=== design 1 ===
==> design_1/clock_map.png <==
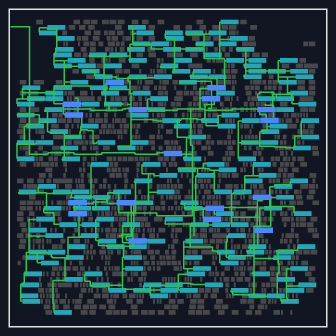
==> design_1/drive_strength.png <==
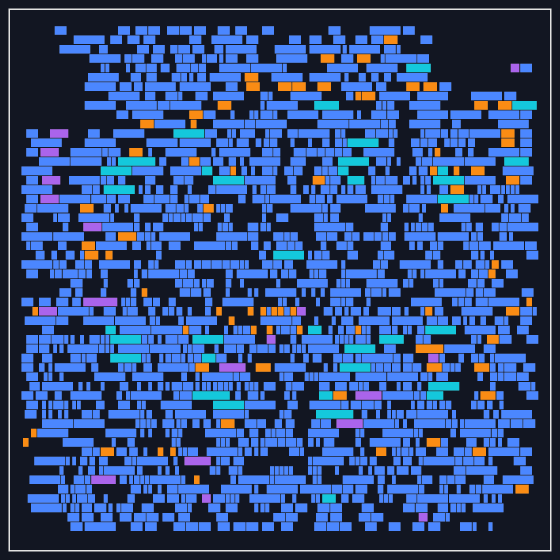
**src/rtl/sprite_layer_renderer.sv**
```systemverilog
// Sprite layer renderer: NUM_CH integer-scaled sprites composited by channel priority, 3-cycle pipeline.
// Define SPRITE_FLIP_EN to build per-channel horizontal mirroring; otherwise ch_flip_h is ignored.
module sprite_layer_renderer #(
   parameter int NUM_CH     = 4,
   parameter int SPR_W      = 16,
   parameter int SPR_H      = 16,
   parameter int ADDR_W     = 8,
   parameter int IDX_W      = 4,
   parameter int SCALE_W    = 2,
   parameter int TRANSP_IDX = 0,
   localparam int CH_W      = (NUM_CH > 1) ? $clog2(NUM_CH) : 1
) (
   input  logic                      vga_clk,
   input  logic                      reset,
   input  logic [9:0]                DrawX,
   input  logic [9:0]                DrawY,
   input  logic                      blank,
   input  logic [NUM_CH-1:0]         ch_en,
   input  logic [NUM_CH*10-1:0]      ch_x,
   input  logic [NUM_CH*10-1:0]      ch_y,
   input  logic [NUM_CH*SCALE_W-1:0] ch_scale,
   input  logic [NUM_CH-1:0]         ch_flip_h,
   output logic [NUM_CH*ADDR_W-1:0]  rom_addr,
   input  logic [NUM_CH*IDX_W-1:0]   rom_q,
   output logic [IDX_W-1:0]          pix_idx,
   output logic [CH_W-1:0]           pix_ch,
   output logic                      pix_opaque,
   output logic                      pix_blank
);
   localparam int RW = (SPR_H > 1) ? $clog2(SPR_H) : 1;
   localparam int CW = (SPR_W > 1) ? $clog2(SPR_W) : 1;

   logic                      w_cap;
   logic [NUM_CH-1:0]         r_sh_en, w_en;
   logic [NUM_CH*10-1:0]      r_sh_x, r_sh_y, w_x, w_y;
   logic [NUM_CH*SCALE_W-1:0] r_sh_sc, w_sc;
   logic [NUM_CH-1:0]         w_hit, r_hit1, r_hit2;
   logic [NUM_CH*ADDR_W-1:0]  w_addr;
   logic                      r_blank1, r_blank2;
   logic                      w_win;
   logic [IDX_W-1:0]          w_win_idx;
   logic [CH_W-1:0]           w_win_ch;

   // The capture cycle renders with the values being captured so a sprite at the origin is not lost.
   assign w_cap = (DrawX == 10'd0) && (DrawY == 10'd0);
   assign w_en  = w_cap ? ch_en    : r_sh_en;
   assign w_x   = w_cap ? ch_x     : r_sh_x;
   assign w_y   = w_cap ? ch_y     : r_sh_y;
   assign w_sc  = w_cap ? ch_scale : r_sh_sc;

   always_ff @(posedge vga_clk or posedge reset) begin
      if (reset) begin
         r_sh_en <= '0;
         r_sh_x  <= '0;
         r_sh_y  <= '0;
         r_sh_sc <= '0;
      end else if (w_cap) begin
         r_sh_en <= ch_en;
         r_sh_x  <= ch_x;
         r_sh_y  <= ch_y;
         r_sh_sc <= ch_scale;
      end
   end

`ifdef SPRITE_FLIP_EN
   logic [NUM_CH-1:0] r_sh_flip, w_flip;
   assign w_flip = w_cap ? ch_flip_h : r_sh_flip;
   always_ff @(posedge vga_clk or posedge reset) begin
      if (reset)      r_sh_flip <= '0;
      else if (w_cap) r_sh_flip <= ch_flip_h;
   end
`else
   logic w_unused_flip;
   assign w_unused_flip = |ch_flip_h;
`endif

   for (genvar c = 0; c < NUM_CH; c++) begin : g_ch
      logic [9:0]         w_cx, w_cy;
      logic [SCALE_W-1:0] w_csc;
      logic               r_ract, w_ract, r_cact, w_cact;
      logic [RW-1:0]      r_row, w_row;
      logic [CW-1:0]      r_col, w_col, w_tcol;
      logic [SCALE_W-1:0] r_rsub, w_rsub, r_csub, w_csub;

      assign w_cx  = w_x[c*10 +: 10];
      assign w_cy  = w_y[c*10 +: 10];
      assign w_csc = w_sc[c*SCALE_W +: SCALE_W];

      // Counter state for the pixel on DrawX/DrawY; registers hold the previous pixel's state.
      always_comb begin
         w_ract = r_ract;
         w_row  = r_row;
         w_rsub = r_rsub;
         if (DrawX == 10'd0) begin
            if ((DrawY == w_cy) && (w_cy < 10'd480)) begin
               w_ract = 1'b1;
               w_row  = '0;
               w_rsub = '0;
            end else if ((DrawY >= 10'd480) || (DrawY == 10'd0)) begin
               w_ract = 1'b0;
            end else if (r_ract) begin
               if (r_rsub == w_csc) begin
                  w_rsub = '0;
                  if (r_row == RW'(SPR_H-1)) w_ract = 1'b0;
                  else                       w_row  = r_row + 1'b1;
               end else begin
                  w_rsub = r_rsub + 1'b1;
               end
            end
         end

         w_cact = r_cact;
         w_col  = r_col;
         w_csub = r_csub;
         if (w_ract && (DrawX == w_cx) && (w_cx < 10'd640)) begin
            w_cact = 1'b1;
            w_col  = '0;
            w_csub = '0;
         end else if (DrawX == 10'd0) begin
            w_cact = 1'b0;
         end else if (r_cact) begin
            if (r_csub == w_csc) begin
               w_csub = '0;
               if (r_col == CW'(SPR_W-1)) w_cact = 1'b0;
               else                       w_col  = r_col + 1'b1;
            end else begin
               w_csub = r_csub + 1'b1;
            end
         end
      end

      always_ff @(posedge vga_clk or posedge reset) begin
         if (reset) begin
            r_ract <= 1'b0;
            r_row  <= '0;
            r_rsub <= '0;
            r_cact <= 1'b0;
            r_col  <= '0;
            r_csub <= '0;
         end else begin
            r_ract <= w_ract;
            r_row  <= w_row;
            r_rsub <= w_rsub;
            r_cact <= w_cact;
            r_col  <= w_col;
            r_csub <= w_csub;
         end
      end

`ifdef SPRITE_FLIP_EN
      assign w_tcol = w_flip[c] ? (CW'(SPR_W-1) - w_col) : w_col;
`else
      assign w_tcol = w_col;
`endif

      assign w_hit[c] = w_en[c] & w_ract & w_cact & (DrawX < 10'd640) & (DrawY < 10'd480);
      assign w_addr[c*ADDR_W +: ADDR_W] = ADDR_W'(w_row) * ADDR_W'(SPR_W) + ADDR_W'(w_tcol);
   end

   // Lowest channel index wins, so scan downwards and let later matches overwrite.
   always_comb begin
      w_win     = 1'b0;
      w_win_idx = '0;
      w_win_ch  = '0;
      for (int c = NUM_CH-1; c >= 0; c--) begin
         if (r_hit2[c] && (rom_q[c*IDX_W +: IDX_W] != IDX_W'(TRANSP_IDX))) begin
            w_win     = 1'b1;
            w_win_idx = rom_q[c*IDX_W +: IDX_W];
            w_win_ch  = CH_W'(c);
         end
      end
   end

   always_ff @(posedge vga_clk or posedge reset) begin
      if (reset) begin
         r_hit1     <= '0;
         r_hit2     <= '0;
         r_blank1   <= 1'b0;
         r_blank2   <= 1'b0;
         rom_addr   <= '0;
         pix_idx    <= '0;
         pix_ch     <= '0;
         pix_opaque <= 1'b0;
         pix_blank  <= 1'b0;
      end else begin
         r_hit1   <= w_hit;
         r_hit2   <= r_hit1;
         r_blank1 <= blank;
         r_blank2 <= r_blank1;
         for (int c = 0; c < NUM_CH; c++) begin
            if (w_hit[c]) rom_addr[c*ADDR_W +: ADDR_W] <= w_addr[c*ADDR_W +: ADDR_W];
         end
         pix_blank  <= r_blank2;
         pix_opaque <= r_blank2 & w_win;
         pix_idx    <= r_blank2 ? w_win_idx : '0;
         pix_ch     <= r_blank2 ? w_win_ch  : '0;
      end
   end
endmodule

```
**config.mk**
```make
export PLATFORM = sky130hd
export DESIGN_NAME = sprite_layer_renderer
export DESIGN_NICKNAME = d
export VERILOG_FILES = /design/src/rtl/sprite_layer_renderer.sv
export SDC_FILE = /design/constraint.sdc
export NUM_CORES = 1
export LEC_CHECK = 0
export CAP_MARGIN = 25
export CORE_MARGIN = 3
export CORE_UTILIZATION = 49
export DETAILED_ROUTE_END_ITERATION = 8
export GPL_ROUTABILITY_DRIVEN = 0
export GPL_TIMING_DRIVEN = 0
export PLACE_DENSITY_LB_ADDON = 0.12
export SYNTH_ARGS = -nofsm -noshare
export SYNTH_HDL_FRONTEND = slang
export SYNTH_SLANG_ARGS = --single-unit
```
**constraint.sdc**
```tcl
create_clock -name vga_clk -period 5.95 [get_ports vga_clk]
set_clock_uncertainty 0.05 [all_clocks]
set_input_delay 0.595 -clock vga_clk [delete_from_list [all_inputs] [get_ports vga_clk]]
set_output_delay 0.595 -clock vga_clk [all_outputs]
set_load 0.05 [all_outputs]
```
==> impl_metrics.json <==
{
  "status": "finished clean",
  "p_per_area_nw_per_um2": 207,
  "p_sw_share_pct": 24.3,
  "synth_cell_types": 79,
  "internal-power_mw": 2.16,
  "worst_path_most_repeated_cell": "buf_2",
  "fillers": 1922,
  "nWellTaps": 280,
  "min_from": "r_hit1[3]$_DFF_PP0_",
  "drc": 0,
  "crit_cells": 12,
  "pwr-share-seq_pct": 47.5,
  "root_buffer": "clkbuf_16",
  "synth_area_per_cell_um2": 9.18,
  "rows": 54,
  "nNonClkBuffers": 226,
  "dpl_cell_area_um2": 13200,
  "worst-path-buf-inv": 5,
  "yosysChipArea_um2": 11200,
  "nClkBuffers": 19,
  "synthFlopType": "dfrtp_1",
  "pre_cts_ws_ps": 915,
  "r2r-end": "rom_addr[19]$_DFFE_PP0P_",
  "warning_count": 30,
  "reg_top3": "r_sh_x x40, r_sh_y x40, rom_addr x32",
  "fp.dieW_um": 157,
  "sh_seq_area_pct": 35.9,
  "cap_violations": 0,
  "top_cell": "nand2_1",
  "coreArea_um2": 22100,
  "flops": 198,
  "ys_seq_share_pct": 44.4,
  "busiest_layer": "met2"
}
About design_1/clock_map.png:
legend:
  flip-flops:
    colour: cyan
    count: 198
  clock wires:
    colour: green
    length: 2590 um
  cells driving clock nets:
    colour: blue
    count: 17
flops lie: all over the die
clk pwr: 1.25 mW
Clock power frac: 43.8%
clk latency of the worst-skew pair: 450 ps

About design_1/drive_strength.png:
legend:
  drive 6 and up:
    colour: cyan
    cells: 35
    share: 2.5%
  drive 3 to 4:
    colour: purple
    cells: 18
    share: 1.3%
  drive 2:
    colour: orange
    cells: 75
    share: 5.3%
  drive 1 or less:
    colour: blue
    cells: 1281
    share: 91%
Worst Setup Slack, final: 1160 ps
area grow syn2layout: 23.7%

==> cells by family after synthesis <==
group / count (synthesis) / synth area share, %
compound gates: 279 / 17.6
xor+xnor: 29 / 2.28
fa+ha+maj: 8 / 0.897
buf+inv: 127 / 4.79
flops: 198 / 44.4
mux: 61 / 6.17
simple gates: 513 / 23.9
==> power groups by stage <==
stage               sequential, mW  combinational (mW)  clock (mW)
floorplan                     1.38               0.101           0
global placement              1.38               0.235           0
detailed placement            1.38               0.245           0
CTS                           1.36               0.246        1.26
global route                  1.36               0.266        1.32
finish                        1.36               0.247        1.25

=== design 2 ===
`config.mk`:
```
export PLATFORM = sky130hd
export DESIGN_NAME = issue_ctrl
export DESIGN_NICKNAME = d
export VERILOG_FILES = /design/src/rtl/issue_ctrl.sv
export SDC_FILE = /design/constraint.sdc
export NUM_CORES = 1
export LEC_CHECK = 0
export CORE_MARGIN = 4
export CORE_UTILIZATION = 38
export DETAILED_ROUTE_END_ITERATION = 8
export GPL_ROUTABILITY_DRIVEN = 0
export SETUP_SLACK_MARGIN = 0.3
export SLEW_MARGIN = 20
export SYNTH_ARGS = -nofsm -noshare
export SYNTH_HDL_FRONTEND = slang
export SYNTH_SLANG_ARGS = --single-unit
```
`constraint.sdc`:
```
create_clock -name clk -period 5.05 [get_ports clk]
set_input_delay 1.01 -clock clk [delete_from_list [all_inputs] [get_ports clk]]
set_output_delay 1.01 -clock clk [all_outputs]
set_load 0.02 [all_outputs]
```
`src/rtl/issue_ctrl.sv`:
```
// Issue controller: per-register scoreboard gating decode->execute issue, plus a
// redirect/flush sequencer after taken jumps. Optional stall counter under ISSUE_CTRL_STATS_EN.
//
//  state | meaning
//  RUN   | normal issue, scoreboard-gated
//  FLUSH | wrong-path discard window after a redirect
module issue_ctrl #(
    parameter int MAX_INFLIGHT = 4,
    parameter int FLUSH_CYCLES = 2
) (
    input  logic        clk,
    input  logic        rst,
    input  logic        dec_valid_i,
    output logic        dec_ready_o,
    input  logic [4:0]  dec_rs1_i,
    input  logic [4:0]  dec_rs2_i,
    input  logic [4:0]  dec_rd_i,
    input  logic        dec_rd_we_i,
    output logic        iss_valid_o,
    input  logic        iss_ready_i,
    input  logic        wb_valid_i,
    input  logic [4:0]  wb_rd_i,
    input  logic        jump_taken_i,
    input  logic [31:0] jump_addr_i,
    output logic        redirect_o,
    output logic [31:0] redirect_addr_o,
    output logic        flush_o,
    output logic [3:0]  inflight_o
`ifdef ISSUE_CTRL_STATS_EN
    ,
    output logic [31:0] stall_cnt_o
`endif
);

    typedef enum logic {RUN, FLUSH} state_t;

    state_t      state, state_nxt;
    logic [2:0]  flush_cnt, flush_cnt_nxt;
    logic [3:0]  pend [32];
    logic        hazard, writes, ok, fire, inc, dec;

    always_comb begin
        state_nxt     = state;
        flush_cnt_nxt = flush_cnt;
        case (state)
            RUN: begin
                if (jump_taken_i) begin
                    state_nxt     = FLUSH;
                    flush_cnt_nxt = 3'(FLUSH_CYCLES);
                end
            end
            FLUSH: begin
                if (flush_cnt == 3'd1) state_nxt = RUN;
                flush_cnt_nxt = flush_cnt - 3'd1;
            end
            default: state_nxt = RUN;
        endcase
    end

    always_comb begin
        hazard      = (pend[dec_rs1_i] != 4'd0) | (pend[dec_rs2_i] != 4'd0);
        writes      = dec_rd_we_i & (dec_rd_i != 5'd0);
        ok          = (state == RUN) & ~hazard & ((inflight_o < 4'(MAX_INFLIGHT)) | ~writes);
        iss_valid_o = rst & dec_valid_i & ok;
        dec_ready_o = rst & ((state == FLUSH) | (ok & iss_ready_i));
        fire        = iss_valid_o & iss_ready_i;
        inc         = fire & writes;
        // Retiring a register with no pending writer is ignored so counters never underflow.
        dec         = wb_valid_i & (wb_rd_i != 5'd0) & (pend[wb_rd_i] != 4'd0);
        flush_o     = (state == FLUSH);
    end

    always_ff @(posedge clk) begin
        if (!rst) begin
            state           <= RUN;
            flush_cnt       <= 3'd0;
            redirect_o      <= 1'b0;
            redirect_addr_o <= 32'd0;
            inflight_o      <= 4'd0;
            for (int r = 0; r < 32; r++) pend[r] <= 4'd0;
        end else begin
            state      <= state_nxt;
            flush_cnt  <= flush_cnt_nxt;
            redirect_o <= (state == RUN) & jump_taken_i;
            if ((state == RUN) && jump_taken_i) redirect_addr_o <= jump_addr_i;
            pend[0] <= 4'd0;
            for (int r = 1; r < 32; r++) begin
                if (inc && dec_rd_i == 5'(r) && !(dec && wb_rd_i == 5'(r)))
                    pend[r] <= pend[r] + 4'd1;
                else if (dec && wb_rd_i == 5'(r) && !(inc && dec_rd_i == 5'(r)))
                    pend[r] <= pend[r] - 4'd1;
            end
            case ({inc, dec})
                2'b10:   inflight_o <= inflight_o + 4'd1;
                2'b01:   inflight_o <= inflight_o - 4'd1;
                default: inflight_o <= inflight_o;
            endcase
        end
    end

`ifdef ISSUE_CTRL_STATS_EN
    always_ff @(posedge clk) begin
        if (!rst) stall_cnt_o <= 32'd0;
        else if (dec_valid_i && state == RUN && !ok) stall_cnt_o <= stall_cnt_o + 32'd1;
    end
`endif

endmodule

```
==> impl_metrics.json <==
{
  "gr-usage-all-layers_pct": 19.2,
  "wl_met2_um": 14900,
  "largest_class": "multi-input combinational cells",
  "endpoint": "pend[10][3]$_SDFFCE_PN0P_",
  "pwr-share-comb_pct": 18.7,
  "min_path_type": "register to register",
  "lay_top_count": "edfxtp_1",
  "synth_area_per_cell_um2": 10.1,
  "most-common-layout-cells": "124 x edfxtp_1, 118 x buf_4, 103 x inv_1, 94 x clkdlybuf4s50_1, 89 x nand2_1",
  "relSlewSlack_pct": 43.9,
  "cp.required_ps": 5340,
  "crit_path_end_kind": "register",
  "drive_above_1_share_pct": 17.1,
  "final_nets": 1520,
  "fp.dieW_um": 185,
  "synth-edff-count": 124,
  "ff2ff_path_depth": 15,
  "period_used_pct": 91.7,
  "dpl.hpwl_um": 24600,
  "status": "finished clean",
  "sh_seq_area_pct": 30.9,
  "synth_cell_types": 76,
  "largest_register_ffs": 124,
  "nNonClkBuffers": 221,
  "cp.arrival_ps": 4920,
  "drv_slew": 0,
  "crit_chain": "clkdlybuf4s50_1 > inv_4 > mux4_2 > a2bb2oi_2 > o221ai_2 > o221a_4 > buf_8 > buf_12 > nor4_4 > or3_1 > inv_1 > ha_1 > a21o_1 > a21oi_1 > xor2_1 > or4_1 > a21oi_2",
  "worstMarginPinSlew_ps": 834,
  "power_combinational_uw": 677,
  "whs_ps": 482
}
[repair_timing]
action | 4_1_cts | 5_1_grt
setup buffers | 1 | 1
setup endpoints to repair | 2 | 19
resized | 3 | 10
[cell families after synthesis]
| group | count (synthesis) | synth area share, % |
|---|---|---|
| adder cells (fa/ha/maj) | 98 | 12.3 |
| buffers and inverters | 160 | 5.74 |
| AND/OR/NAND/NOR | 444 | 21.7 |
| multiplexers | 33 | 4.10 |
| flip-flops | 165 | 38.2 |
| XOR/XNOR | 95 | 6.99 |
| AND-OR/OR-AND | 180 | 11.0 |
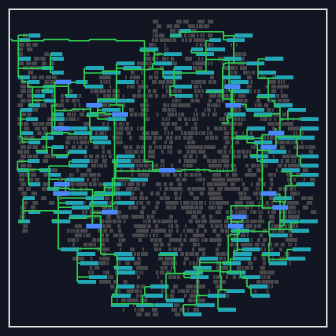
(design_2/clock_map.png)
legend:
  flip-flops:
    colour: cyan
    count: 165
  cells driving clock nets:
    colour: blue
    count: 17
  clock wires:
    colour: green
    length: 2440 um
routed clock nets: 18


=== design 3 ===
==> design_3/clock_map.png <==
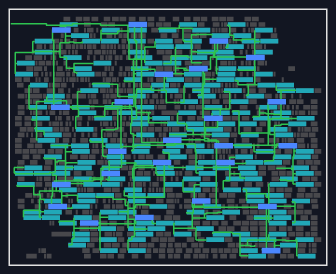
### src/rtl/core_v1_pkg.sv
// Shared definitions for core_v1: datapath width, reset PC, major opcodes
// and the fetch-stage state encoding.
// FETCH_ALIGN_CHK_EN adds the S_FAULT state used by the misaligned-redirect check.
package core_v1_pkg;

  localparam int          CORE_XLEN     = 32;
  localparam logic [31:0] CORE_RESET_PC = 32'h0000_0000;
  localparam int          INSTR_W       = 32;

  // RV32I major opcodes, as decoded from instr[6:0]
  localparam logic [6:0] OP_LUI    = 7'b0110111;
  localparam logic [6:0] OP_AUIPC  = 7'b0010111;
  localparam logic [6:0] OP_JAL    = 7'b1101111;
  localparam logic [6:0] OP_JALR   = 7'b1100111;
  localparam logic [6:0] OP_BRANCH = 7'b1100011;
  localparam logic [6:0] OP_LOAD   = 7'b0000011;
  localparam logic [6:0] OP_STORE  = 7'b0100011;
  localparam logic [6:0] OP_OP_IMM = 7'b0010011;
  localparam logic [6:0] OP_OP     = 7'b0110011;

  // Fetch FSM encoding; S_FAULT exists only when the alignment check is built in
  typedef enum logic [1:0] {
    S_BOOT  = 2'd0,
    S_RUN   = 2'd1,
    S_DRAIN = 2'd2
`ifdef FETCH_ALIGN_CHK_EN
    ,
    S_FAULT = 2'd3
`endif
  } fetch_state_e;

endpackage

### src/rtl/fetch_fifo.sv
// Small synchronous FIFO with wrap-bit pointers. Used both as the fetch
// instruction buffer and as the in-order PC-tag queue for outstanding reads.
// flush empties the FIFO and wins over push/pop in the same cycle.
module fetch_fifo #(
  parameter int WIDTH = 32,
  parameter int DEPTH = 2
) (
  input  logic                     clk,
  input  logic                     rst_n,
  input  logic                     flush,
  input  logic                     push,
  input  logic [WIDTH-1:0]         din,
  input  logic                     pop,
  output logic [WIDTH-1:0]         dout,
  output logic [$clog2(DEPTH):0]   count,
  output logic                     empty,
  output logic                     full
);

  localparam int AW = $clog2(DEPTH);
  localparam logic [AW:0] PTR_ONE = {{AW{1'b0}}, 1'b1};
  localparam logic [AW:0] DEPTH_C = (AW+1)'(DEPTH);

  logic [WIDTH-1:0] mem [DEPTH];
  logic [AW:0]      wr_ptr;
  logic [AW:0]      rd_ptr;
  logic             do_push;
  logic             do_pop;

  assign count   = wr_ptr - rd_ptr;
  assign empty   = (count == '0);
  assign full    = (count == DEPTH_C);
  assign do_push = push && (!full || pop);
  assign do_pop  = pop && !empty;
  assign dout    = mem[rd_ptr[AW-1:0]];

  // Pointer and storage update; storage is cleared on reset so outputs read 0
  always_ff @(posedge clk or negedge rst_n) begin
    if (!rst_n) begin
      wr_ptr <= '0;
      rd_ptr <= '0;
      for (int i = 0; i < DEPTH; i++) begin
        mem[i] <= '0;
      end
    end else if (flush) begin
      wr_ptr <= '0;
      rd_ptr <= '0;
    end else begin
      if (do_push) begin
        mem[wr_ptr[AW-1:0]] <= din;
        wr_ptr <= wr_ptr + PTR_ONE;
      end
      if (do_pop) begin
        rd_ptr <= rd_ptr + PTR_ONE;
      end
    end
  end

endmodule

### src/rtl/instr_fetch.sv
// Fetch stage of core_v1: owns the PC, issues word reads to instruction
// memory under a credit limit, buffers returned words with their PCs and
// hands {instr, pc} to decode. Redirects flush the buffer and drop any reads
// still in flight (S_DRAIN) before fetching from the new target.
// Optional feature macro: FETCH_ALIGN_CHK_EN (misaligned redirect -> sticky
// fetch_fault, fetching stops until reset). Without it the low two bits of
// redirect_pc are ignored.
//
// Handshakes: a transfer happens on a rising clk edge where valid and ready
// are both 1; a valid source holds its payload stable until that edge, and
// valid never depends combinationally on ready.
module instr_fetch
  import core_v1_pkg::*;
#(
  parameter int              XLEN       = CORE_XLEN,
  parameter logic [XLEN-1:0] RESET_PC   = XLEN'(CORE_RESET_PC),
  parameter int              FIFO_DEPTH = 2
) (
  input  logic            clk,
  input  logic            rst_n,
  output logic            imem_req_valid,
  input  logic            imem_req_ready,
  output logic [XLEN-1:0] imem_req_addr,
  input  logic            imem_rsp_valid,
  input  logic [31:0]     imem_rsp_data,
  input  logic            redirect_valid,
  input  logic [XLEN-1:0] redirect_pc,
  output logic            id_valid,
  input  logic            id_ready,
  output logic [31:0]     id_instr,
  output logic [XLEN-1:0] id_pc,
  output logic [6:0]      id_opcode,
  output logic [2:0]      id_funct3,
  output logic            fetch_fault,
  output logic [1:0]      dbg_state
);

  localparam int CW = $clog2(FIFO_DEPTH) + 1;
  localparam int SW = CW + 1;
  localparam int BW = INSTR_W + XLEN;

  fetch_state_e    state;
  fetch_state_e    state_next;
  logic [XLEN-1:0] pc;
  logic [CW-1:0]   outstanding;
  logic [CW-1:0]   drop_cnt;
  logic [CW-1:0]   drop_load;
  logic [XLEN-1:0] target;
  logic            misaligned;
  logic            accept;
  logic            credit_ok;
  logic            ibuf_push;
  logic            ibuf_pop;
  logic [BW-1:0]   ibuf_dout;
  logic [CW-1:0]   ibuf_count;
  logic            ibuf_empty;
  logic            ibuf_full;
  logic [XLEN-1:0] tag_head;
  logic [CW-1:0]   tag_count;
  logic            tag_empty;
  logic            tag_full;
  logic            unused_sink;

`ifdef FETCH_ALIGN_CHK_EN
  logic fault_q;

  assign target      = redirect_pc;
  assign misaligned  = redirect_valid && (redirect_pc[1:0] != 2'b00);
  assign fetch_fault = fault_q;
  assign unused_sink = ^{tag_count, tag_full, ibuf_full};

  // Sticky fault flag; only reset clears it
  always_ff @(posedge clk or negedge rst_n) begin
    if (!rst_n) begin
      fault_q <= 1'b0;
    end else if (misaligned) begin
      fault_q <= 1'b1;
    end
  end
`else
  assign target      = {redirect_pc[XLEN-1:2], 2'b00};
  assign misaligned  = 1'b0;
  assign fetch_fault = 1'b0;
  assign unused_sink = ^{tag_count, tag_full, ibuf_full, redirect_pc[1:0]};
`endif

  // In-flight reads plus buffered words may never exceed the buffer size,
  // which is what keeps the instruction buffer from overflowing.
  assign credit_ok      = (SW'(outstanding) + SW'(ibuf_count)) < SW'(FIFO_DEPTH);
  assign imem_req_valid = (state == S_RUN) && !redirect_valid && credit_ok;
  assign imem_req_addr  = pc;
  assign accept         = imem_req_valid && imem_req_ready;

  // A response arriving in the redirect cycle is already accounted for
  assign drop_load = outstanding - CW'(imem_rsp_valid);

  // Only responses that belong to the current fetch stream enter the buffer
  assign ibuf_push = imem_rsp_valid && (state == S_RUN) && !redirect_valid && !tag_empty;
  assign ibuf_pop  = id_valid && id_ready && !redirect_valid;

  assign id_valid             = !ibuf_empty;
  assign {id_instr, id_pc}    = ibuf_dout;
  assign id_opcode            = id_instr[6:0];
  assign id_funct3            = id_instr[14:12];
  assign dbg_state            = state;

  // State register
  always_ff @(posedge clk or negedge rst_n) begin
    if (!rst_n) begin
      state <= S_BOOT;
    end else begin
      state <= state_next;
    end
  end

  // Next-state logic; redirect overrides the normal progression
  always_comb begin
    state_next = state;
    case (state)
      S_BOOT:  state_next = S_RUN;
      S_RUN:   state_next = S_RUN;
      S_DRAIN: begin
        if ((drop_cnt == '0) || (imem_rsp_valid && (drop_cnt == CW'(1)))) begin
          state_next = S_RUN;
        end
      end
      default: state_next = state;
    endcase
    if (redirect_valid) begin
      state_next = (drop_load != '0) ? S_DRAIN : S_RUN;
    end
`ifdef FETCH_ALIGN_CHK_EN
    if ((state == S_FAULT) || misaligned) begin
      state_next = S_FAULT;
    end
`endif
  end

  // PC: load redirect target, otherwise advance on each accepted request
  always_ff @(posedge clk or negedge rst_n) begin
    if (!rst_n) begin
      pc <= RESET_PC;
    end else if (redirect_valid && !misaligned) begin
      pc <= target;
    end else if (accept) begin
      pc <= pc + XLEN'(4);
    end
  end

  // Reads in flight: up on accept, down on every response
  always_ff @(posedge clk or negedge rst_n) begin
    if (!rst_n) begin
      outstanding <= '0;
    end else begin
      outstanding <= outstanding + CW'(accept) - CW'(imem_rsp_valid);
    end
  end

  // Count of stale responses still to be discarded after a redirect
  always_ff @(posedge clk or negedge rst_n) begin
    if (!rst_n) begin
      drop_cnt <= '0;
    end else if (redirect_valid) begin
      drop_cnt <= drop_load;
    end else if ((state == S_DRAIN) && imem_rsp_valid && (drop_cnt != '0)) begin
      drop_cnt <= drop_cnt - CW'(1);
    end
  end

  fetch_fifo #(
    .WIDTH (BW),
    .DEPTH (FIFO_DEPTH)
  ) u_ibuf (
    .clk   (clk),
    .rst_n (rst_n),
    .flush (redirect_valid),
    .push  (ibuf_push),
    .din   ({imem_rsp_data, tag_head}),
    .pop   (ibuf_pop),
    .dout  (ibuf_dout),
    .count (ibuf_count),
    .empty (ibuf_empty),
    .full  (ibuf_full)
  );

  fetch_fifo #(
    .WIDTH (XLEN),
    .DEPTH (FIFO_DEPTH)
  ) u_tagq (
    .clk   (clk),
    .rst_n (rst_n),
    .flush (redirect_valid),
    .push  (accept),
    .din   (pc),
    .pop   (ibuf_push),
    .dout  (tag_head),
    .count (tag_count),
    .empty (tag_empty),
    .full  (tag_full)
  );

endmodule
### config.mk
export PLATFORM = sky130hd
export DESIGN_NAME = instr_fetch
export DESIGN_NICKNAME = d
export VERILOG_FILES = /design/src/rtl/core_v1_pkg.sv /design/src/rtl/fetch_fifo.sv /design/src/rtl/instr_fetch.sv
export SDC_FILE = /design/constraint.sdc
export NUM_CORES = 1
export LEC_CHECK = 0
export CAP_MARGIN = 25
export CORE_ASPECT_RATIO = 0.8
export CORE_MARGIN = 2
export CORE_UTILIZATION = 57
export CTS_CLUSTER_SIZE = 28
export DETAILED_ROUTE_END_ITERATION = 8
export GPL_TIMING_DRIVEN = 0
export MAX_ROUTING_LAYER = met4
export PLACE_DENSITY_LB_ADDON = 0.3
export SYNTH_ARGS = -nofsm -noshare
export SYNTH_HDL_FRONTEND = slang
export SYNTH_SLANG_ARGS = --single-unit
### constraint.sdc
create_clock -name clk -period 6.3 [get_ports clk]
set_input_delay 1.26 -clock clk [delete_from_list [all_inputs] [get_ports clk]]
set_output_delay 1.26 -clock clk [all_outputs]
set_load 0.02 [all_outputs]
==> impl_metrics.json <==
{
  "worstMarginPinSlew_ps": 819,
  "wl_per_cell_um": 19.1,
  "post-synth-top-area-cell": "dfrtp_1",
  "die_y_um": 125,
  "drive_above_1_share_pct": 20.7,
  "final_nets": 1190,
  "fp.dieW_um": 156,
  "worst_path_most_repeated_cell": "clkbuf_1",
  "pwr-share-seq_pct": 35.2,
  "finalInstanceArea_um2": 13400,
  "topCellsByArea": "dfrtp_1 54%, mux2_2 16%, mux2i_1 5.9%",
  "setup_viol": 0,
  "finalNonFillerCells": 1359,
  "p_seq_mw": 2.14,
  "gr-usage-all-layers_pct": 27.9,
  "root_buffer": "clkbuf_16",
  "post-route-min-period_ps": 4540,
  "skew_ps": 18.8,
  "grt_pass1_vias": 7821,
  "whs_ps": 481,
  "lay_top_count": "dfrtp_1",
  "dpl_cell_area_um2": 12600,
  "initCoreUtil_pct": 58.0,
  "io_buffers": 173,
  "largest_register_ffs": 124,
  "status": "finished clean",
  "r2r_start": "u_ibuf.rd_ptr[0]$_DFFE_PN0P_"
}
About design_3/clock_map.png:
legend:
  cells driving clock nets:
    colour: blue
    count: 24
  clock wires:
    colour: green
    length: 2620 um
  flip-flops:
    colour: cyan
    count: 228
flops lie: all over the die
routed clock nets: 25

-- cell families after synthesis --
logic type | after synthesis | synth area share [%]
xor gates and xnor gates | 18 | 1.63
adders and majority gates | 8 | 1.02
DFF | 228 | 54.3
other | 1 | 0.0357
buffers and inverters | 113 | 4.84
and+or+nand+nor | 197 | 8.63
AOI/OAI and AO/OA | 130 | 7.50
muxes | 213 | 22.1
-- cell usage after synthesis (15+ instances only) --
master	instances
inv_1	45
buf_4	15
o211ai_1	15
nor2_1	18
mux2_2	150
nand2_1	118
o21ai_0	82
dfrtp_1	228
clkbuf_1	27
buf_2	20
mux2i_1	62
nand3_1	20

=== design 4 ===
**src/rtl/dds_cmd_sequencer.sv**
```systemverilog
// Command sequencer between spi_slave_4byte and the DDS core: decodes SPI words into
// shadow registers, commits them atomically, and queues 24-bit replies to the slave.
module dds_cmd_sequencer #(
    parameter logic [31:0] FTW_RESET     = 32'h0000_0000,
    parameter int unsigned AMP_W         = 12,
    parameter int unsigned REPLY_TIMEOUT = 65535
) (
    input  logic             clk,
    input  logic             reset,
    input  logic             rd_data_available,
    input  logic [31:0]      rd_data,
    output logic             rd_ack,
    input  logic             wr_buffer_free,
    output logic             wr_en,
    output logic [23:0]      wr_data,
    output logic [31:0]      ftw,
    output logic [15:0]      phase,
    output logic [AMP_W-1:0] amp,
    output logic [1:0]       wave_sel,
    output logic             dds_update,
    output logic             busy,
    output logic [7:0]       err_count
);

    localparam logic [7:0] OP_NOP    = 8'h00;
    localparam logic [7:0] OP_INIT   = 8'h01;
    localparam logic [7:0] OP_FTW_LO = 8'h10;
    localparam logic [7:0] OP_FTW_HI = 8'h11;
    localparam logic [7:0] OP_PHASE  = 8'h12;
    localparam logic [7:0] OP_AMP    = 8'h13;
    localparam logic [7:0] OP_WAVE   = 8'h14;
    localparam logic [7:0] OP_COMMIT = 8'h20;
    localparam logic [7:0] OP_READ   = 8'h30;
    localparam logic [7:0] OP_STATUS = 8'h31;

    localparam int unsigned TMO_W = $clog2(REPLY_TIMEOUT + 1);
    localparam logic [TMO_W-1:0] TMO_LAST = TMO_W'(REPLY_TIMEOUT - 1);

    typedef enum logic [1:0] {IDLE, EXEC, REPLY, WAIT_CLR} state_t;

    state_t           state, state_nxt;
    logic [31:0]      cmd;
    logic [7:0]       opcode;
    logic [23:0]      payload;
    logic [31:0]      sh_ftw;
    logic [15:0]      sh_phase;
    logic [AMP_W-1:0] sh_amp;
    logic [1:0]       sh_wave;
    logic             pending;
    logic [7:0]       cmd_count;
    logic [23:0]      reply;
    logic [23:0]      read_val;
    logic [23:0]      status_val;
    logic [TMO_W-1:0] tmo_cnt;
    logic             tmo_hit;
    logic             is_reply_op;

    assign opcode      = cmd[7:0];
    assign payload     = cmd[31:8];
    assign is_reply_op = (opcode == OP_READ) || (opcode == OP_STATUS);
    assign tmo_hit     = !wr_buffer_free && (tmo_cnt == TMO_LAST);

    // Status reports the count including the STATUS word being executed.
    assign status_val = {err_count, cmd_count + 8'd1, 7'h0, pending};

    always_comb begin
        read_val = 24'hEEEEEE;
        case (payload[2:0])
            3'd0:    read_val = ftw[23:0];
            3'd1:    read_val = {16'h0, ftw[31:24]};
            3'd2:    read_val = {8'h0, phase};
            3'd3:    read_val = 24'(amp);
            3'd4:    read_val = {22'h0, wave_sel};
            default: read_val = 24'hEEEEEE;
        endcase
    end

    always_ff @(posedge clk) begin
        if (!reset) begin
            state <= IDLE;
        end else begin
            state <= state_nxt;
        end
    end

    always_comb begin
        state_nxt = state;
        case (state)
            IDLE:     if (rd_data_available) state_nxt = EXEC;
            EXEC:     state_nxt = is_reply_op ? REPLY : WAIT_CLR;
            REPLY:    if (wr_buffer_free || tmo_hit) state_nxt = WAIT_CLR;
            WAIT_CLR: if (!rd_data_available) state_nxt = IDLE;
            default:  state_nxt = IDLE;
        endcase
    end

    always_comb begin
        rd_ack = (state == EXEC);
        busy   = (state != IDLE);
    end

    always_ff @(posedge clk) begin
        if (!reset) begin
            cmd        <= '0;
            sh_ftw     <= FTW_RESET;
            sh_phase   <= '0;
            sh_amp     <= '0;
            sh_wave    <= '0;
            ftw        <= FTW_RESET;
            phase      <= '0;
            amp        <= '0;
            wave_sel   <= '0;
            pending    <= 1'b0;
            cmd_count  <= '0;
            err_count  <= '0;
            reply      <= '0;
            tmo_cnt    <= '0;
            wr_en      <= 1'b0;
            wr_data    <= '0;
            dds_update <= 1'b0;
        end else begin
            dds_update <= 1'b0;
            wr_en      <= 1'b0;
            if (state == IDLE && rd_data_available) begin
                cmd <= rd_data;
            end
            if (state == EXEC) begin
                cmd_count <= cmd_count + 8'd1;
                tmo_cnt   <= '0;
                reply     <= (opcode == OP_READ) ? read_val : status_val;
                case (opcode)
                    OP_FTW_LO: begin sh_ftw[23:0]  <= payload;          pending <= 1'b1; end
                    OP_FTW_HI: begin sh_ftw[31:24] <= payload[7:0];     pending <= 1'b1; end
                    OP_PHASE:  begin sh_phase      <= payload[15:0];    pending <= 1'b1; end
                    OP_AMP:    begin sh_amp        <= payload[AMP_W-1:0]; pending <= 1'b1; end
                    OP_WAVE:   begin sh_wave       <= payload[1:0];     pending <= 1'b1; end
                    OP_COMMIT: begin
                        ftw        <= sh_ftw;
                        phase      <= sh_phase;
                        amp        <= sh_amp;
                        wave_sel   <= sh_wave;
                        dds_update <= 1'b1;
                        pending    <= 1'b0;
                    end
                    OP_READ, OP_STATUS, OP_NOP, OP_INIT: ;
                    default: if (err_count != 8'hFF) err_count <= err_count + 8'd1;
                endcase
            end
            if (state == REPLY) begin
                if (wr_buffer_free) begin
                    wr_en   <= 1'b1;
                    wr_data <= reply;
                end else if (tmo_hit) begin
                    if (err_count != 8'hFF) err_count <= err_count + 8'd1;
                end else begin
                    tmo_cnt <= tmo_cnt + 1'b1;
                end
            end
        end
    end

endmodule
```
**config.mk**
```make
export PLATFORM = sky130hd
export DESIGN_NAME = dds_cmd_sequencer
export DESIGN_NICKNAME = d
export VERILOG_FILES = /design/src/rtl/dds_cmd_sequencer.sv
export SDC_FILE = /design/constraint.sdc
export NUM_CORES = 1
export LEC_CHECK = 0
export CORE_UTILIZATION = 50
export DETAILED_ROUTE_END_ITERATION = 12
export GPL_TIMING_DRIVEN = 0
export PLACE_DENSITY_LB_ADDON = 0.3
export SLEW_MARGIN = 10
export SYNTH_ARGS = -nofsm -noshare
export SYNTH_HDL_FRONTEND = slang
export SYNTH_SLANG_ARGS = --single-unit
```
**constraint.sdc**
```tcl
create_clock -name clk -period 6.1 [get_ports clk]
set_input_delay 1.22 -clock clk [delete_from_list [all_inputs] [get_ports clk]]
set_output_delay 1.22 -clock clk [all_outputs]
set_load 0.02 [all_outputs]
```
==> impl_metrics.json <==
{
  "busiest_layer": "met2",
  "gr-usage-met3_pct": 3.83,
  "top_power_group": "registers",
  "mux_share_pct": 6.16,
  "ff2ff_path_depth": 10,
  "switchingPower_mw": 1.14,
  "top_logic_kind": "simple AND/OR/NAND/NOR gates",
  "min_to": "wr_data[8]$_SDFFE_PN0P_",
  "clock_sinks": 241,
  "cts_buffer_depth": 3,
  "routed_wl_um": 28800,
  "setup_viol": 0,
  "cap_violations": 0,
  "worstSetupPathType": "register to output pin",
  "drt-pass1-iter-count": 7,
  "pre_cts_ws_ps": 2790,
  "fp.dieW_um": 144,
  "antenna_found_initial": 0,
  "reg_top3": "cmd x32, ftw x32, sh_ftw x32",
  "drv_slew": 0,
  "gr-usage-all-layers_pct": 28.7,
  "synth_cells": 1218,
  "post-synth-top-area-cell": "dfxtp_1",
  "worst_path_max_delay_cell": "clkdlybuf4s50_1",
  "power_combinational_uw": 673,
  "postRouteAntennaNets": 0,
  "final_util_pct": 64.0,
  "cts_tree": "done",
  "reg2reg_slack_ps": 3500,
  "status": "finished clean",
  "leakagePower_nw": 4.49
}
worst reg2reg max path, cell delays in order (launching register included):
cell      delay [ps]
dfxtp_1          350
inv_1            120
ha_1             220
clkbuf_1         350
and4b_1          240
clkbuf_1         240
and2_1           180
clkbuf_1         300
buf_2            290
nand2_1           90
a21oi_1          130
area by class of cell:
type	instances	area, um^2
fillers	1717	7030
clock inverters	9	104
clock buffers	33	716
flip-flops and latches	241	4820
well taps	265	332
plain buffers	98	518
inverters	12	45.0
multi-input cells	867	4620
repair buffers	133	1330
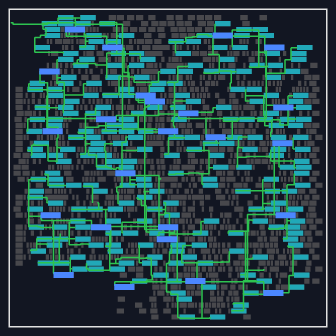
(design_4/clock_map.png)
legend:
  cells driving clock nets:
    colour: blue
    count: 24
  clock wires:
    colour: green
    length: 2660 um
  flip-flops:
    colour: cyan
    count: 241
flops lie: all over the die
routed clock nets: 25
Worst Skew: 12.8 ps
Clock power frac: 38.8%
clk latency of the worst-skew pair: 530 ps
clk pwr: 1.51 mW


=== design 5 ===
==> design_5/gate_families.png <==
Scale bar: 50 um.
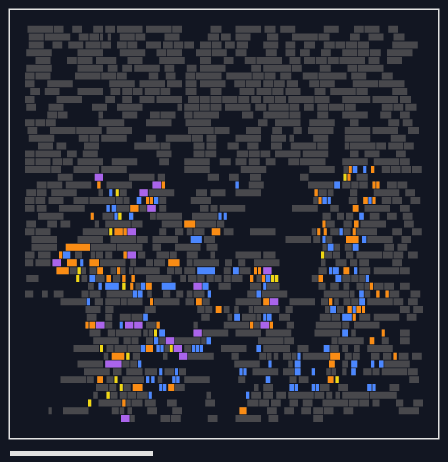
==> design_5/met3.png <==
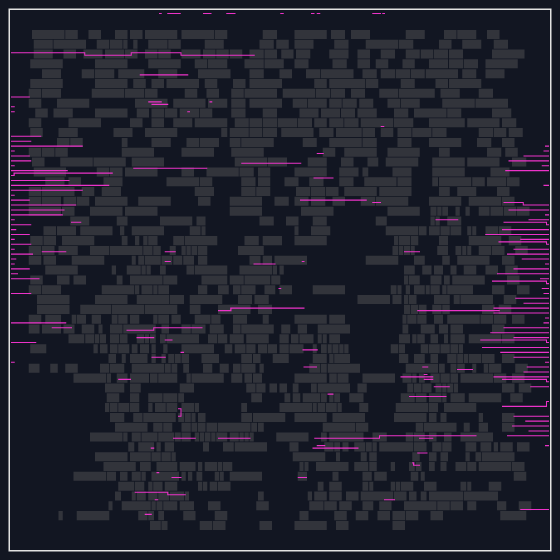
--- src/rtl/sb_bus_master_if.sv ---
// sb_bus_master_if: client command/data channel and SB bus signals of one bus master
interface sb_bus_master_if;
  logic        cmd_valid;
  logic        cmd_ready;
  logic        cmd_write;
  logic [31:0] cmd_addr;
  logic [4:0]  cmd_len;
  logic [31:0] wr_data;
  logic        wr_valid;
  logic        wr_ready;
  logic [31:0] rd_data;
  logic        rd_valid;
  logic        done;
  logic        done_err;
  logic        sb_busreq;
  logic        sb_grant;
  logic        sb_mastlock;
  logic [31:0] sb_addr;
  logic        sb_write;
  logic [1:0]  sb_trans;
  logic [2:0]  sb_size;
  logic [2:0]  sb_burst;
  logic [31:0] sb_wdata;
  logic        sb_ready;
  logic [1:0]  sb_resp;
  logic [31:0] sb_rdata;
  logic [1:0]  sb_split;

  modport master (
    input  cmd_valid, cmd_write, cmd_addr, cmd_len, wr_data, wr_valid,
           sb_grant, sb_ready, sb_resp, sb_rdata, sb_split,
    output cmd_ready, wr_ready, rd_data, rd_valid, done, done_err,
           sb_busreq, sb_mastlock, sb_addr, sb_write, sb_trans, sb_size,
           sb_burst, sb_wdata
  );

  modport slave (
    output cmd_valid, cmd_write, cmd_addr, cmd_len, wr_data, wr_valid,
           sb_grant, sb_ready, sb_resp, sb_rdata, sb_split,
    input  cmd_ready, wr_ready, rd_data, rd_valid, done, done_err,
           sb_busreq, sb_mastlock, sb_addr, sb_write, sb_trans, sb_size,
           sb_burst, sb_wdata
  );
endinterface

--- src/rtl/sb_bus_master.sv ---
// sb_bus_master: SB bus initiator running one 1..16 word burst per client command with split resume
module sb_bus_master #(
  parameter int MASTER_ID     = 0,
  parameter int READY_TIMEOUT = 64,
  parameter int SPLIT_TIMEOUT = 256
) (
  input  logic          sb_clk,
  input  logic          sb_resetn,
  sb_bus_master_if.master bus
);
  localparam int RW = $clog2(READY_TIMEOUT + 1);
  localparam int SW = $clog2(SPLIT_TIMEOUT + 1);

  typedef enum logic [2:0] {IDLE, REQ, XFER, SPLIT_WAIT, DONE} state_t;

  state_t        state, state_n;
  logic          err_q, err_n;
  logic          write_q, first_q, have_q, rdv_q;
  logic [31:0]   addr_q, wdata_q, rd_q;
  logic [4:0]    len_q, beat_cnt, rem;
  logic [RW-1:0] rdy_cnt;
  logic [SW-1:0] spl_cnt;
  logic          xfer, accept, bad_len, active, wr_take;
  logic          beat_ok, err_hit, split_hit, last, rdy_to, spl_to;

  assign xfer      = state == XFER;
  assign accept    = state == IDLE && bus.cmd_valid;
  assign bad_len   = bus.cmd_len == 5'd0 || bus.cmd_len > 5'd16;
  // a write beat is only presented once its data word is held or arriving this cycle
  assign active    = xfer && bus.sb_grant && (!write_q || have_q || bus.wr_valid);
  assign wr_take   = xfer && bus.sb_grant && write_q && !have_q && bus.wr_valid;
  assign beat_ok   = active && bus.sb_ready && bus.sb_resp == 2'd1;
  assign err_hit   = active && bus.sb_ready && bus.sb_resp == 2'd2;
  assign split_hit = active && bus.sb_ready && bus.sb_resp == 2'd3;
  assign last      = beat_cnt + 5'd1 == len_q;
  assign rdy_to    = !bus.sb_ready && rdy_cnt == RW'(READY_TIMEOUT - 1);
  assign spl_to    = spl_cnt == SW'(SPLIT_TIMEOUT - 1);
  assign rem       = len_q - beat_cnt;

  assign bus.cmd_ready   = state == IDLE;
  assign bus.wr_ready    = wr_take;
  assign bus.rd_data     = rd_q;
  assign bus.rd_valid    = rdv_q;
  assign bus.done        = state == DONE;
  assign bus.done_err    = state == DONE && err_q;
  assign bus.sb_busreq   = state == REQ || xfer;
  assign bus.sb_mastlock = xfer;
  assign bus.sb_addr     = addr_q;
  assign bus.sb_write    = xfer && write_q;
  assign bus.sb_trans    = (!xfer || !bus.sb_grant) ? 2'd0 : !active ? 2'd1 : first_q ? 2'd2 : 2'd3;
  assign bus.sb_size     = 3'b010;
  assign bus.sb_burst    = !xfer ? 3'd0 : rem <= 5'd1 ? 3'd0 : rem <= 5'd2 ? 3'd1 :
                           rem <= 5'd4 ? 3'd2 : rem <= 5'd8 ? 3'd3 : 3'd4;
  assign bus.sb_wdata    = (xfer && write_q && !have_q) ? bus.wr_data : wdata_q;

  // state register
  always_ff @(posedge sb_clk or negedge sb_resetn)
    if (!sb_resetn) state <= IDLE;
    else state <= state_n;

  // next-state logic; err_n records why a burst ended when entering DONE
  always_comb begin
    state_n = state;
    err_n   = err_q;
    case (state)
      IDLE:       if (accept) begin state_n = bad_len ? DONE : REQ; err_n = bad_len; end
      REQ:        if (bus.sb_grant) state_n = XFER;
      XFER:       if (!bus.sb_grant) state_n = REQ;
                  else if (beat_ok && last) begin state_n = DONE; err_n = 1'b0; end
                  else if (err_hit || rdy_to) begin state_n = DONE; err_n = 1'b1; end
                  else if (split_hit) state_n = SPLIT_WAIT;
      SPLIT_WAIT: if (bus.sb_split[MASTER_ID]) state_n = REQ;
                  else if (spl_to) begin state_n = DONE; err_n = 1'b1; end
      DONE:       state_n = IDLE;
      default:    state_n = IDLE;
    endcase
  end

  // burst datapath: address/beat progress, held write word, read return and timeout counters
  always_ff @(posedge sb_clk or negedge sb_resetn)
    if (!sb_resetn) begin
      err_q    <= 1'b0;
      write_q  <= 1'b0;
      first_q  <= 1'b0;
      have_q   <= 1'b0;
      rdv_q    <= 1'b0;
      addr_q   <= '0;
      wdata_q  <= '0;
      rd_q     <= '0;
      len_q    <= '0;
      beat_cnt <= '0;
      rdy_cnt  <= '0;
      spl_cnt  <= '0;
    end else begin
      err_q <= err_n;
      if (accept) begin
        write_q  <= bus.cmd_write;
        addr_q   <= bus.cmd_addr;
        len_q    <= bus.cmd_len;
        beat_cnt <= '0;
      end
      if (state == REQ) first_q <= 1'b1;
      if (beat_ok) begin
        beat_cnt <= beat_cnt + 5'd1;
        addr_q   <= addr_q + 32'd1;
        first_q  <= 1'b0;
      end
      if (wr_take) wdata_q <= bus.wr_data;
      have_q <= (accept || beat_ok || err_hit) ? 1'b0 : wr_take ? 1'b1 : have_q;
      rdv_q  <= beat_ok && !write_q;
      if (beat_ok && !write_q) rd_q <= bus.sb_rdata;
      rdy_cnt <= (xfer && !bus.sb_ready) ? (rdy_cnt == RW'(READY_TIMEOUT) ? rdy_cnt : rdy_cnt + RW'(1)) : '0;
      spl_cnt <= (state == SPLIT_WAIT) ? (spl_cnt == SW'(SPLIT_TIMEOUT) ? spl_cnt : spl_cnt + SW'(1)) : '0;
    end
endmodule

--- src/flat_wrapper.sv ---
// flat-port wrapper written by rule: the top's interface ports become plain ports
module sb_bus_master_flat 
#(
  parameter int MASTER_ID     = 0,
  parameter int READY_TIMEOUT = 64,
  parameter int SPLIT_TIMEOUT = 256
)
  (sb_clk, sb_resetn, bus_cmd_valid, bus_cmd_write, bus_cmd_addr, bus_cmd_len, bus_wr_data, bus_wr_valid, bus_sb_grant, bus_sb_ready, bus_sb_resp, bus_sb_rdata, bus_sb_split, bus_cmd_ready, bus_wr_ready, bus_rd_data, bus_rd_valid, bus_done, bus_done_err, bus_sb_busreq, bus_sb_mastlock, bus_sb_addr, bus_sb_write, bus_sb_trans, bus_sb_size, bus_sb_burst, bus_sb_wdata);
  sb_bus_master_if bus_i ();
  input  logic sb_clk;
  input  logic sb_resetn;
  input wire logic [$bits(bus_i.cmd_valid)-1:0] bus_cmd_valid;
  input wire logic [$bits(bus_i.cmd_write)-1:0] bus_cmd_write;
  input wire logic [$bits(bus_i.cmd_addr)-1:0] bus_cmd_addr;
  input wire logic [$bits(bus_i.cmd_len)-1:0] bus_cmd_len;
  input wire logic [$bits(bus_i.wr_data)-1:0] bus_wr_data;
  input wire logic [$bits(bus_i.wr_valid)-1:0] bus_wr_valid;
  input wire logic [$bits(bus_i.sb_grant)-1:0] bus_sb_grant;
  input wire logic [$bits(bus_i.sb_ready)-1:0] bus_sb_ready;
  input wire logic [$bits(bus_i.sb_resp)-1:0] bus_sb_resp;
  input wire logic [$bits(bus_i.sb_rdata)-1:0] bus_sb_rdata;
  input wire logic [$bits(bus_i.sb_split)-1:0] bus_sb_split;
  output wire logic [$bits(bus_i.cmd_ready)-1:0] bus_cmd_ready;
  output wire logic [$bits(bus_i.wr_ready)-1:0] bus_wr_ready;
  output wire logic [$bits(bus_i.rd_data)-1:0] bus_rd_data;
  output wire logic [$bits(bus_i.rd_valid)-1:0] bus_rd_valid;
  output wire logic [$bits(bus_i.done)-1:0] bus_done;
  output wire logic [$bits(bus_i.done_err)-1:0] bus_done_err;
  output wire logic [$bits(bus_i.sb_busreq)-1:0] bus_sb_busreq;
  output wire logic [$bits(bus_i.sb_mastlock)-1:0] bus_sb_mastlock;
  output wire logic [$bits(bus_i.sb_addr)-1:0] bus_sb_addr;
  output wire logic [$bits(bus_i.sb_write)-1:0] bus_sb_write;
  output wire logic [$bits(bus_i.sb_trans)-1:0] bus_sb_trans;
  output wire logic [$bits(bus_i.sb_size)-1:0] bus_sb_size;
  output wire logic [$bits(bus_i.sb_burst)-1:0] bus_sb_burst;
  output wire logic [$bits(bus_i.sb_wdata)-1:0] bus_sb_wdata;
  assign bus_i.cmd_valid = bus_cmd_valid;
  assign bus_i.cmd_write = bus_cmd_write;
  assign bus_i.cmd_addr = bus_cmd_addr;
  assign bus_i.cmd_len = bus_cmd_len;
  assign bus_i.wr_data = bus_wr_data;
  assign bus_i.wr_valid = bus_wr_valid;
  assign bus_i.sb_grant = bus_sb_grant;
  assign bus_i.sb_ready = bus_sb_ready;
  assign bus_i.sb_resp = bus_sb_resp;
  assign bus_i.sb_rdata = bus_sb_rdata;
  assign bus_i.sb_split = bus_sb_split;
  assign bus_cmd_ready = bus_i.cmd_ready;
  assign bus_wr_ready = bus_i.wr_ready;
  assign bus_rd_data = bus_i.rd_data;
  assign bus_rd_valid = bus_i.rd_valid;
  assign bus_done = bus_i.done;
  assign bus_done_err = bus_i.done_err;
  assign bus_sb_busreq = bus_i.sb_busreq;
  assign bus_sb_mastlock = bus_i.sb_mastlock;
  assign bus_sb_addr = bus_i.sb_addr;
  assign bus_sb_write = bus_i.sb_write;
  assign bus_sb_trans = bus_i.sb_trans;
  assign bus_sb_size = bus_i.sb_size;
  assign bus_sb_burst = bus_i.sb_burst;
  assign bus_sb_wdata = bus_i.sb_wdata;
  sb_bus_master #(.MASTER_ID(MASTER_ID), .READY_TIMEOUT(READY_TIMEOUT), .SPLIT_TIMEOUT(SPLIT_TIMEOUT)) u_core (.sb_clk(sb_clk), .sb_resetn(sb_resetn), .bus(bus_i));
endmodule
--- config.mk ---
export PLATFORM = sky130hd
export DESIGN_NAME = sb_bus_master_flat
export DESIGN_NICKNAME = d
export VERILOG_FILES = /design/src/rtl/sb_bus_master_if.sv /design/src/rtl/sb_bus_master.sv /design/src/flat_wrapper.sv
export SDC_FILE = /design/constraint.sdc
export NUM_CORES = 1
export LEC_CHECK = 0
export CAP_MARGIN = 20
export CORE_MARGIN = 5
export CORE_UTILIZATION = 35
export CTS_CLUSTER_SIZE = 25
export DETAILED_ROUTE_END_ITERATION = 8
export GPL_ROUTABILITY_DRIVEN = 0
export HOLD_SLACK_MARGIN = 0.15
export PLACE_DENSITY_LB_ADDON = 0.1
export SETUP_SLACK_MARGIN = 0.2
export SLEW_MARGIN = 20
export SYNTH_ARGS = -nofsm -noshare
export SYNTH_HDL_FRONTEND = slang
export SYNTH_SLANG_ARGS = --single-unit
--- constraint.sdc ---
create_clock -name sb_clk -period 2.27 [get_ports sb_clk]
set_input_delay 0.227 -clock sb_clk [delete_from_list [all_inputs] [get_ports sb_clk]]
set_output_delay 0.227 -clock sb_clk [all_outputs]
set_load 0.01 [all_outputs]
==> impl_metrics.json <==
{
  "status": "finished, violations left",
  "violations": "negative setup slack",
  "crit_path_end_kind": "output pin",
  "final_nets": 1053,
  "area_delta_synth_final_pct": 63.6,
  "flops": 130,
  "wl_per_cell_um": 19.1,
  "p_per_area_nw_per_um2": 1180,
  "setup_viol": 3,
  "syn_area_um2": 6820,
  "vias_per_cell": 5.15,
  "final_util_pct": 57.7,
  "routed_wl_um": 23100,
  "coreArea_um2": 19300,
  "busiest_layer": "met2",
  "clk_share_pct": 4.86,
  "top_logic_kind": "multiplexers",
  "cts_buffer_depth": 2,
  "setup_ws_ps": -393,
  "cpPeakStageDelay_ps": 410,
  "cts_tree": "done",
  "ys_sh_xor_pct": 2.57,
  "min_from": "bus_cmd_write",
  "drc": 0,
  "crit_family": "simple AND/OR/NAND/NOR gates",
  "flop_area_um2": 3260,
  "inv_count": 19,
  "post-route-min-period_ps": 2660,
  "cp.arrival_ps": 2440,
  "comb_cells": 456,
  "fin_tns_setup_ps": -998,
  "top_cell": "dfrtp_1",
  "vias": 6221,
  "dr_wl_met3_um": 1180,
  "rows": 51,
  "io_buffers": 219
}
About design_5/gate_families.png:
legend:
  inverters:
    colour: yellow
    cells: 19
    most_used: inv_1
  NOR gates:
    colour: orange
    cells: 76
    most_used: nor2_1
  NAND gates:
    colour: blue
    cells: 96
    most_used: nand2_1
  XOR/XNOR gates:
    colour: purple
    cells: 20
    most_used: xor2_1
Commonest Layout Cell: clkdlybuf4s50_1
logic share of the area: 34.4%

About design_5/met3.png:
main direction: horizontal
nets with wire on the layer: 132
longest straight run: 27.1 um

worst register-to-register path: cells and delay by family (launching register included):
kind	cells	cell delay (ps)
buf+inv	2	240
flops	1	400
compound gates	2	330
simple gates	3	1000
path summary, 6_finish.rpt:
check                                                      to  slack, ps
max                                           bus_sb_burst[0]       -390
min                                u_core.write_q$_DFFE_PN0P_        360
max reg2reg                          u_core.err_q$_DFFE_PN0P_        180
min reg2reg                     u_core.wdata_q[3]$_DFFE_PN0P_        500
max in group asynchronous      u_core.beat_cnt[2]$_DFFE_PN0P_       1250
min in group asynchronous  u_core.bus.sb_addr[12]$_DFFE_PN0P_        440

=== design 6 ===
### src/rtl/tx_sequencer_if.sv
// Request/grant and serialiser bus between the TX sequencer and its neighbours.
// Combinational bundle: no latency of its own.
// No backpressure: grants are one-cycle strobes, serialiser shifts on ser_en_o.
interface tx_sequencer_if #(
  parameter int WIDTH = 8
);
  logic [1:0]       req_i;
  logic [WIDTH-1:0] data0_i;
  logic [WIDTH-1:0] data1_i;
  logic [1:0]       gnt_o;
  logic [WIDTH-1:0] ser_data_o;
  logic             ser_en_o;
  logic             ser_bit_i;

  // Sequencer side: consumes requests and the serialiser bit, drives grant/shift.
  modport master (
    input  req_i, data0_i, data1_i, ser_bit_i,
    output gnt_o, ser_data_o, ser_en_o
  );

  // Environment side: requesters and serialiser.
  modport slave (
    output req_i, data0_i, data1_i, ser_bit_i,
    input  gnt_o, ser_data_o, ser_en_o
  );
endinterface

### src/rtl/tx_sequencer.sv
// I2C slave-transmitter byte sequencer: arbitrates two byte sources, paces a serialiser off SCL, handles ACK/NACK/abort.
// Latency: scl_fall_i in cycle n -> ser_en_o in n+1 -> sda_oe_o valid in n+3; gnt_o is combinational in the ARB cycle.
// No backpressure: progress is paced only by SCL strobes; a requester must present its byte whenever it is granted.
module tx_sequencer #(
  parameter int               WIDTH = 8,
  parameter logic [WIDTH-1:0] FILL  = 8'hFF
) (
  input  logic             clk_i,
  input  logic             rst_i,
  input  logic             scl_fall_i,
  input  logic             scl_rise_i,
  input  logic             sda_i,
  input  logic             rd_start_i,
  input  logic             stop_i,
  tx_sequencer_if.master   bus,
  output logic             sda_oe_o,
  output logic             byte_done_o,
  output logic             nack_o,
  output logic             abort_o,
  output logic             underflow_o,
  output logic             busy_o
);

  typedef enum logic [2:0] {
    IDLE       = 3'd0,
    ARB        = 3'd1,
    SHIFT_WAIT = 3'd2,
    SHIFT_CAP  = 3'd3,
    ACK_WAIT   = 3'd4,
    ACK_SAMPLE = 3'd5,
    FLUSH      = 3'd6
  } state_t;

  state_t           state_q, state_d;
  logic [3:0]       bit_cnt_q, bit_cnt_d;
  logic             cap_wait_q, cap_wait_d;   // second SHIFT_CAP cycle: serialiser bit is now valid
  logic             rr_last_q, rr_last_d;     // index of the requester granted most recently
  logic [WIDTH-1:0] ser_data_q, ser_data_d;
  logic             ser_en_q, ser_en_d;
  logic             sda_oe_q, sda_oe_d;
  logic             byte_done_q, byte_done_d;
  logic             nack_q, nack_d;
  logic             abort_q, abort_d;
  logic             underflow_q, underflow_d;
  logic [1:0]       gnt;

  logic             win_vld;
  logic             win_idx;
  logic             in_cap;
  logic [3:0]       issued;

  // Round-robin winner: on a tie the requester not served last wins.
  always_comb begin
    win_vld = |bus.req_i;
    win_idx = 1'b0;
    if (bus.req_i == 2'b11) begin
      win_idx = ~rr_last_q;
    end else begin
      win_idx = bus.req_i[1];
    end
  end

  // Shift pulses already delivered to the serialiser this byte. Once in SHIFT_CAP the
  // pulse has gone out (or is going out this cycle) but bit_cnt has not yet caught up,
  // so an abort there must count it or the flush would leave the index misaligned.
  always_comb begin
    in_cap = (state_q == SHIFT_CAP);
    issued = bit_cnt_q + {3'd0, in_cap};
  end

  // Next-state and registered-output logic; abort takes priority over SCL edges.
  always_comb begin
    state_d     = state_q;
    bit_cnt_d   = bit_cnt_q;
    cap_wait_d  = 1'b0;
    rr_last_d   = rr_last_q;
    ser_data_d  = ser_data_q;
    ser_en_d    = 1'b0;
    sda_oe_d    = sda_oe_q;
    byte_done_d = 1'b0;
    nack_d      = 1'b0;
    abort_d     = 1'b0;
    underflow_d = 1'b0;
    gnt         = 2'b00;

    case (state_q)
      IDLE: begin
        // A start coinciding with a stop is treated as a plain stop.
        if (rd_start_i && !stop_i) begin
          state_d = ARB;
        end
      end

      FLUSH: begin
        // Stop is ignored here; a repeated start is reported but the flush still
        // completes so the serialiser index ends back on the MSB.
        abort_d   = rd_start_i;
        sda_oe_d  = 1'b0;
        bit_cnt_d = bit_cnt_q + 4'd1;
        if (bit_cnt_q == 4'd7) begin
          state_d = IDLE;
        end else begin
          ser_en_d = 1'b1;
        end
      end

      default: begin
        if (stop_i || rd_start_i) begin
          abort_d  = 1'b1;
          sda_oe_d = 1'b0;
          if ((issued >= 4'd1) && (issued <= 4'd7)) begin
            state_d   = FLUSH;
            bit_cnt_d = issued;
            ser_en_d  = 1'b1;
          end else begin
            state_d = IDLE;
          end
        end else begin
          case (state_q)
            ARB: begin
              bit_cnt_d = 4'd0;
              state_d   = SHIFT_WAIT;
              if (win_vld) begin
                gnt[win_idx] = 1'b1;
                rr_last_d    = win_idx;
                ser_data_d   = win_idx ? bus.data1_i : bus.data0_i;
              end else begin
                ser_data_d  = FILL;
                underflow_d = 1'b1;
              end
            end

            SHIFT_WAIT: begin
              if (scl_fall_i) begin
                ser_en_d = 1'b1;
                state_d  = SHIFT_CAP;
              end
            end

            SHIFT_CAP: begin
              if (!cap_wait_q) begin
                cap_wait_d = 1'b1;
              end else begin
                sda_oe_d  = ~bus.ser_bit_i;
                bit_cnt_d = bit_cnt_q + 4'd1;
                state_d   = (bit_cnt_q == 4'd7) ? ACK_WAIT : SHIFT_WAIT;
              end
            end

            ACK_WAIT: begin
              if (scl_fall_i) begin
                sda_oe_d = 1'b0;
                state_d  = ACK_SAMPLE;
              end
            end

            ACK_SAMPLE: begin
              if (scl_rise_i) begin
                if (!sda_i) begin
                  byte_done_d = 1'b1;
                  state_d     = ARB;
                end else begin
                  nack_d  = 1'b1;
                  state_d = IDLE;
                end
              end
            end

            default: begin
              state_d = IDLE;
            end
          endcase
        end
      end
    endcase
  end

  // State and output registers; reset drops everything at once, no flush.
  always_ff @(posedge clk_i or posedge rst_i) begin
    if (rst_i) begin
      state_q     <= IDLE;
      bit_cnt_q   <= 4'd0;
      cap_wait_q  <= 1'b0;
      rr_last_q   <= 1'b1;
      ser_data_q  <= '0;
      ser_en_q    <= 1'b0;
      sda_oe_q    <= 1'b0;
      byte_done_q <= 1'b0;
      nack_q      <= 1'b0;
      abort_q     <= 1'b0;
      underflow_q <= 1'b0;
    end else begin
      state_q     <= state_d;
      bit_cnt_q   <= bit_cnt_d;
      cap_wait_q  <= cap_wait_d;
      rr_last_q   <= rr_last_d;
      ser_data_q  <= ser_data_d;
      ser_en_q    <= ser_en_d;
      sda_oe_q    <= sda_oe_d;
      byte_done_q <= byte_done_d;
      nack_q      <= nack_d;
      abort_q     <= abort_d;
      underflow_q <= underflow_d;
    end
  end

  assign bus.gnt_o      = gnt;
  assign bus.ser_data_o = ser_data_q;
  assign bus.ser_en_o   = ser_en_q;
  assign sda_oe_o       = sda_oe_q;
  assign byte_done_o    = byte_done_q;
  assign nack_o         = nack_q;
  assign abort_o        = abort_q;
  assign underflow_o    = underflow_q;
  assign busy_o         = (state_q != IDLE);

endmodule

### src/flat_wrapper.sv
// flat-port wrapper written by rule: the top's interface ports become plain ports
module tx_sequencer_flat 
#(
  parameter int               WIDTH = 8,
  parameter logic [WIDTH-1:0] FILL  = 8'hFF
)
  (clk_i, rst_i, scl_fall_i, scl_rise_i, sda_i, rd_start_i, stop_i, sda_oe_o, byte_done_o, nack_o, abort_o, underflow_o, busy_o, bus_req_i, bus_data0_i, bus_data1_i, bus_ser_bit_i, bus_gnt_o, bus_ser_data_o, bus_ser_en_o);
  tx_sequencer_if #(.WIDTH(WIDTH)) bus_i ();
  input  logic clk_i;
  input  logic rst_i;
  input  logic scl_fall_i;
  input  logic scl_rise_i;
  input  logic sda_i;
  input  logic rd_start_i;
  input  logic stop_i;
  output logic sda_oe_o;
  output logic byte_done_o;
  output logic nack_o;
  output logic abort_o;
  output logic underflow_o;
  output logic busy_o;
  input wire logic [$bits(bus_i.req_i)-1:0] bus_req_i;
  input wire logic [$bits(bus_i.data0_i)-1:0] bus_data0_i;
  input wire logic [$bits(bus_i.data1_i)-1:0] bus_data1_i;
  input wire logic [$bits(bus_i.ser_bit_i)-1:0] bus_ser_bit_i;
  output wire logic [$bits(bus_i.gnt_o)-1:0] bus_gnt_o;
  output wire logic [$bits(bus_i.ser_data_o)-1:0] bus_ser_data_o;
  output wire logic [$bits(bus_i.ser_en_o)-1:0] bus_ser_en_o;
  assign bus_i.req_i = bus_req_i;
  assign bus_i.data0_i = bus_data0_i;
  assign bus_i.data1_i = bus_data1_i;
  assign bus_i.ser_bit_i = bus_ser_bit_i;
  assign bus_gnt_o = bus_i.gnt_o;
  assign bus_ser_data_o = bus_i.ser_data_o;
  assign bus_ser_en_o = bus_i.ser_en_o;
  tx_sequencer #(.WIDTH(WIDTH), .FILL(FILL)) u_core (.clk_i(clk_i), .rst_i(rst_i), .scl_fall_i(scl_fall_i), .scl_rise_i(scl_rise_i), .sda_i(sda_i), .rd_start_i(rd_start_i), .stop_i(stop_i), .bus(bus_i), .sda_oe_o(sda_oe_o), .byte_done_o(byte_done_o), .nack_o(nack_o), .abort_o(abort_o), .underflow_o(underflow_o), .busy_o(busy_o));
endmodule
### config.mk
export PLATFORM = sky130hd
export DESIGN_NAME = tx_sequencer_flat
export DESIGN_NICKNAME = d
export VERILOG_FILES = /design/src/rtl/tx_sequencer_if.sv /design/src/rtl/tx_sequencer.sv /design/src/flat_wrapper.sv
export SDC_FILE = /design/constraint.sdc
export NUM_CORES = 1
export LEC_CHECK = 0
export ABC_AREA = 1
export ABC_CLOCK_PERIOD_IN_PS = 4100
export CELL_PAD_IN_SITES_DETAIL_PLACEMENT = 1
export CELL_PAD_IN_SITES_GLOBAL_PLACEMENT = 1
export CORE_MARGIN = 2
export CORE_UTILIZATION = 37
export CTS_BUF_LIST = sky130_fd_sc_hd__clkbuf_8
export DETAILED_ROUTE_END_ITERATION = 7
export GPL_TIMING_DRIVEN = 0
export PLACE_DENSITY = 0.92
export SYNTH_ARGS = -nofsm -noshare
export SYNTH_HDL_FRONTEND = slang
export SYNTH_SLANG_ARGS = --single-unit
### constraint.sdc
create_clock -name clk_i -period 4.1 [get_ports clk_i]
set_input_delay 1.23 -clock clk_i [delete_from_list [all_inputs] [get_ports clk_i]]
set_output_delay 1.23 -clock clk_i [all_outputs]
set_load 0.005 [all_outputs]
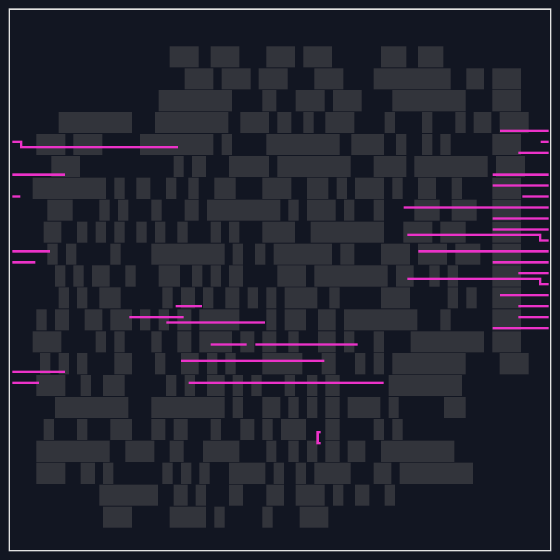
(design_6/met3.png)
share of all routed wire: 6.2%
wire length on this layer: 264 um
final wirelength: 4280 um
via count: 1470
met3 GRT Util: 2.70%

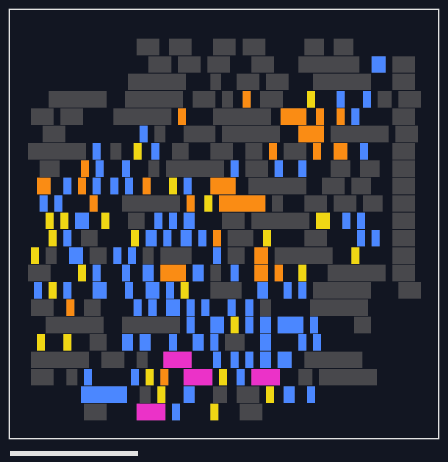
(design_6/gate_families.png)
Scale bar: 20 um.
legend:
  NOR gates:
    colour: orange
    cells: 24
    most_used: nor2_1
  NAND gates:
    colour: blue
    cells: 85
    most_used: nand2_1
  inverters:
    colour: yellow
    cells: 25
    most_used: inv_1
  adder and majority cells:
    colour: magenta
    cells: 4
    most_used: ha_1
    where: south

[cell type report]
type / instances / area share, %
Clock buffer: 3 / 2.04
Buffer: 4 / 1.55
Tap cell: 48 / 2.97
Clock inverter: 1 / 0.247
Sequential cell: 23 / 28.5
Multi-Input combinational cell: 141 / 38.3
Timing Repair Buffer: 45 / 21.7
Inverter: 25 / 4.76
[repair_timing]
item	in CTS	in global routing
setup endpoints to repair	2	0
gates resized	6	0
setup buffers	3	0
[where the power goes]
group          switching, mW  internal [mW]  leakage, nW
sequential            0.0409          0.291        0.294
clock                 0.0758         0.0679       0.0255
combinational          0.228          0.201        0.729
total                  0.345          0.560         1.05
==> impl_metrics.json <==
{
  "final_nets": 273,
  "numCtsBuffers": 3,
  "mux_share_pct": 2.73,
  "initCoreUtil_pct": 39.2,
  "cts_tree": "done",
  "busiest_layer": "met2",
  "die_y_um": 67.0,
  "finalHoldViolations": 0,
  "wl_per_cell_um": 14.8,
  "ys_seq_elements": 23,
  "dr_wl_met3_um": 263,
  "drt-pass1-iter-count": 4,
  "dpl_cell_area_um2": 1950,
  "area_delta_synth_final_pct": 37.8,
  "most-common-layout-cells": "61 x nand2_1, 39 x clkdlybuf4s50_1, 22 x dfrtp_1, 20 x inv_1, 15 x nor2_1",
  "vias_per_cell": 5.07,
  "status": "finished clean",
  "warning_count": 27,
  "wl_met2_um": 2210,
  "ir_worst_vdd_mv": 0.188,
  "overflow": 0,
  "setup_viol": 0,
  "crit_family": "buffers and inverters",
  "cts_buffer_depth": 2,
  "yosys_warnings": 0,
  "grt_max_degree": 24,
  "skew_ps": 4.97,
  "worst-path-buf-inv": 4
}

=== design 7 ===
==> design_7/drive_strength.png <==
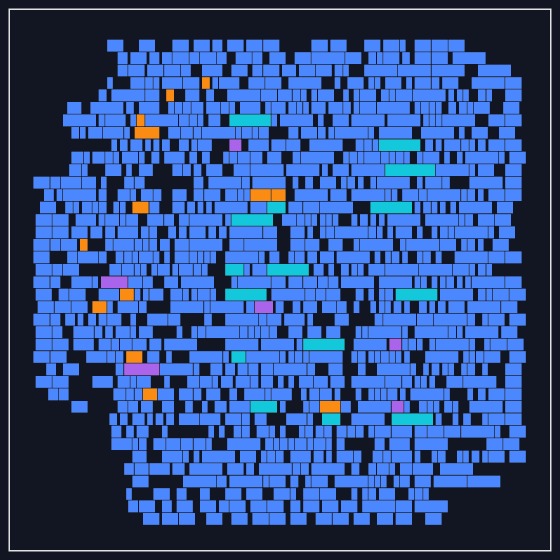
==> design_7/met3.png <==
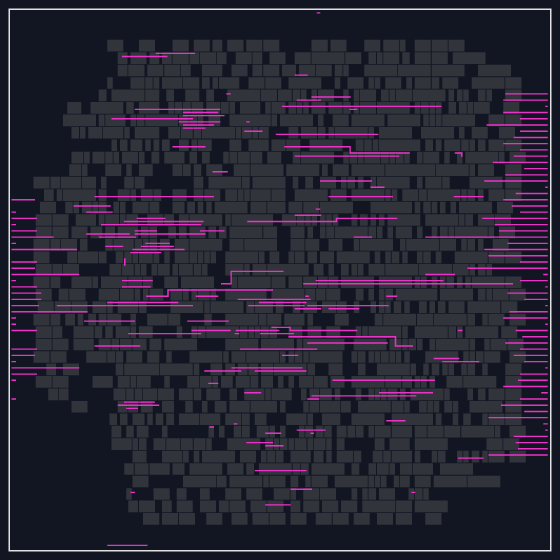
## src/rtl/periph_pkg.sv

```systemverilog
`default_nettype none
// ============================================================================
//  Module      : periph_pkg
//  Description : Shared definitions for the accumulator-peripheral initiator.
//                Holds the peripheral register addresses and the initiator
//                FSM state encoding.
//  Revision    : 1.0 - initial release
// ============================================================================
package periph_pkg;

  // Peripheral register map
  localparam logic [1:0] ADDR_CLR    = 2'b00;  // write: clear sum and count
  localparam logic [1:0] ADDR_ADD    = 2'b01;  // write: add word, bump count
  localparam logic [1:0] ADDR_RD_ACC = 2'b10;  // read : accumulated sum
  localparam logic [1:0] ADDR_RD_CNT = 2'b11;  // read : number of adds

  // Initiator FSM states
  typedef enum logic [2:0] {
    ST_IDLE    = 3'd0,
    ST_CLEAR   = 3'd1,
    ST_PUSH    = 3'd2,
    ST_RD_ACC  = 3'd3,
    ST_CAP_ACC = 3'd4,
    ST_RD_CNT  = 3'd5,
    ST_CAP_CNT = 3'd6,
    ST_DONE    = 3'd7
  } state_t;

endpackage : periph_pkg
`default_nettype wire

```

## src/rtl/periph_initiator_if.sv

```systemverilog
`default_nettype none
// ============================================================================
//  Module      : periph_initiator_if
//  Description : Bundles the input data stream (valid/ready handshake) and
//                the accumulator-peripheral bus. The master modport is the
//                initiator view; the slave modport is the view of whatever
//                sources the stream and implements the peripheral.
//  Revision    : 1.0 - initial release
// ============================================================================
interface periph_initiator_if;

  // Input data stream; a word moves when in_valid && in_ready
  logic        in_valid;
  logic [31:0] in_data;
  logic        in_ready;

  // Peripheral bus
  logic        p_ce;
  logic        p_we;
  logic [1:0]  p_addr;
  logic [31:0] p_wdata;
  logic [31:0] p_rdata;

  modport master (
    input  in_valid,
    input  in_data,
    output in_ready,
    output p_ce,
    output p_we,
    output p_addr,
    output p_wdata,
    input  p_rdata
  );

  modport slave (
    output in_valid,
    output in_data,
    input  in_ready,
    input  p_ce,
    input  p_we,
    input  p_addr,
    input  p_wdata,
    output p_rdata
  );

endinterface : periph_initiator_if
`default_nettype wire

```

## src/rtl/periph_initiator.sv

```systemverilog
`default_nettype none
// ============================================================================
//  Module      : periph_initiator
//  Description : Burst initiator for an accumulator peripheral. On start it
//                clears the peripheral, forwards len stream words as add
//                writes while keeping a local shadow sum, reads back the
//                peripheral sum and count, and flags a shadow/readback
//                mismatch together with a one-cycle done pulse.
//  Options     : PERIPH_INIT_TIMEOUT_EN - when defined, TIMEOUT_CYC idle
//                PUSH cycles abort the burst and raise timeout_err.
//  Revision    : 1.0 - initial release
// ============================================================================
module periph_initiator
  import periph_pkg::*;
#(
  parameter int LEN_W       = 5,
  parameter int TIMEOUT_CYC = 255
) (
  input  wire logic              clk,
  input  wire logic              reset,
  input  wire logic              start,
  input  wire logic [LEN_W-1:0]  len,
  periph_initiator_if.master     bus,
  output logic                   busy,
  output logic                   done,
  output logic [31:0]            result_acc,
  output logic [31:0]            result_count,
  output logic                   acc_mismatch
`ifdef PERIPH_INIT_TIMEOUT_EN
  ,
  output logic                   timeout_err
`endif
);

  // --------------------------------------------------------------------------
  // Parameter sanity: a zero-length timeout window would abort every burst
  // --------------------------------------------------------------------------
  if (TIMEOUT_CYC < 1) begin : g_bad_timeout
    $error("periph_initiator: TIMEOUT_CYC must be at least 1");
  end

  // --------------------------------------------------------------------------
  // State and datapath registers
  // --------------------------------------------------------------------------
  state_t             r_state;
  state_t             w_next;
  logic [LEN_W-1:0]   r_remain;
  logic [31:0]        r_shadow;
  logic [31:0]        r_result_acc;
  logic [31:0]        r_result_count;
  logic               r_mismatch;

  // Combinational bus drive
  logic               w_xfer;
  logic               w_in_ready;
  logic               w_p_ce;
  logic               w_p_we;
  logic [1:0]         w_p_addr;
  logic [31:0]        w_p_wdata;
  logic               w_timeout_hit;

`ifdef PERIPH_INIT_TIMEOUT_EN
  localparam int unsigned c_TO_W = $clog2(TIMEOUT_CYC + 1);
  localparam logic [c_TO_W-1:0] c_TO_LAST = c_TO_W'(TIMEOUT_CYC - 1);

  logic [c_TO_W-1:0]  r_idle_cnt;
  logic               r_timeout_err;

  // The current idle PUSH cycle is the last one allowed
  assign w_timeout_hit = (r_state == ST_PUSH) && !bus.in_valid &&
                         (r_idle_cnt == c_TO_LAST);
`else
  assign w_timeout_hit = 1'b0;
`endif

  // A stream word is consumed only while pushing
  assign w_xfer = (r_state == ST_PUSH) && bus.in_valid;

  // State register
  always_ff @(posedge clk) begin
    if (reset) begin
      r_state <= ST_IDLE;
    end else begin
      r_state <= w_next;
    end
  end

  // Next-state and bus decode; peripheral is idle unless a state claims it
  always_comb begin
    w_next     = r_state;
    w_in_ready = 1'b0;
    w_p_ce     = 1'b0;
    w_p_we     = 1'b0;
    w_p_addr   = ADDR_CLR;
    w_p_wdata  = 32'd0;
    case (r_state)
      ST_IDLE: begin
        if (start) begin
          w_next = ST_CLEAR;
        end
      end
      ST_CLEAR: begin
        w_p_ce   = 1'b1;
        w_p_we   = 1'b1;
        w_p_addr = ADDR_CLR;
        w_next   = (r_remain == '0) ? ST_RD_ACC : ST_PUSH;
      end
      ST_PUSH: begin
        w_in_ready = 1'b1;
        w_p_we     = 1'b1;
        w_p_addr   = ADDR_ADD;
        if (w_xfer) begin
          // Chip enable only qualifies real transfers so gaps issue no writes
          w_p_ce    = 1'b1;
          w_p_wdata = bus.in_data;
          if (r_remain == LEN_W'(1)) begin
            w_next = ST_RD_ACC;
          end
        end else if (w_timeout_hit) begin
          w_next = ST_RD_ACC;
        end
      end
      ST_RD_ACC: begin
        w_p_ce   = 1'b1;
        w_p_addr = ADDR_RD_ACC;
        w_next   = ST_CAP_ACC;
      end
      ST_CAP_ACC: begin
        // Address held so the peripheral's registered read data is stable
        w_p_ce   = 1'b1;
        w_p_addr = ADDR_RD_ACC;
        w_next   = ST_RD_CNT;
      end
      ST_RD_CNT: begin
        w_p_ce   = 1'b1;
        w_p_addr = ADDR_RD_CNT;
        w_next   = ST_CAP_CNT;
      end
      ST_CAP_CNT: begin
        w_p_ce   = 1'b1;
        w_p_addr = ADDR_RD_CNT;
        w_next   = ST_DONE;
      end
      ST_DONE: begin
        // start is deliberately not looked at here
        w_next = ST_IDLE;
      end
      default: begin
        w_next = ST_IDLE;
      end
    endcase
  end

  // Burst bookkeeping, shadow sum and readback capture
  always_ff @(posedge clk) begin
    if (reset) begin
      r_remain       <= '0;
      r_shadow       <= 32'd0;
      r_result_acc   <= 32'd0;
      r_result_count <= 32'd0;
      r_mismatch     <= 1'b0;
    end else begin
      case (r_state)
        ST_IDLE: begin
          if (start) begin
            r_remain <= len;
            r_shadow <= 32'd0;
          end
        end
        ST_PUSH: begin
          if (w_xfer) begin
            r_remain <= r_remain - LEN_W'(1);
            r_shadow <= r_shadow + bus.in_data;
          end
        end
        ST_CAP_ACC: begin
          // Compare against the raw read data so the flag is ready for DONE
          r_result_acc <= bus.p_rdata;
          r_mismatch   <= (r_shadow != bus.p_rdata);
        end
        ST_CAP_CNT: begin
          r_result_count <= bus.p_rdata;
        end
        default: begin
        end
      endcase
    end
  end

`ifdef PERIPH_INIT_TIMEOUT_EN
  // Idle-cycle watchdog for PUSH; sticky error cleared by the next start
  always_ff @(posedge clk) begin
    if (reset) begin
      r_idle_cnt    <= '0;
      r_timeout_err <= 1'b0;
    end else if (r_state == ST_IDLE) begin
      if (start) begin
        r_idle_cnt    <= '0;
        r_timeout_err <= 1'b0;
      end
    end else if (r_state == ST_PUSH) begin
      if (w_xfer) begin
        r_idle_cnt <= '0;
      end else if (w_timeout_hit) begin
        r_idle_cnt    <= '0;
        r_timeout_err <= 1'b1;
      end else begin
        r_idle_cnt <= r_idle_cnt + c_TO_W'(1);
      end
    end
  end

  assign timeout_err = r_timeout_err;
`endif

  // Output drive
  assign bus.in_ready  = w_in_ready;
  assign bus.p_ce      = w_p_ce;
  assign bus.p_we      = w_p_we;
  assign bus.p_addr    = w_p_addr;
  assign bus.p_wdata   = w_p_wdata;

  assign busy          = (r_state != ST_IDLE);
  assign done          = (r_state == ST_DONE);
  assign result_acc    = r_result_acc;
  assign result_count  = r_result_count;
  assign acc_mismatch  = r_mismatch;

endmodule : periph_initiator
`default_nettype wire

```

## src/flat_wrapper.sv

```systemverilog
// flat-port wrapper written by rule: the top's interface ports become plain ports
module periph_initiator_flat import periph_pkg::*;
#(
  parameter int LEN_W       = 5,
  parameter int TIMEOUT_CYC = 255
)
  (clk, reset, start, len, busy, done, result_acc, result_count, acc_mismatch, bus_in_valid, bus_in_data, bus_in_ready, bus_p_ce, bus_p_we, bus_p_addr, bus_p_wdata, bus_p_rdata);
  periph_initiator_if bus_i ();
  input  wire logic clk;
  input  wire logic reset;
  input  wire logic start;
  input  wire logic [LEN_W-1:0] len;
  output logic busy;
  output logic done;
  output logic [31:0] result_acc;
  output logic [31:0] result_count;
  output logic acc_mismatch;
  input wire logic [$bits(bus_i.in_valid)-1:0] bus_in_valid;
  input wire logic [$bits(bus_i.in_data)-1:0] bus_in_data;
  output wire logic [$bits(bus_i.in_ready)-1:0] bus_in_ready;
  output wire logic [$bits(bus_i.p_ce)-1:0] bus_p_ce;
  output wire logic [$bits(bus_i.p_we)-1:0] bus_p_we;
  output wire logic [$bits(bus_i.p_addr)-1:0] bus_p_addr;
  output wire logic [$bits(bus_i.p_wdata)-1:0] bus_p_wdata;
  input wire logic [$bits(bus_i.p_rdata)-1:0] bus_p_rdata;
  assign bus_i.in_valid = bus_in_valid;
  assign bus_i.in_data = bus_in_data;
  assign bus_in_ready = bus_i.in_ready;
  assign bus_p_ce = bus_i.p_ce;
  assign bus_p_we = bus_i.p_we;
  assign bus_p_addr = bus_i.p_addr;
  assign bus_p_wdata = bus_i.p_wdata;
  assign bus_i.p_rdata = bus_p_rdata;
  periph_initiator #(.LEN_W(LEN_W), .TIMEOUT_CYC(TIMEOUT_CYC)) u_core (.clk(clk), .reset(reset), .start(start), .len(len), .bus(bus_i), .busy(busy), .done(done), .result_acc(result_acc), .result_count(result_count), .acc_mismatch(acc_mismatch));
endmodule
```

## config.mk

```make
export PLATFORM = sky130hd
export DESIGN_NAME = periph_initiator_flat
export DESIGN_NICKNAME = d
export VERILOG_FILES = /design/src/rtl/periph_pkg.sv /design/src/rtl/periph_initiator_if.sv /design/src/rtl/periph_initiator.sv /design/src/flat_wrapper.sv
export SDC_FILE = /design/constraint.sdc
export NUM_CORES = 1
export LEC_CHECK = 0
export CORE_MARGIN = 5
export CORE_UTILIZATION = 52
export DETAILED_ROUTE_END_ITERATION = 10
export GPL_TIMING_DRIVEN = 0
export PLACE_DENSITY = 0.87
export SLEW_MARGIN = 40
export SYNTH_ARGS = -nofsm -noshare
export SYNTH_HDL_FRONTEND = slang
export SYNTH_SLANG_ARGS = --single-unit
```

## constraint.sdc

```tcl
create_clock -name clk -period 5.7 [get_ports clk]
set_clock_uncertainty 0.15 [all_clocks]
set_input_delay 0.57 -clock clk [delete_from_list [all_inputs] [get_ports clk]]
set_output_delay 0.57 -clock clk [all_outputs]
set_load 0.05 [all_outputs]
```

==> impl_metrics.json <==
{
  "whs_ps": 303,
  "synth_cell_types": 60,
  "die_y_um": 118,
  "fp.dieW_um": 118,
  "cp.required_ps": 4980,
  "coreArea_um2": 11400,
  "yosys_cells": 784,
  "finalHoldViolations": 0,
  "cts_buffer_depth": 2,
  "mux_share_pct": 0.330,
  "highest_layer": "met4",
  "io_buffers": 175,
  "synth_nets": 895,
  "post-synth-top-area-cell": "dfxtp_1",
  "warning_count": 30,
  "root_buffer": "clkbuf_16",
  "final_nets": 1081,
  "min_from": "u_core.result_acc[28]$_SDFFE_PP0P_",
  "initCoreUtil_pct": 53.1,
  "cts_tree": "done",
  "drv_slew": 0,
  "status": "finished clean",
  "cpPeakStageDelay_ps": 830,
  "post-cts-setup-buffer-count": 0,
  "worstSetupPathType": "register to output pin",
  "fin_tns_setup_ps": 0,
  "ys_seq_elements": 105,
  "yosys_warnings": 0,
  "min_path_type": "register to register",
  "ctsResizeCount": 0,
  "worst_path_max_delay_cell": "clkdlybuf4s50_1",
  "whs_path_depth": 2,
  "htree_levels": 3,
  "vias_per_cell": 5.73,
  "synthFlopType": "dfxtp_1",
  "syn_area_um2": 6060,
  "dr_wl_met3_um": 1650,
  "ys_sh_simple_pct": 23.7,
  "antenna_found_initial": 0
}
Notes on design_7/drive_strength.png above:
legend:
  drive 2:
    colour: orange
    cells: 13
    share: 1.3%
  drive 6 and up:
    colour: cyan
    cells: 15
    share: 1.5%
  drive 1 or less:
    colour: blue
    cells: 941
    share: 97%
  drive 3 to 4:
    colour: purple
    cells: 6
    share: 0.62%
area grow syn2layout: 37.2%
number of non-clock buffers: 219

Notes on design_7/met3.png above:
longest straight run: 45.5 um
nets with wire on the layer: 164
share of all routed wire: 8.7%
via count: 6409
met3 GRT Util: 4.23%
final wirelength: 19000 um

==> power by group <==
group          internal (mW)  leakage (nW)  switching [mW]
logic                  0.357          2.17           0.610
registers              0.792         0.848          0.0609
clock network          0.349         0.143           0.302
==> final cells by class <==
class | instances | area [um^2] | share of cell area (%)
clock buffer | 9 | 225 | 2.71
clock inverter | 7 | 88.8 | 1.07
timing repair buffer | 175 | 1750 | 21.1
sequential | 105 | 2100 | 25.3
buffer | 44 | 185 | 2.23
inverter | 17 | 63.8 | 0.768
tap | 143 | 179 | 2.15
multi-input combinational | 618 | 3710 | 44.7

=== design 8 ===
==> design_8/met3.png <==
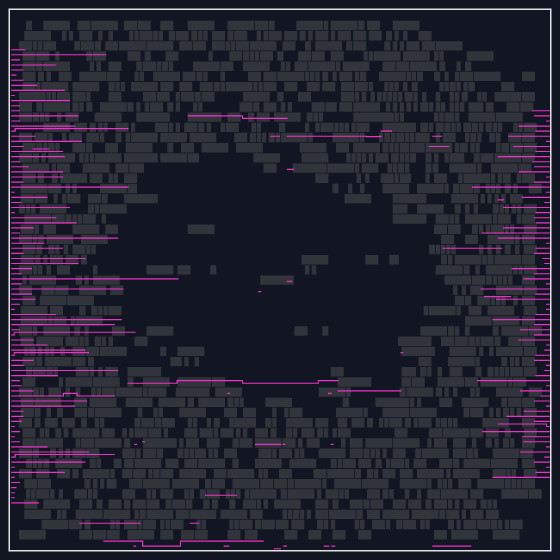
==> design_8/drive_strength.png <==
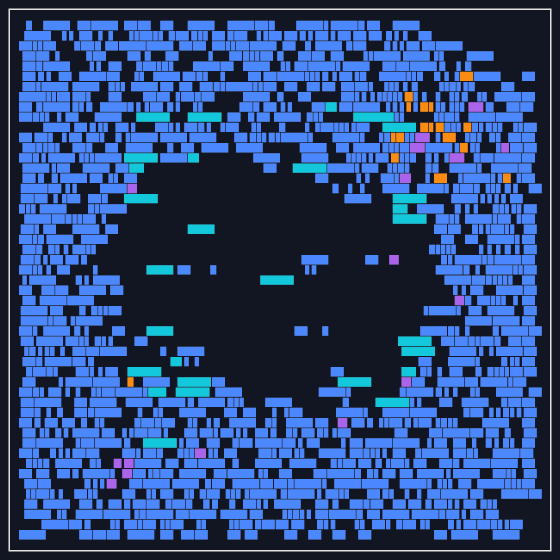
==> design_8/gate_families.png <==
Scale bar: 50 um.
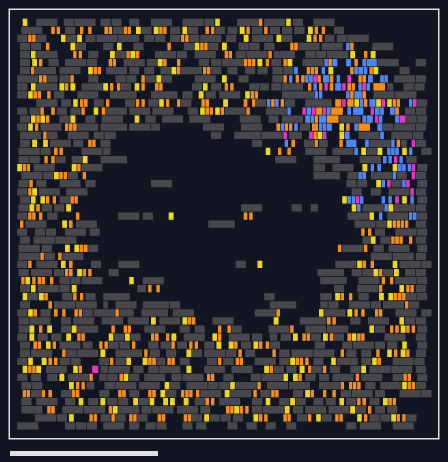
**src/rtl/id_ex_pipe_reg_pkg.sv**
```systemverilog
// Shared definitions for the ID/EX-style pipeline register bank:
// control bundle layout and data channel indices.
package id_ex_pkg;

   localparam int CTRL_W = 9;

   localparam int CB_REGDST   = 0;
   localparam int CB_ALUOP_LO = 1;
   localparam int CB_ALUOP_HI = 2;
   localparam int CB_ALUSRC   = 3;
   localparam int CB_REGWRITE = 4;
   localparam int CB_MEMTOREG = 5;
   localparam int CB_MEMWRITE = 6;
   localparam int CB_ISBRANCH = 7;
   localparam int CB_ISJUMP   = 8;

   localparam int CH_INST = 0;
   localparam int CH_PC   = 1;
   localparam int CH_RS   = 2;
   localparam int CH_RT   = 3;
   localparam int CH_SEXT = 4;

   // Field order mirrors the bit positions above, MSB first.
   typedef struct packed {
      logic       is_jump;
      logic       is_branch;
      logic       mem_write;
      logic       mem_to_reg;
      logic       reg_write;
      logic       alu_src;
      logic [1:0] alu_op;
      logic       reg_dst;
   } ctrl_t;

   function automatic logic [CTRL_W-1:0] ctrl_pack(input ctrl_t c);
      return c;
   endfunction

endpackage

```
**src/rtl/id_ex_pipe_reg_if.sv**
```systemverilog
// Upstream/downstream bundle of the pipeline register bank; the
// producer/consumer side uses master, the register bank uses slave.
interface id_ex_pipe_reg_if #(
   parameter int DATA_W = 32,
   parameter int NCH    = 5,
   parameter int CTRL_W = id_ex_pkg::CTRL_W,
   parameter int STAGES = 1,
   parameter int CNT_W  = 16
);
   logic                    stall_i;
   logic [STAGES-1:0]       flush_i;
   logic                    valid_i;
   logic [CTRL_W-1:0]       ctrl_i;
   logic [NCH*DATA_W-1:0]   data_i;
   logic                    valid_o;
   logic [CTRL_W-1:0]       ctrl_o;
   logic [NCH*DATA_W-1:0]   data_o;
   logic [CNT_W-1:0]        bubble_cnt_o;

   modport master (
      output stall_i, flush_i, valid_i, ctrl_i, data_i,
      input  valid_o, ctrl_o, data_o, bubble_cnt_o
   );

   modport slave (
      input  stall_i, flush_i, valid_i, ctrl_i, data_i,
      output valid_o, ctrl_o, data_o, bubble_cnt_o
   );
endinterface

```
**src/rtl/id_ex_pipe_reg_slice.sv**
```systemverilog
// One {valid, ctrl, data} register slice with hold (stall) and
// bubble insertion (flush); flush wins over stall for valid/ctrl.
module pipe_slice #(
   parameter int DATA_W = 32,
   parameter int NCH    = 5,
   parameter int CTRL_W = 9
) (
   input  logic                  clk_i,
   input  logic                  rst_i,
   input  logic                  i_stall,
   input  logic                  i_flush,
   input  logic                  i_v,
   input  logic [CTRL_W-1:0]     i_ctrl,
   input  logic [NCH*DATA_W-1:0] i_data,
   output logic                  o_v,
   output logic [CTRL_W-1:0]     o_ctrl,
   output logic [NCH*DATA_W-1:0] o_data
);
   logic                  r_v;
   logic [CTRL_W-1:0]     r_ctrl;
   logic [NCH*DATA_W-1:0] r_data;

   always_ff @(posedge clk_i) begin
      if (rst_i) begin
         r_v    <= 1'b0;
         r_ctrl <= '0;
         r_data <= '0;
      end else begin
         // Data never sees flush: a killed entry keeps its payload.
         if (!i_stall) r_data <= i_data;
         if (i_flush) begin
            r_v    <= 1'b0;
            r_ctrl <= '0;
         end else if (!i_stall) begin
            r_v    <= i_v;
            r_ctrl <= i_v ? i_ctrl : '0;
         end
      end
   end

   assign o_v    = r_v;
   assign o_ctrl = r_ctrl;
   assign o_data = r_data;
endmodule

```
**src/rtl/id_ex_pipe_reg.sv**
```systemverilog
// ID/EX-style pipeline register bank: STAGES slices in series with stall,
// per-slice flush, masked control output and a saturating bubble counter.
module id_ex_pipe_reg #(
   parameter int DATA_W = 32,
   parameter int NCH    = 5,
   parameter int CTRL_W = id_ex_pkg::CTRL_W,
   parameter int STAGES = 1,
   parameter int CNT_W  = 16
) (
   input  logic             clk_i,
   input  logic             rst_i,
   id_ex_pipe_reg_if.slave  bus
);
   localparam logic [CNT_W-1:0] CNT_MAX = '1;

   if (STAGES < 1 || STAGES > 4) begin : g_bad_stages
      $error("id_ex_pipe_reg: STAGES must be within 1..4");
   end

   // Index 0 is the upstream input, index k+1 is the output of slice k.
   logic                  w_v    [0:STAGES];
   logic [CTRL_W-1:0]     w_ctrl [0:STAGES];
   logic [NCH*DATA_W-1:0] w_data [0:STAGES];
   logic [CNT_W-1:0]      r_bubble_cnt;

   assign w_v[0]    = bus.valid_i;
   assign w_ctrl[0] = bus.ctrl_i;
   assign w_data[0] = bus.data_i;

   for (genvar k = 0; k < STAGES; k++) begin : g_slice
      pipe_slice #(
         .DATA_W (DATA_W),
         .NCH    (NCH),
         .CTRL_W (CTRL_W)
      ) u_slice (
         .clk_i   (clk_i),
         .rst_i   (rst_i),
         .i_stall (bus.stall_i),
         .i_flush (bus.flush_i[k]),
         .i_v     (w_v[k]),
         .i_ctrl  (w_ctrl[k]),
         .i_data  (w_data[k]),
         .o_v     (w_v[k+1]),
         .o_ctrl  (w_ctrl[k+1]),
         .o_data  (w_data[k+1])
      );
   end

   // Counts on the pre-edge valid of the last slice, same edge as the slices.
   always_ff @(posedge clk_i) begin
      if (rst_i) begin
         r_bubble_cnt <= '0;
      end else if (!w_v[STAGES] && (r_bubble_cnt != CNT_MAX)) begin
         r_bubble_cnt <= r_bubble_cnt + 1'b1;
      end
   end

   assign bus.valid_o      = w_v[STAGES];
   assign bus.ctrl_o       = w_v[STAGES] ? w_ctrl[STAGES] : '0;
   assign bus.data_o       = w_data[STAGES];
   assign bus.bubble_cnt_o = r_bubble_cnt;
endmodule

```
**src/flat_wrapper.sv**
```systemverilog
// flat-port wrapper written by rule: the top's interface ports become plain ports
module id_ex_pipe_reg_flat 
#(
   parameter int DATA_W = 32,
   parameter int NCH    = 5,
   parameter int CTRL_W = id_ex_pkg::CTRL_W,
   parameter int STAGES = 1,
   parameter int CNT_W  = 16
)
  (clk_i, rst_i, bus_stall_i, bus_flush_i, bus_valid_i, bus_ctrl_i, bus_data_i, bus_valid_o, bus_ctrl_o, bus_data_o, bus_bubble_cnt_o);
  id_ex_pipe_reg_if #(.DATA_W(DATA_W), .NCH(NCH), .CTRL_W(CTRL_W), .STAGES(STAGES), .CNT_W(CNT_W)) bus_i ();
  input  logic clk_i;
  input  logic rst_i;
  input wire logic [$bits(bus_i.stall_i)-1:0] bus_stall_i;
  input wire logic [$bits(bus_i.flush_i)-1:0] bus_flush_i;
  input wire logic [$bits(bus_i.valid_i)-1:0] bus_valid_i;
  input wire logic [$bits(bus_i.ctrl_i)-1:0] bus_ctrl_i;
  input wire logic [$bits(bus_i.data_i)-1:0] bus_data_i;
  output wire logic [$bits(bus_i.valid_o)-1:0] bus_valid_o;
  output wire logic [$bits(bus_i.ctrl_o)-1:0] bus_ctrl_o;
  output wire logic [$bits(bus_i.data_o)-1:0] bus_data_o;
  output wire logic [$bits(bus_i.bubble_cnt_o)-1:0] bus_bubble_cnt_o;
  assign bus_i.stall_i = bus_stall_i;
  assign bus_i.flush_i = bus_flush_i;
  assign bus_i.valid_i = bus_valid_i;
  assign bus_i.ctrl_i = bus_ctrl_i;
  assign bus_i.data_i = bus_data_i;
  assign bus_valid_o = bus_i.valid_o;
  assign bus_ctrl_o = bus_i.ctrl_o;
  assign bus_data_o = bus_i.data_o;
  assign bus_bubble_cnt_o = bus_i.bubble_cnt_o;
  id_ex_pipe_reg #(.DATA_W(DATA_W), .NCH(NCH), .CTRL_W(CTRL_W), .STAGES(STAGES), .CNT_W(CNT_W)) u_core (.clk_i(clk_i), .rst_i(rst_i), .bus(bus_i));
endmodule
```
**config.mk**
```make
export PLATFORM = sky130hd
export DESIGN_NAME = id_ex_pipe_reg_flat
export DESIGN_NICKNAME = d
export VERILOG_FILES = /design/src/rtl/id_ex_pipe_reg_pkg.sv /design/src/rtl/id_ex_pipe_reg_if.sv /design/src/rtl/id_ex_pipe_reg_slice.sv /design/src/rtl/id_ex_pipe_reg.sv /design/src/flat_wrapper.sv
export SDC_FILE = /design/constraint.sdc
export NUM_CORES = 1
export LEC_CHECK = 0
export ABC_AREA = 1
export CAP_MARGIN = 10
export CORE_MARGIN = 2
export CORE_UTILIZATION = 35
export CTS_CLUSTER_SIZE = 24
export DETAILED_ROUTE_END_ITERATION = 8
export PLACE_DENSITY = 0.81
export REMOVE_ABC_BUFFERS = 1
export SYNTH_ARGS = -nofsm -noshare
export SYNTH_HDL_FRONTEND = slang
export SYNTH_SLANG_ARGS = --single-unit
```
**constraint.sdc**
```tcl
create_clock -name clk_i -period 3 [get_ports clk_i]
set_clock_uncertainty 0.05 [all_clocks]
set_input_delay 0.6 -clock clk_i [delete_from_list [all_inputs] [get_ports clk_i]]
set_output_delay 0.6 -clock clk_i [all_outputs]
set_load 0.01 [all_outputs]
```
==> impl_metrics.json <==
{
  "status": "finished clean",
  "initCoreUtil_pct": 35.5,
  "cts_tree": "done",
  "cp-start-kind": "register",
  "pwr-share-seq_pct": 46.2,
  "cp.required_ps": 2350,
  "mux_share_pct": 0,
  "cp.arrival_ps": 1850,
  "final_util_pct": 57.4,
  "r2r_start": "u_core.bus.bubble_cnt_o[0]$_SDFFE_PP0P_",
  "switchingPower_mw": 1.50,
  "synthAdderAreaFrac_pct": 0.182,
  "min_from": "u_core.g_slice[0].u_slice.o_ctrl[0]$_SDFFE_PP0N_",
  "vias_per_cell": 4.53,
  "fillers": 1786,
  "post-cts-setup-buffer-count": 0,
  "reg2reg_slack_ps": 1450,
  "ys_sh_simple_pct": 26.3,
  "whs_path_depth": 2,
  "postRouteAntennaNets": 0,
  "p_sw_share_pct": 25.6,
  "flop_area_um2": 3720
}
## Picture notes: design_8/met3.png
share of all routed wire: 7.8%
nets with wire on the layer: 182
longest straight run: 44.4 um
via count: 6856
final wirelength: 21000 um

## Picture notes: design_8/drive_strength.png
legend:
  drive 3 to 4:
    colour: purple
    cells: 16
    share: 1.3%
  drive 2:
    colour: orange
    cells: 17
    share: 1.4%
  drive 1 or less:
    colour: blue
    cells: 1187
    share: 95%
  drive 6 and up:
    colour: cyan
    cells: 28
    share: 2.2%

## Picture notes: design_8/gate_families.png
legend:
  NOR gates:
    colour: orange
    cells: 366
    most_used: nor2_1
    where: all over the die
  inverters:
    colour: magenta
    cells: 27
    most_used: inv_1
    where: north-east
  inverting AOI/OAI gates:
    colour: yellow
    cells: 180
    most_used: o21ai_0
    where: all over the die
  NAND gates:
    colour: blue
    cells: 89
    most_used: nand2_1

-- synthesized netlist by cell type --
cell,instances,area [um^2]
a21oi_1,19,95.1
and3_1,1,6.26
buf_1,1,3.75
buf_2,12,60.1
buf_6,13,146
clkbuf_1,32,120
clkinv_1,1,3.75
dfxtp_1,186,3720
ha_1,1,12.5
inv_1,21,78.8
inv_2,4,15.0
inv_4,1,6.26
nand2_1,69,259
nand2_2,4,25.0
nand3_1,11,55.1
nand3_2,3,30.0
nand3b_1,2,15.0
nor2_1,358,1340
nor2_2,4,25.0
nor2_4,4,45.0
o21ai_0,161,806
or2_2,1,6.26

=== design 9 ===
==> design_9/clock_map.png <==
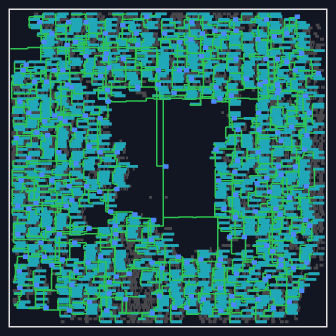
==> design_9/drive_strength.png <==
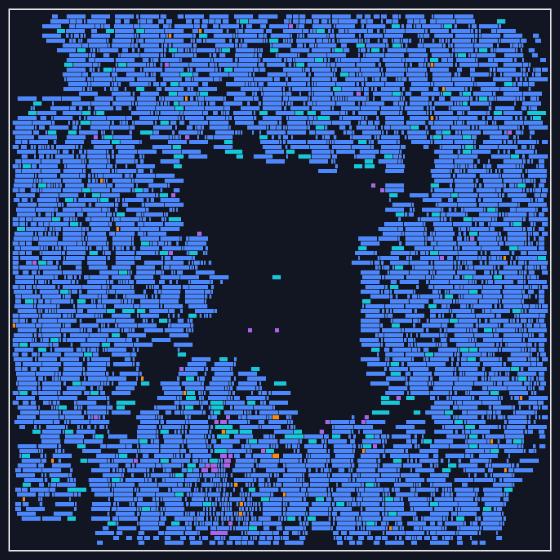
==> design_9/gate_families.png <==
Scale bar: 100 um.
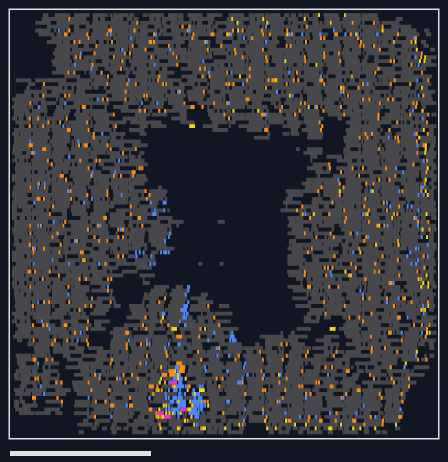
$ cat src/rtl/noc_async_fifo_wr.sv
// Write-side end of the NoC async FIFO link: owns the packet storage and the
// Gray write pointer, accepts packets from a local valid/ready source and
// exposes storage plus pointer to a reader running in a foreign clock domain.
//
// Ports:
//   clk_i, reset_i  write-domain clock, synchronous active-high reset
//   wr_data_i       packet to enqueue
//   wr_valid_i      wr_data_i valid
//   wr_ready_o      FIFO can accept (registered)
//   fifo_data_o     storage entry addressed by fifo_raddr_i (combinational)
//   fifo_raddr_i    Gray read pointer from the reader domain (asynchronous)
//   fifo_waddr_o    Gray write pointer to the reader domain (registered)
//   full_o          FIFO full, pessimistic (registered)
//   fill_o          occupancy estimate 0..2**AWIDTH (registered)
module noc_async_fifo_wr #(
  parameter int unsigned PACKET_SIZE = 160,
  parameter int unsigned AWIDTH      = 3,
  parameter int unsigned SYNC_STAGES = 2
) (
  input  logic                   clk_i,
  input  logic                   reset_i,
  input  logic [PACKET_SIZE-1:0] wr_data_i,
  input  logic                   wr_valid_i,
  output logic                   wr_ready_o,
  output logic [PACKET_SIZE-1:0] fifo_data_o,
  input  logic [AWIDTH:0]        fifo_raddr_i,
  output logic [AWIDTH:0]        fifo_waddr_o,
  output logic                   full_o,
  output logic [AWIDTH:0]        fill_o
);

  localparam int unsigned DEPTH = 1 << AWIDTH;
  localparam int unsigned PW    = AWIDTH + 1;
  // Full when the write pointer equals the read pointer with its two top Gray bits inverted.
  localparam logic [PW-1:0] FULL_MASK = PW'(2'b11) << (AWIDTH - 1);

  function automatic logic [PW-1:0] bin2gray(input logic [PW-1:0] b);
    return b ^ (b >> 1);
  endfunction

  function automatic logic [PW-1:0] gray2bin(input logic [PW-1:0] g);
    logic [PW-1:0] b;
    b[PW-1] = g[PW-1];
    for (int i = int'(PW) - 2; i >= 0; i--) begin
      b[i] = b[i+1] ^ g[i];
    end
    return b;
  endfunction

  logic [PACKET_SIZE-1:0] mem_q [DEPTH];
  logic [PW-1:0]          rsync_q [SYNC_STAGES];

  logic [PW-1:0]     wptr_bin_q, wptr_bin_d;
  logic [PW-1:0]     waddr_q, waddr_d;
  logic [PW-1:0]     fill_q, fill_d;
  logic              full_q, full_d;
  logic              ready_q, ready_d;
  logic              accept_c;
  logic [PW-1:0]     rptr_sync_gray_c;
  logic [PW-1:0]     rptr_sync_bin_c;
  logic [AWIDTH-1:0] rd_idx_c;

  assign rptr_sync_gray_c = rsync_q[SYNC_STAGES-1];

  // Next-state pointer, full and fill; full/fill look at the post-accept pointer
  // so full_o asserts right after the filling write and no overrun can happen.
  always_comb begin
    accept_c        = wr_valid_i & ready_q;
    wptr_bin_d      = wptr_bin_q;
    if (accept_c) begin
      wptr_bin_d = wptr_bin_q + PW'(1);
    end
    waddr_d         = bin2gray(wptr_bin_d);
    rptr_sync_bin_c = gray2bin(rptr_sync_gray_c);
    full_d          = (waddr_d == (rptr_sync_gray_c ^ FULL_MASK));
    ready_d         = ~full_d;
    fill_d          = wptr_bin_d - rptr_sync_bin_c;
  end

  // Pointer/status registers.
  always_ff @(posedge clk_i) begin
    if (reset_i) begin
      wptr_bin_q <= '0;
      waddr_q    <= '0;
      fill_q     <= '0;
      full_q     <= 1'b0;
      ready_q    <= 1'b1;
    end else begin
      wptr_bin_q <= wptr_bin_d;
      waddr_q    <= waddr_d;
      fill_q     <= fill_d;
      full_q     <= full_d;
      ready_q    <= ready_d;
    end
  end

  // Read-pointer synchronizer into clk_i.
  always_ff @(posedge clk_i) begin
    if (reset_i) begin
      for (int i = 0; i < int'(SYNC_STAGES); i++) begin
        rsync_q[i] <= '0;
      end
    end else begin
      rsync_q[0] <= fifo_raddr_i;
      for (int i = 1; i < int'(SYNC_STAGES); i++) begin
        rsync_q[i] <= rsync_q[i-1];
      end
    end
  end

  // Storage, not reset; written on the same edge that advances the pointer.
  always_ff @(posedge clk_i) begin
    if (accept_c) begin
      mem_q[wptr_bin_q[AWIDTH-1:0]] <= wr_data_i;
    end
  end

  // Reader-side data lookup; slot index is the low bits of the binary read pointer.
  assign rd_idx_c    = AWIDTH'(gray2bin(fifo_raddr_i));
  assign fifo_data_o = mem_q[rd_idx_c];

  assign fifo_waddr_o = waddr_q;
  assign full_o       = full_q;
  assign wr_ready_o   = ready_q;
  assign fill_o       = fill_q;

endmodule

$ cat config.mk
export PLATFORM = sky130hd
export DESIGN_NAME = noc_async_fifo_wr
export DESIGN_NICKNAME = d
export VERILOG_FILES = /design/src/rtl/noc_async_fifo_wr.sv
export SDC_FILE = /design/constraint.sdc
export NUM_CORES = 1
export LEC_CHECK = 0
export ABC_AREA = 1
export CAP_MARGIN = 30
export CORE_UTILIZATION = 55
export CTS_BUF_LIST = sky130_fd_sc_hd__clkbuf_8
export DETAILED_ROUTE_END_ITERATION = 16
export PLACE_DENSITY = 0.83
export SETUP_SLACK_MARGIN = 0.5
export SLEW_MARGIN = 20
export SYNTH_ARGS = -nofsm -noshare
export SYNTH_HDL_FRONTEND = slang
export SYNTH_SLANG_ARGS = --single-unit
$ cat constraint.sdc
create_clock -name clk_i -period 9.2 [get_ports clk_i]
set_input_delay 1.84 -clock clk_i [delete_from_list [all_inputs] [get_ports clk_i]]
set_output_delay 1.84 -clock clk_i [all_outputs]
set_load 0.01 [all_outputs]
==> impl_metrics.json <==
{
  "synth_area_per_cell_um2": 14.1,
  "cap_violations": 0,
  "fillers": 6104,
  "ir_worst_vdd_mv": 0.170,
  "cts_buffer_depth": 3,
  "clk_share_pct": 6.27,
  "highest_layer": "met5",
  "postRouteAntennaNets": 0,
  "cp.required_ps": 7360,
  "clock_sinks": 1301,
  "routed_wl_um": 115000,
  "aoi_share_pct": 10.9,
  "drive_above_1_share_pct": 7.50,
  "drv_slew": 0,
  "yosysChipArea_um2": 50200,
  "comb_cells": 1900,
  "ios": 337,
  "p_per_area_nw_per_um2": 209,
  "ys_seq_share_pct": 77.3,
  "relSlewSlack_pct": 26.2,
  "top_power_group": "registers",
  "nWellTaps": 1176,
  "clock_latency_ps": 860,
  "initialDrtViolationCount": 3401,
  "r2r_start": "wr_ready_o$_SDFF_PP1_",
  "r2r-end": "mem_q[4][86]$_DFFE_PP_",
  "status": "finished clean",
  "ys_sh_simple_pct": 7.07,
  "whs_ps": 403,
  "final_nets": 4075,
  "io_buffers": 336,
  "sh_seq_area_pct": 66.7
}
Notes on design_9/clock_map.png above:
legend:
  cells driving clock nets:
    colour: blue
    count: 198
  clock wires:
    colour: green
    length: 14100 um
  flip-flops:
    colour: cyan
    count: 1301
routed clock nets: 199

Notes on design_9/drive_strength.png above:
legend:
  drive 6 and up:
    colour: cyan
    cells: 240
    share: 5.9%
  drive 2:
    colour: orange
    cells: 26
    share: 0.64%
  drive 1 or less:
    colour: blue
    cells: 3764
    share: 93%
  drive 3 to 4:
    colour: purple
    cells: 39
    share: 0.96%
Post-Layout Inst Area: 58300 um^2
area grow syn2layout: 16.0%

Notes on design_9/gate_families.png above:
legend:
  inverters:
    colour: yellow
    cells: 121
    most_used: inv_1
  NOR gates:
    colour: orange
    cells: 626
    most_used: nor2_1
    where: all over the die
  adder and majority cells:
    colour: magenta
    cells: 4
    most_used: ha_1
  NAND gates:
    colour: blue
    cells: 304
    most_used: nand2_1
    where: all over the die
Final Non-Filler Cells: 5257
Commonest Layout Cell: edfxtp_1
logic share of the area: 16.9%

==> metrics by stage <==
stage / utilization (%) / cell area, um^2 / total power [mW]
global route: 64.5 / 58300 / 12.6
finish: 64.5 / 58300 / 12.2
CTS: 64.4 / 58200 / 12.2
floorplan: - / 50200 / 7.39
global placement: 60.3 / 54500 / 7.88
detailed placement: 60.4 / 54500 / 7.91
==> worst max-delay path: stages <==
cell             delay [ps]
clkbuf_8                400
buf_4                   620
buf_4                   810
o21ai_0                 260
o22ai_1                 250
nand2_1                  70
o221ai_1                140
clkdlybuf4s50_1         650

=== design 10 ===
==> design_10/drive_strength.png <==
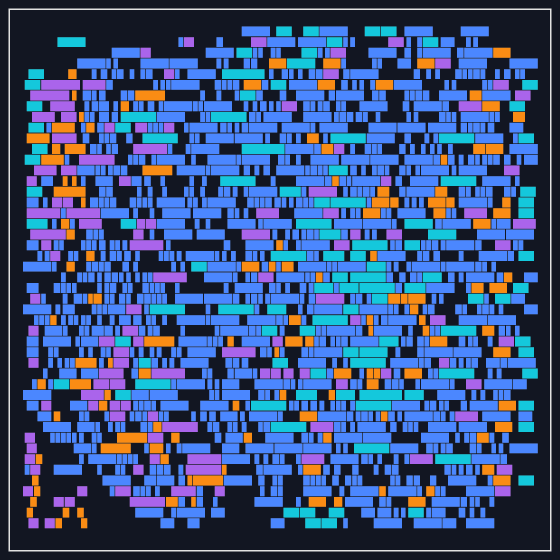
==> design_10/gate_families.png <==
Scale bar: 50 um.
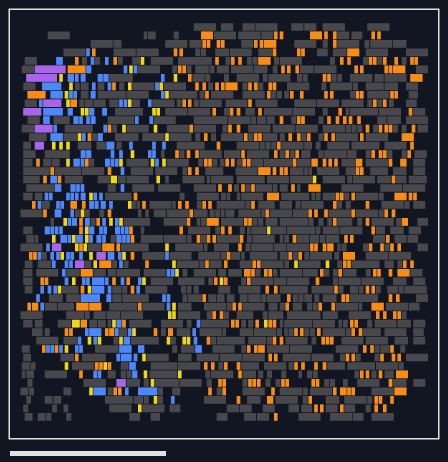
==> design_10/clock_map.png <==
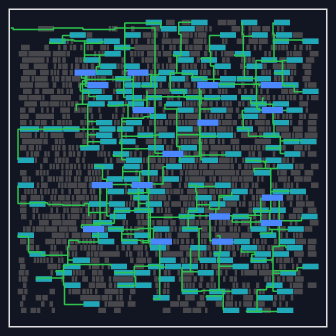
$ cat src/rtl/cu_sched.sv
// cu_sched: walks the feature map band by band for the 3x3 conv engine and collects window sums.
// Issue->FIFO write 2 cycles (res_valid at issue+3); result issues wait for FIFO credit, then replay 2 columns.
module cu_sched #(
    parameter int IMG_W     = 32,
    parameter int IMG_H     = 32,
    parameter int ADDR_W    = 16,
    parameter int IDX_W     = 8,
    parameter int RES_DEPTH = 4
) (
    input  logic              clk,
    input  logic              nrst,
    input  logic              start,
    output logic              busy,
    output logic              done,
    output logic              buf_ren,
    output logic [ADDR_W-1:0] buf_raddr,
    output logic [8:0]        pe_en_ctrl,
    input  logic [15:0]       pe_out,
    output logic              res_valid,
    input  logic              res_ready,
    output logic [15:0]       res_data,
    output logic [IDX_W-1:0]  res_row,
    output logic [IDX_W-1:0]  res_col
);
    localparam int PTR_W = (RES_DEPTH > 1) ? $clog2(RES_DEPTH) : 1;
    localparam int CNT_W = $clog2(RES_DEPTH + 1) + 1;
    localparam logic [IDX_W-1:0] LAST_COL  = IDX_W'(IMG_W - 1);
    localparam logic [IDX_W-1:0] LAST_BAND = IDX_W'(IMG_H - 3);
    localparam logic [PTR_W-1:0] LAST_PTR  = PTR_W'(RES_DEPTH - 1);
    localparam logic [CNT_W-1:0] DEPTH_C   = CNT_W'(RES_DEPTH);

    typedef enum logic [1:0] {S_IDLE, S_RUN, S_STALL, S_DRAIN} state_t;

    typedef struct packed {
        logic             vld;
        logic [IDX_W-1:0] row;
        logic [IDX_W-1:0] col;
    } tag_t;

    typedef struct packed {
        logic [15:0]      dat;
        logic [IDX_W-1:0] row;
        logic [IDX_W-1:0] col;
    } res_t;

    state_t           state_q, state_d;
    logic [IDX_W-1:0] band_q, band_d;
    logic [IDX_W-1:0] col_q, col_d;
    logic [1:0]       fill_q, fill_d;
    logic             pe_en_q, pe_en_d;
    logic             done_q, done_d;
    tag_t             t1_q, t1_d, t2_q, t2_d;
    res_t             fifo_q [RES_DEPTH];
    res_t             fifo_d [RES_DEPTH];
    logic [PTR_W-1:0] wr_ptr_q, wr_ptr_d, rd_ptr_q, rd_ptr_d;
    logic [CNT_W-1:0] cnt_q, cnt_d;

    logic [CNT_W-1:0] inflight;
    logic             is_res, credit_ok, issue, push, pop;

    // Credit counts every result already issued but not yet in the FIFO, so a full FIFO never sees a push.
    always_comb begin
        inflight  = CNT_W'(t1_q.vld) + CNT_W'(t2_q.vld);
        is_res    = (fill_q == 2'd2);
        credit_ok = (cnt_q + inflight) < DEPTH_C;
        issue     = (state_q == S_RUN) && (!is_res || credit_ok);
        push      = t2_q.vld;
        pop       = res_valid && res_ready;
    end

    always_comb begin
        state_d  = state_q;
        band_d   = band_q;
        col_d    = col_q;
        fill_d   = fill_q;
        done_d   = 1'b0;
        pe_en_d  = issue;
        t1_d.vld = issue && is_res;
        t1_d.row = band_q;
        t1_d.col = col_q - IDX_W'(2);
        t2_d     = t1_q;

        case (state_q)
            S_IDLE: begin
                if (start) begin
                    band_d  = '0;
                    col_d   = '0;
                    fill_d  = '0;
                    state_d = S_RUN;
                end
            end
            S_RUN: begin
                if (issue) begin
                    fill_d = is_res ? 2'd2 : fill_q + 2'd1;
                    if (col_q == LAST_COL) begin
                        col_d  = '0;
                        fill_d = '0;
                        if (band_q == LAST_BAND) begin
                            state_d = S_DRAIN;
                        end else begin
                            band_d = band_q + IDX_W'(1);
                        end
                    end else begin
                        col_d = col_q + IDX_W'(1);
                    end
                end else begin
                    state_d = S_STALL;
                end
            end
            S_STALL: begin
                // The engine delay line kept shifting; re-prime it with the two columns left of the window.
                if (credit_ok) begin
                    col_d   = col_q - IDX_W'(2);
                    fill_d  = '0;
                    state_d = S_RUN;
                end
            end
            S_DRAIN: begin
                // Once the last result tag is in the capture stage, its FIFO write happens this cycle.
                if (!t1_q.vld) begin
                    state_d = S_IDLE;
                    done_d  = 1'b1;
                    band_d  = '0;
                    col_d   = '0;
                end
            end
            default: state_d = S_IDLE;
        endcase
    end

    always_comb begin
        fifo_d   = fifo_q;
        wr_ptr_d = wr_ptr_q;
        rd_ptr_d = rd_ptr_q;
        cnt_d    = cnt_q;
        if (push) begin
            fifo_d[wr_ptr_q].dat = pe_out;
            fifo_d[wr_ptr_q].row = t2_q.row;
            fifo_d[wr_ptr_q].col = t2_q.col;
            wr_ptr_d = (wr_ptr_q == LAST_PTR) ? '0 : wr_ptr_q + PTR_W'(1);
        end
        if (pop) begin
            rd_ptr_d = (rd_ptr_q == LAST_PTR) ? '0 : rd_ptr_q + PTR_W'(1);
        end
        case ({push, pop})
            2'b10:   cnt_d = cnt_q + CNT_W'(1);
            2'b01:   cnt_d = cnt_q - CNT_W'(1);
            default: cnt_d = cnt_q;
        endcase
    end

    always_ff @(posedge clk) begin
        if (!nrst) begin
            state_q  <= S_IDLE;
            band_q   <= '0;
            col_q    <= '0;
            fill_q   <= '0;
            pe_en_q  <= 1'b0;
            done_q   <= 1'b0;
            t1_q     <= '0;
            t2_q     <= '0;
            fifo_q   <= '{default: '0};
            wr_ptr_q <= '0;
            rd_ptr_q <= '0;
            cnt_q    <= '0;
        end else begin
            state_q  <= state_d;
            band_q   <= band_d;
            col_q    <= col_d;
            fill_q   <= fill_d;
            pe_en_q  <= pe_en_d;
            done_q   <= done_d;
            t1_q     <= t1_d;
            t2_q     <= t2_d;
            fifo_q   <= fifo_d;
            wr_ptr_q <= wr_ptr_d;
            rd_ptr_q <= rd_ptr_d;
            cnt_q    <= cnt_d;
        end
    end

    assign busy       = (state_q != S_IDLE);
    assign done       = done_q;
    assign buf_ren    = issue;
    assign buf_raddr  = ADDR_W'(band_q) * ADDR_W'(IMG_W) + ADDR_W'(col_q);
    assign pe_en_ctrl = {9{pe_en_q}};
    assign res_valid  = (cnt_q != '0);
    assign res_data   = fifo_q[rd_ptr_q].dat;
    assign res_row    = fifo_q[rd_ptr_q].row;
    assign res_col    = fifo_q[rd_ptr_q].col;

    assert property (@(posedge clk) disable iff (!nrst) !(push && !pop && cnt_q == DEPTH_C));

endmodule

$ cat config.mk
export PLATFORM = sky130hd
export DESIGN_NAME = cu_sched
export DESIGN_NICKNAME = d
export VERILOG_FILES = /design/src/rtl/cu_sched.sv
export SDC_FILE = /design/constraint.sdc
export NUM_CORES = 1
export LEC_CHECK = 0
export ABC_AREA = 1
export CAP_MARGIN = 15
export CORE_MARGIN = 3
export CORE_UTILIZATION = 50
export CTS_CLUSTER_SIZE = 25
export DETAILED_ROUTE_END_ITERATION = 7
export GPL_ROUTABILITY_DRIVEN = 0
export GPL_TIMING_DRIVEN = 0
export HOLD_SLACK_MARGIN = 0.06
export PLACE_DENSITY_LB_ADDON = 0.05
export RECOVER_POWER = 50
export SLEW_MARGIN = 5
export SYNTH_ARGS = -nofsm -noshare
export SYNTH_HDL_FRONTEND = slang
export SYNTH_SLANG_ARGS = --single-unit
$ cat constraint.sdc
create_clock -name clk -period 1.8 [get_ports clk]
set_input_delay 0.18 -clock clk [delete_from_list [all_inputs] [get_ports clk]]
set_output_delay 0.18 -clock clk [all_outputs]
set_load 0.05 [all_outputs]
==> impl_metrics.json <==
{
  "status": "finished, violations left",
  "violations": "negative setup slack",
  "dr_wl_met3_um": 1870,
  "worst-path-max-fanout": 2,
  "nWellTaps": 220,
  "min_from": "nrst",
  "setup_viol": 44,
  "flop_area_um2": 3880,
  "cts.clk_slew.worst_paths_ps": 70,
  "comb_area_um2": 4900,
  "ys_seq_share_pct": 44.5,
  "p_seq_mw": 5.21,
  "worst_path_max_delay_cell": "dfxtp_4",
  "rows": 47,
  "cts_buffer_depth": 2,
  "endpoint": "buf_raddr[11]",
  "wl_per_cell_um": 16.9,
  "cts_hold_buf": 0,
  "worstMarginPinSlew_ps": 670,
  "setup_ws_ps": -376
}
Notes on design_10/drive_strength.png above:
legend:
  drive 3 to 4:
    colour: purple
    cells: 115
    share: 8.4%
  drive 1 or less:
    colour: blue
    cells: 1029
    share: 75%
  drive 6 and up:
    colour: cyan
    cells: 105
    share: 7.6%
  drive 2:
    colour: orange
    cells: 127
    share: 9.2%

Notes on design_10/gate_families.png above:
legend:
  NOR gates:
    colour: orange
    cells: 385
    most_used: nor2_1
    where: all over the die
  NAND gates:
    colour: blue
    cells: 173
    most_used: nand2_1
  XOR/XNOR gates:
    colour: purple
    cells: 10
  inverters:
    colour: yellow
    cells: 80
    most_used: inv_1
Final Non-Filler Cells: 1596
Commonest Layout Cell: nor2_1
logic share of the area: 41.1%

Notes on design_10/clock_map.png above:
legend:
  cells driving clock nets:
    colour: blue
    count: 17
  clock wires:
    colour: green
    length: 2240 um
  flip-flops:
    colour: cyan
    count: 192
routed clock nets: 18

==> Yosys cell counts (all sizes together) <==
cell,count,area (um^2)
buf,27,198
nor2,381,1470
fa,2,40.0
nand2,135,534
xnor2,3,26.3
ha,25,313
clkbuf,63,236
inv,79,297
a21oi,20,100
xor2,7,61.3
o211ai,2,15.0
conb,1,3.75
clkinv,1,3.75
o22ai,33,206
or2,1,6.26
nand3,33,170
nand3b,1,7.51
o21ai,210,1050
nand4,4,25.0
nor3,4,20.0
dfxtp,192,3840


==> notes/layouts.md <==
Pictures saved along the way, in no particular order.

M3 wires.
picture 1
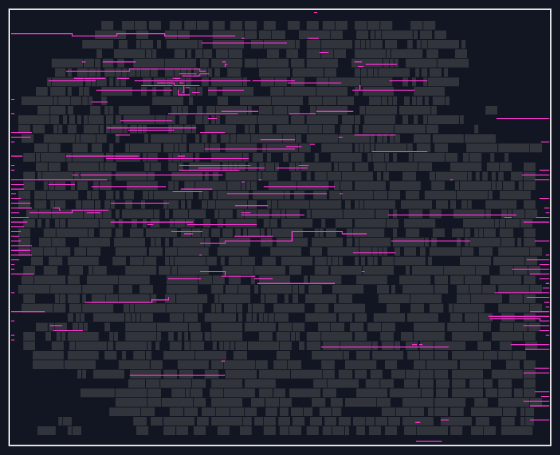
picture 2
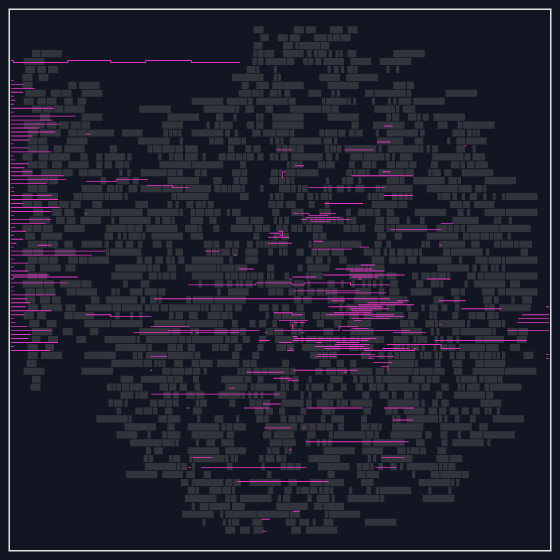
picture 3
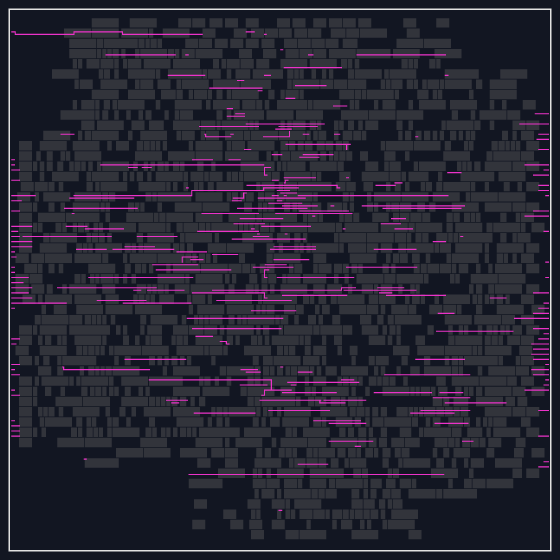
picture 4
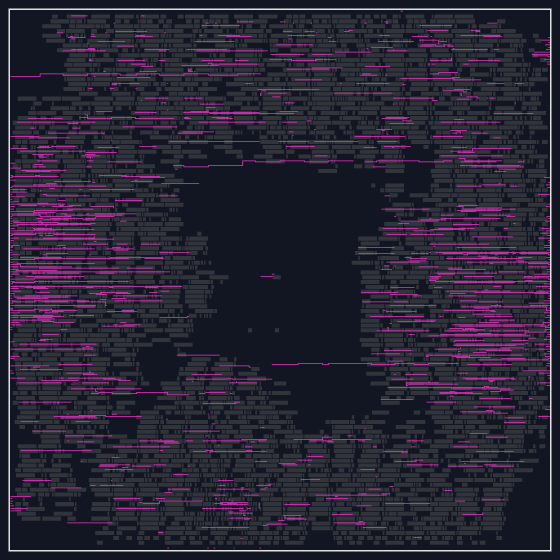
picture 5
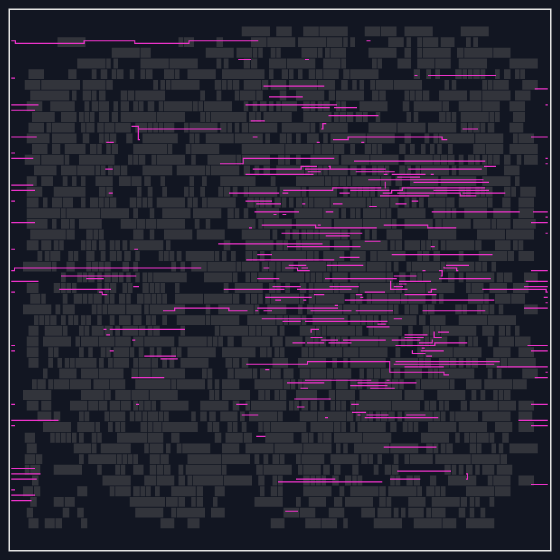
picture 6
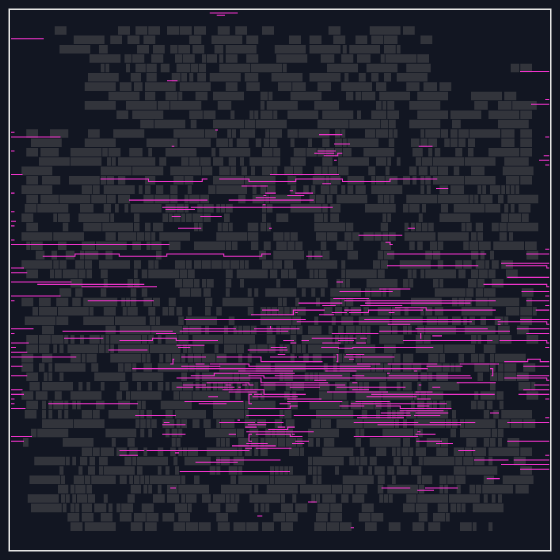
Picture 3 comes from design 4.
Picture 5 comes from design 10.
Picture 4 comes from design 9.
Picture 2 comes from design 2.
Picture 1 comes from design 3.
Picture 6 comes from design 1.


==> screenshots <==
Clock wires, drivers and flops.
image #1
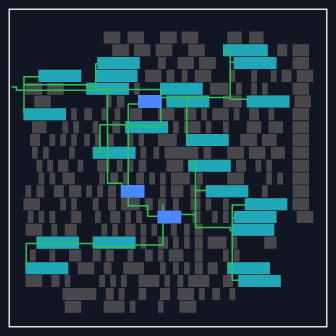
image #2
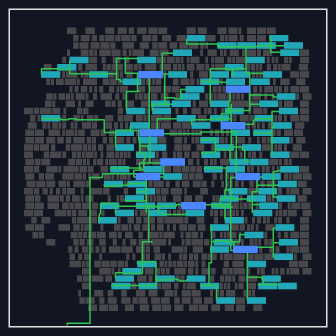
image #3
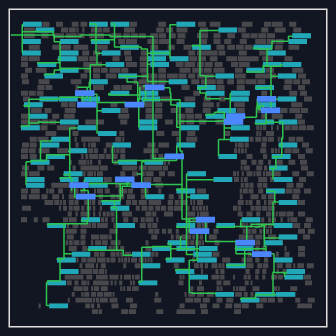
image #4
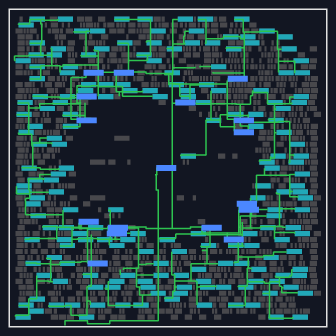
- fewest sequential cells: image #1
- most sequential cells: image #4
design 5: image #3
design 6: image #1
design 7: image #2
design 8: image #4

Key to image #2:
legend:
  clock wires:
    colour: green
    length: 1200 um
  flip-flops:
    colour: cyan
    count: 105
  cells driving clock nets:
    colour: blue
    count: 9
routed clock nets: 10

Power figures rest on the tool's default switching activity, not on a simulated workload.
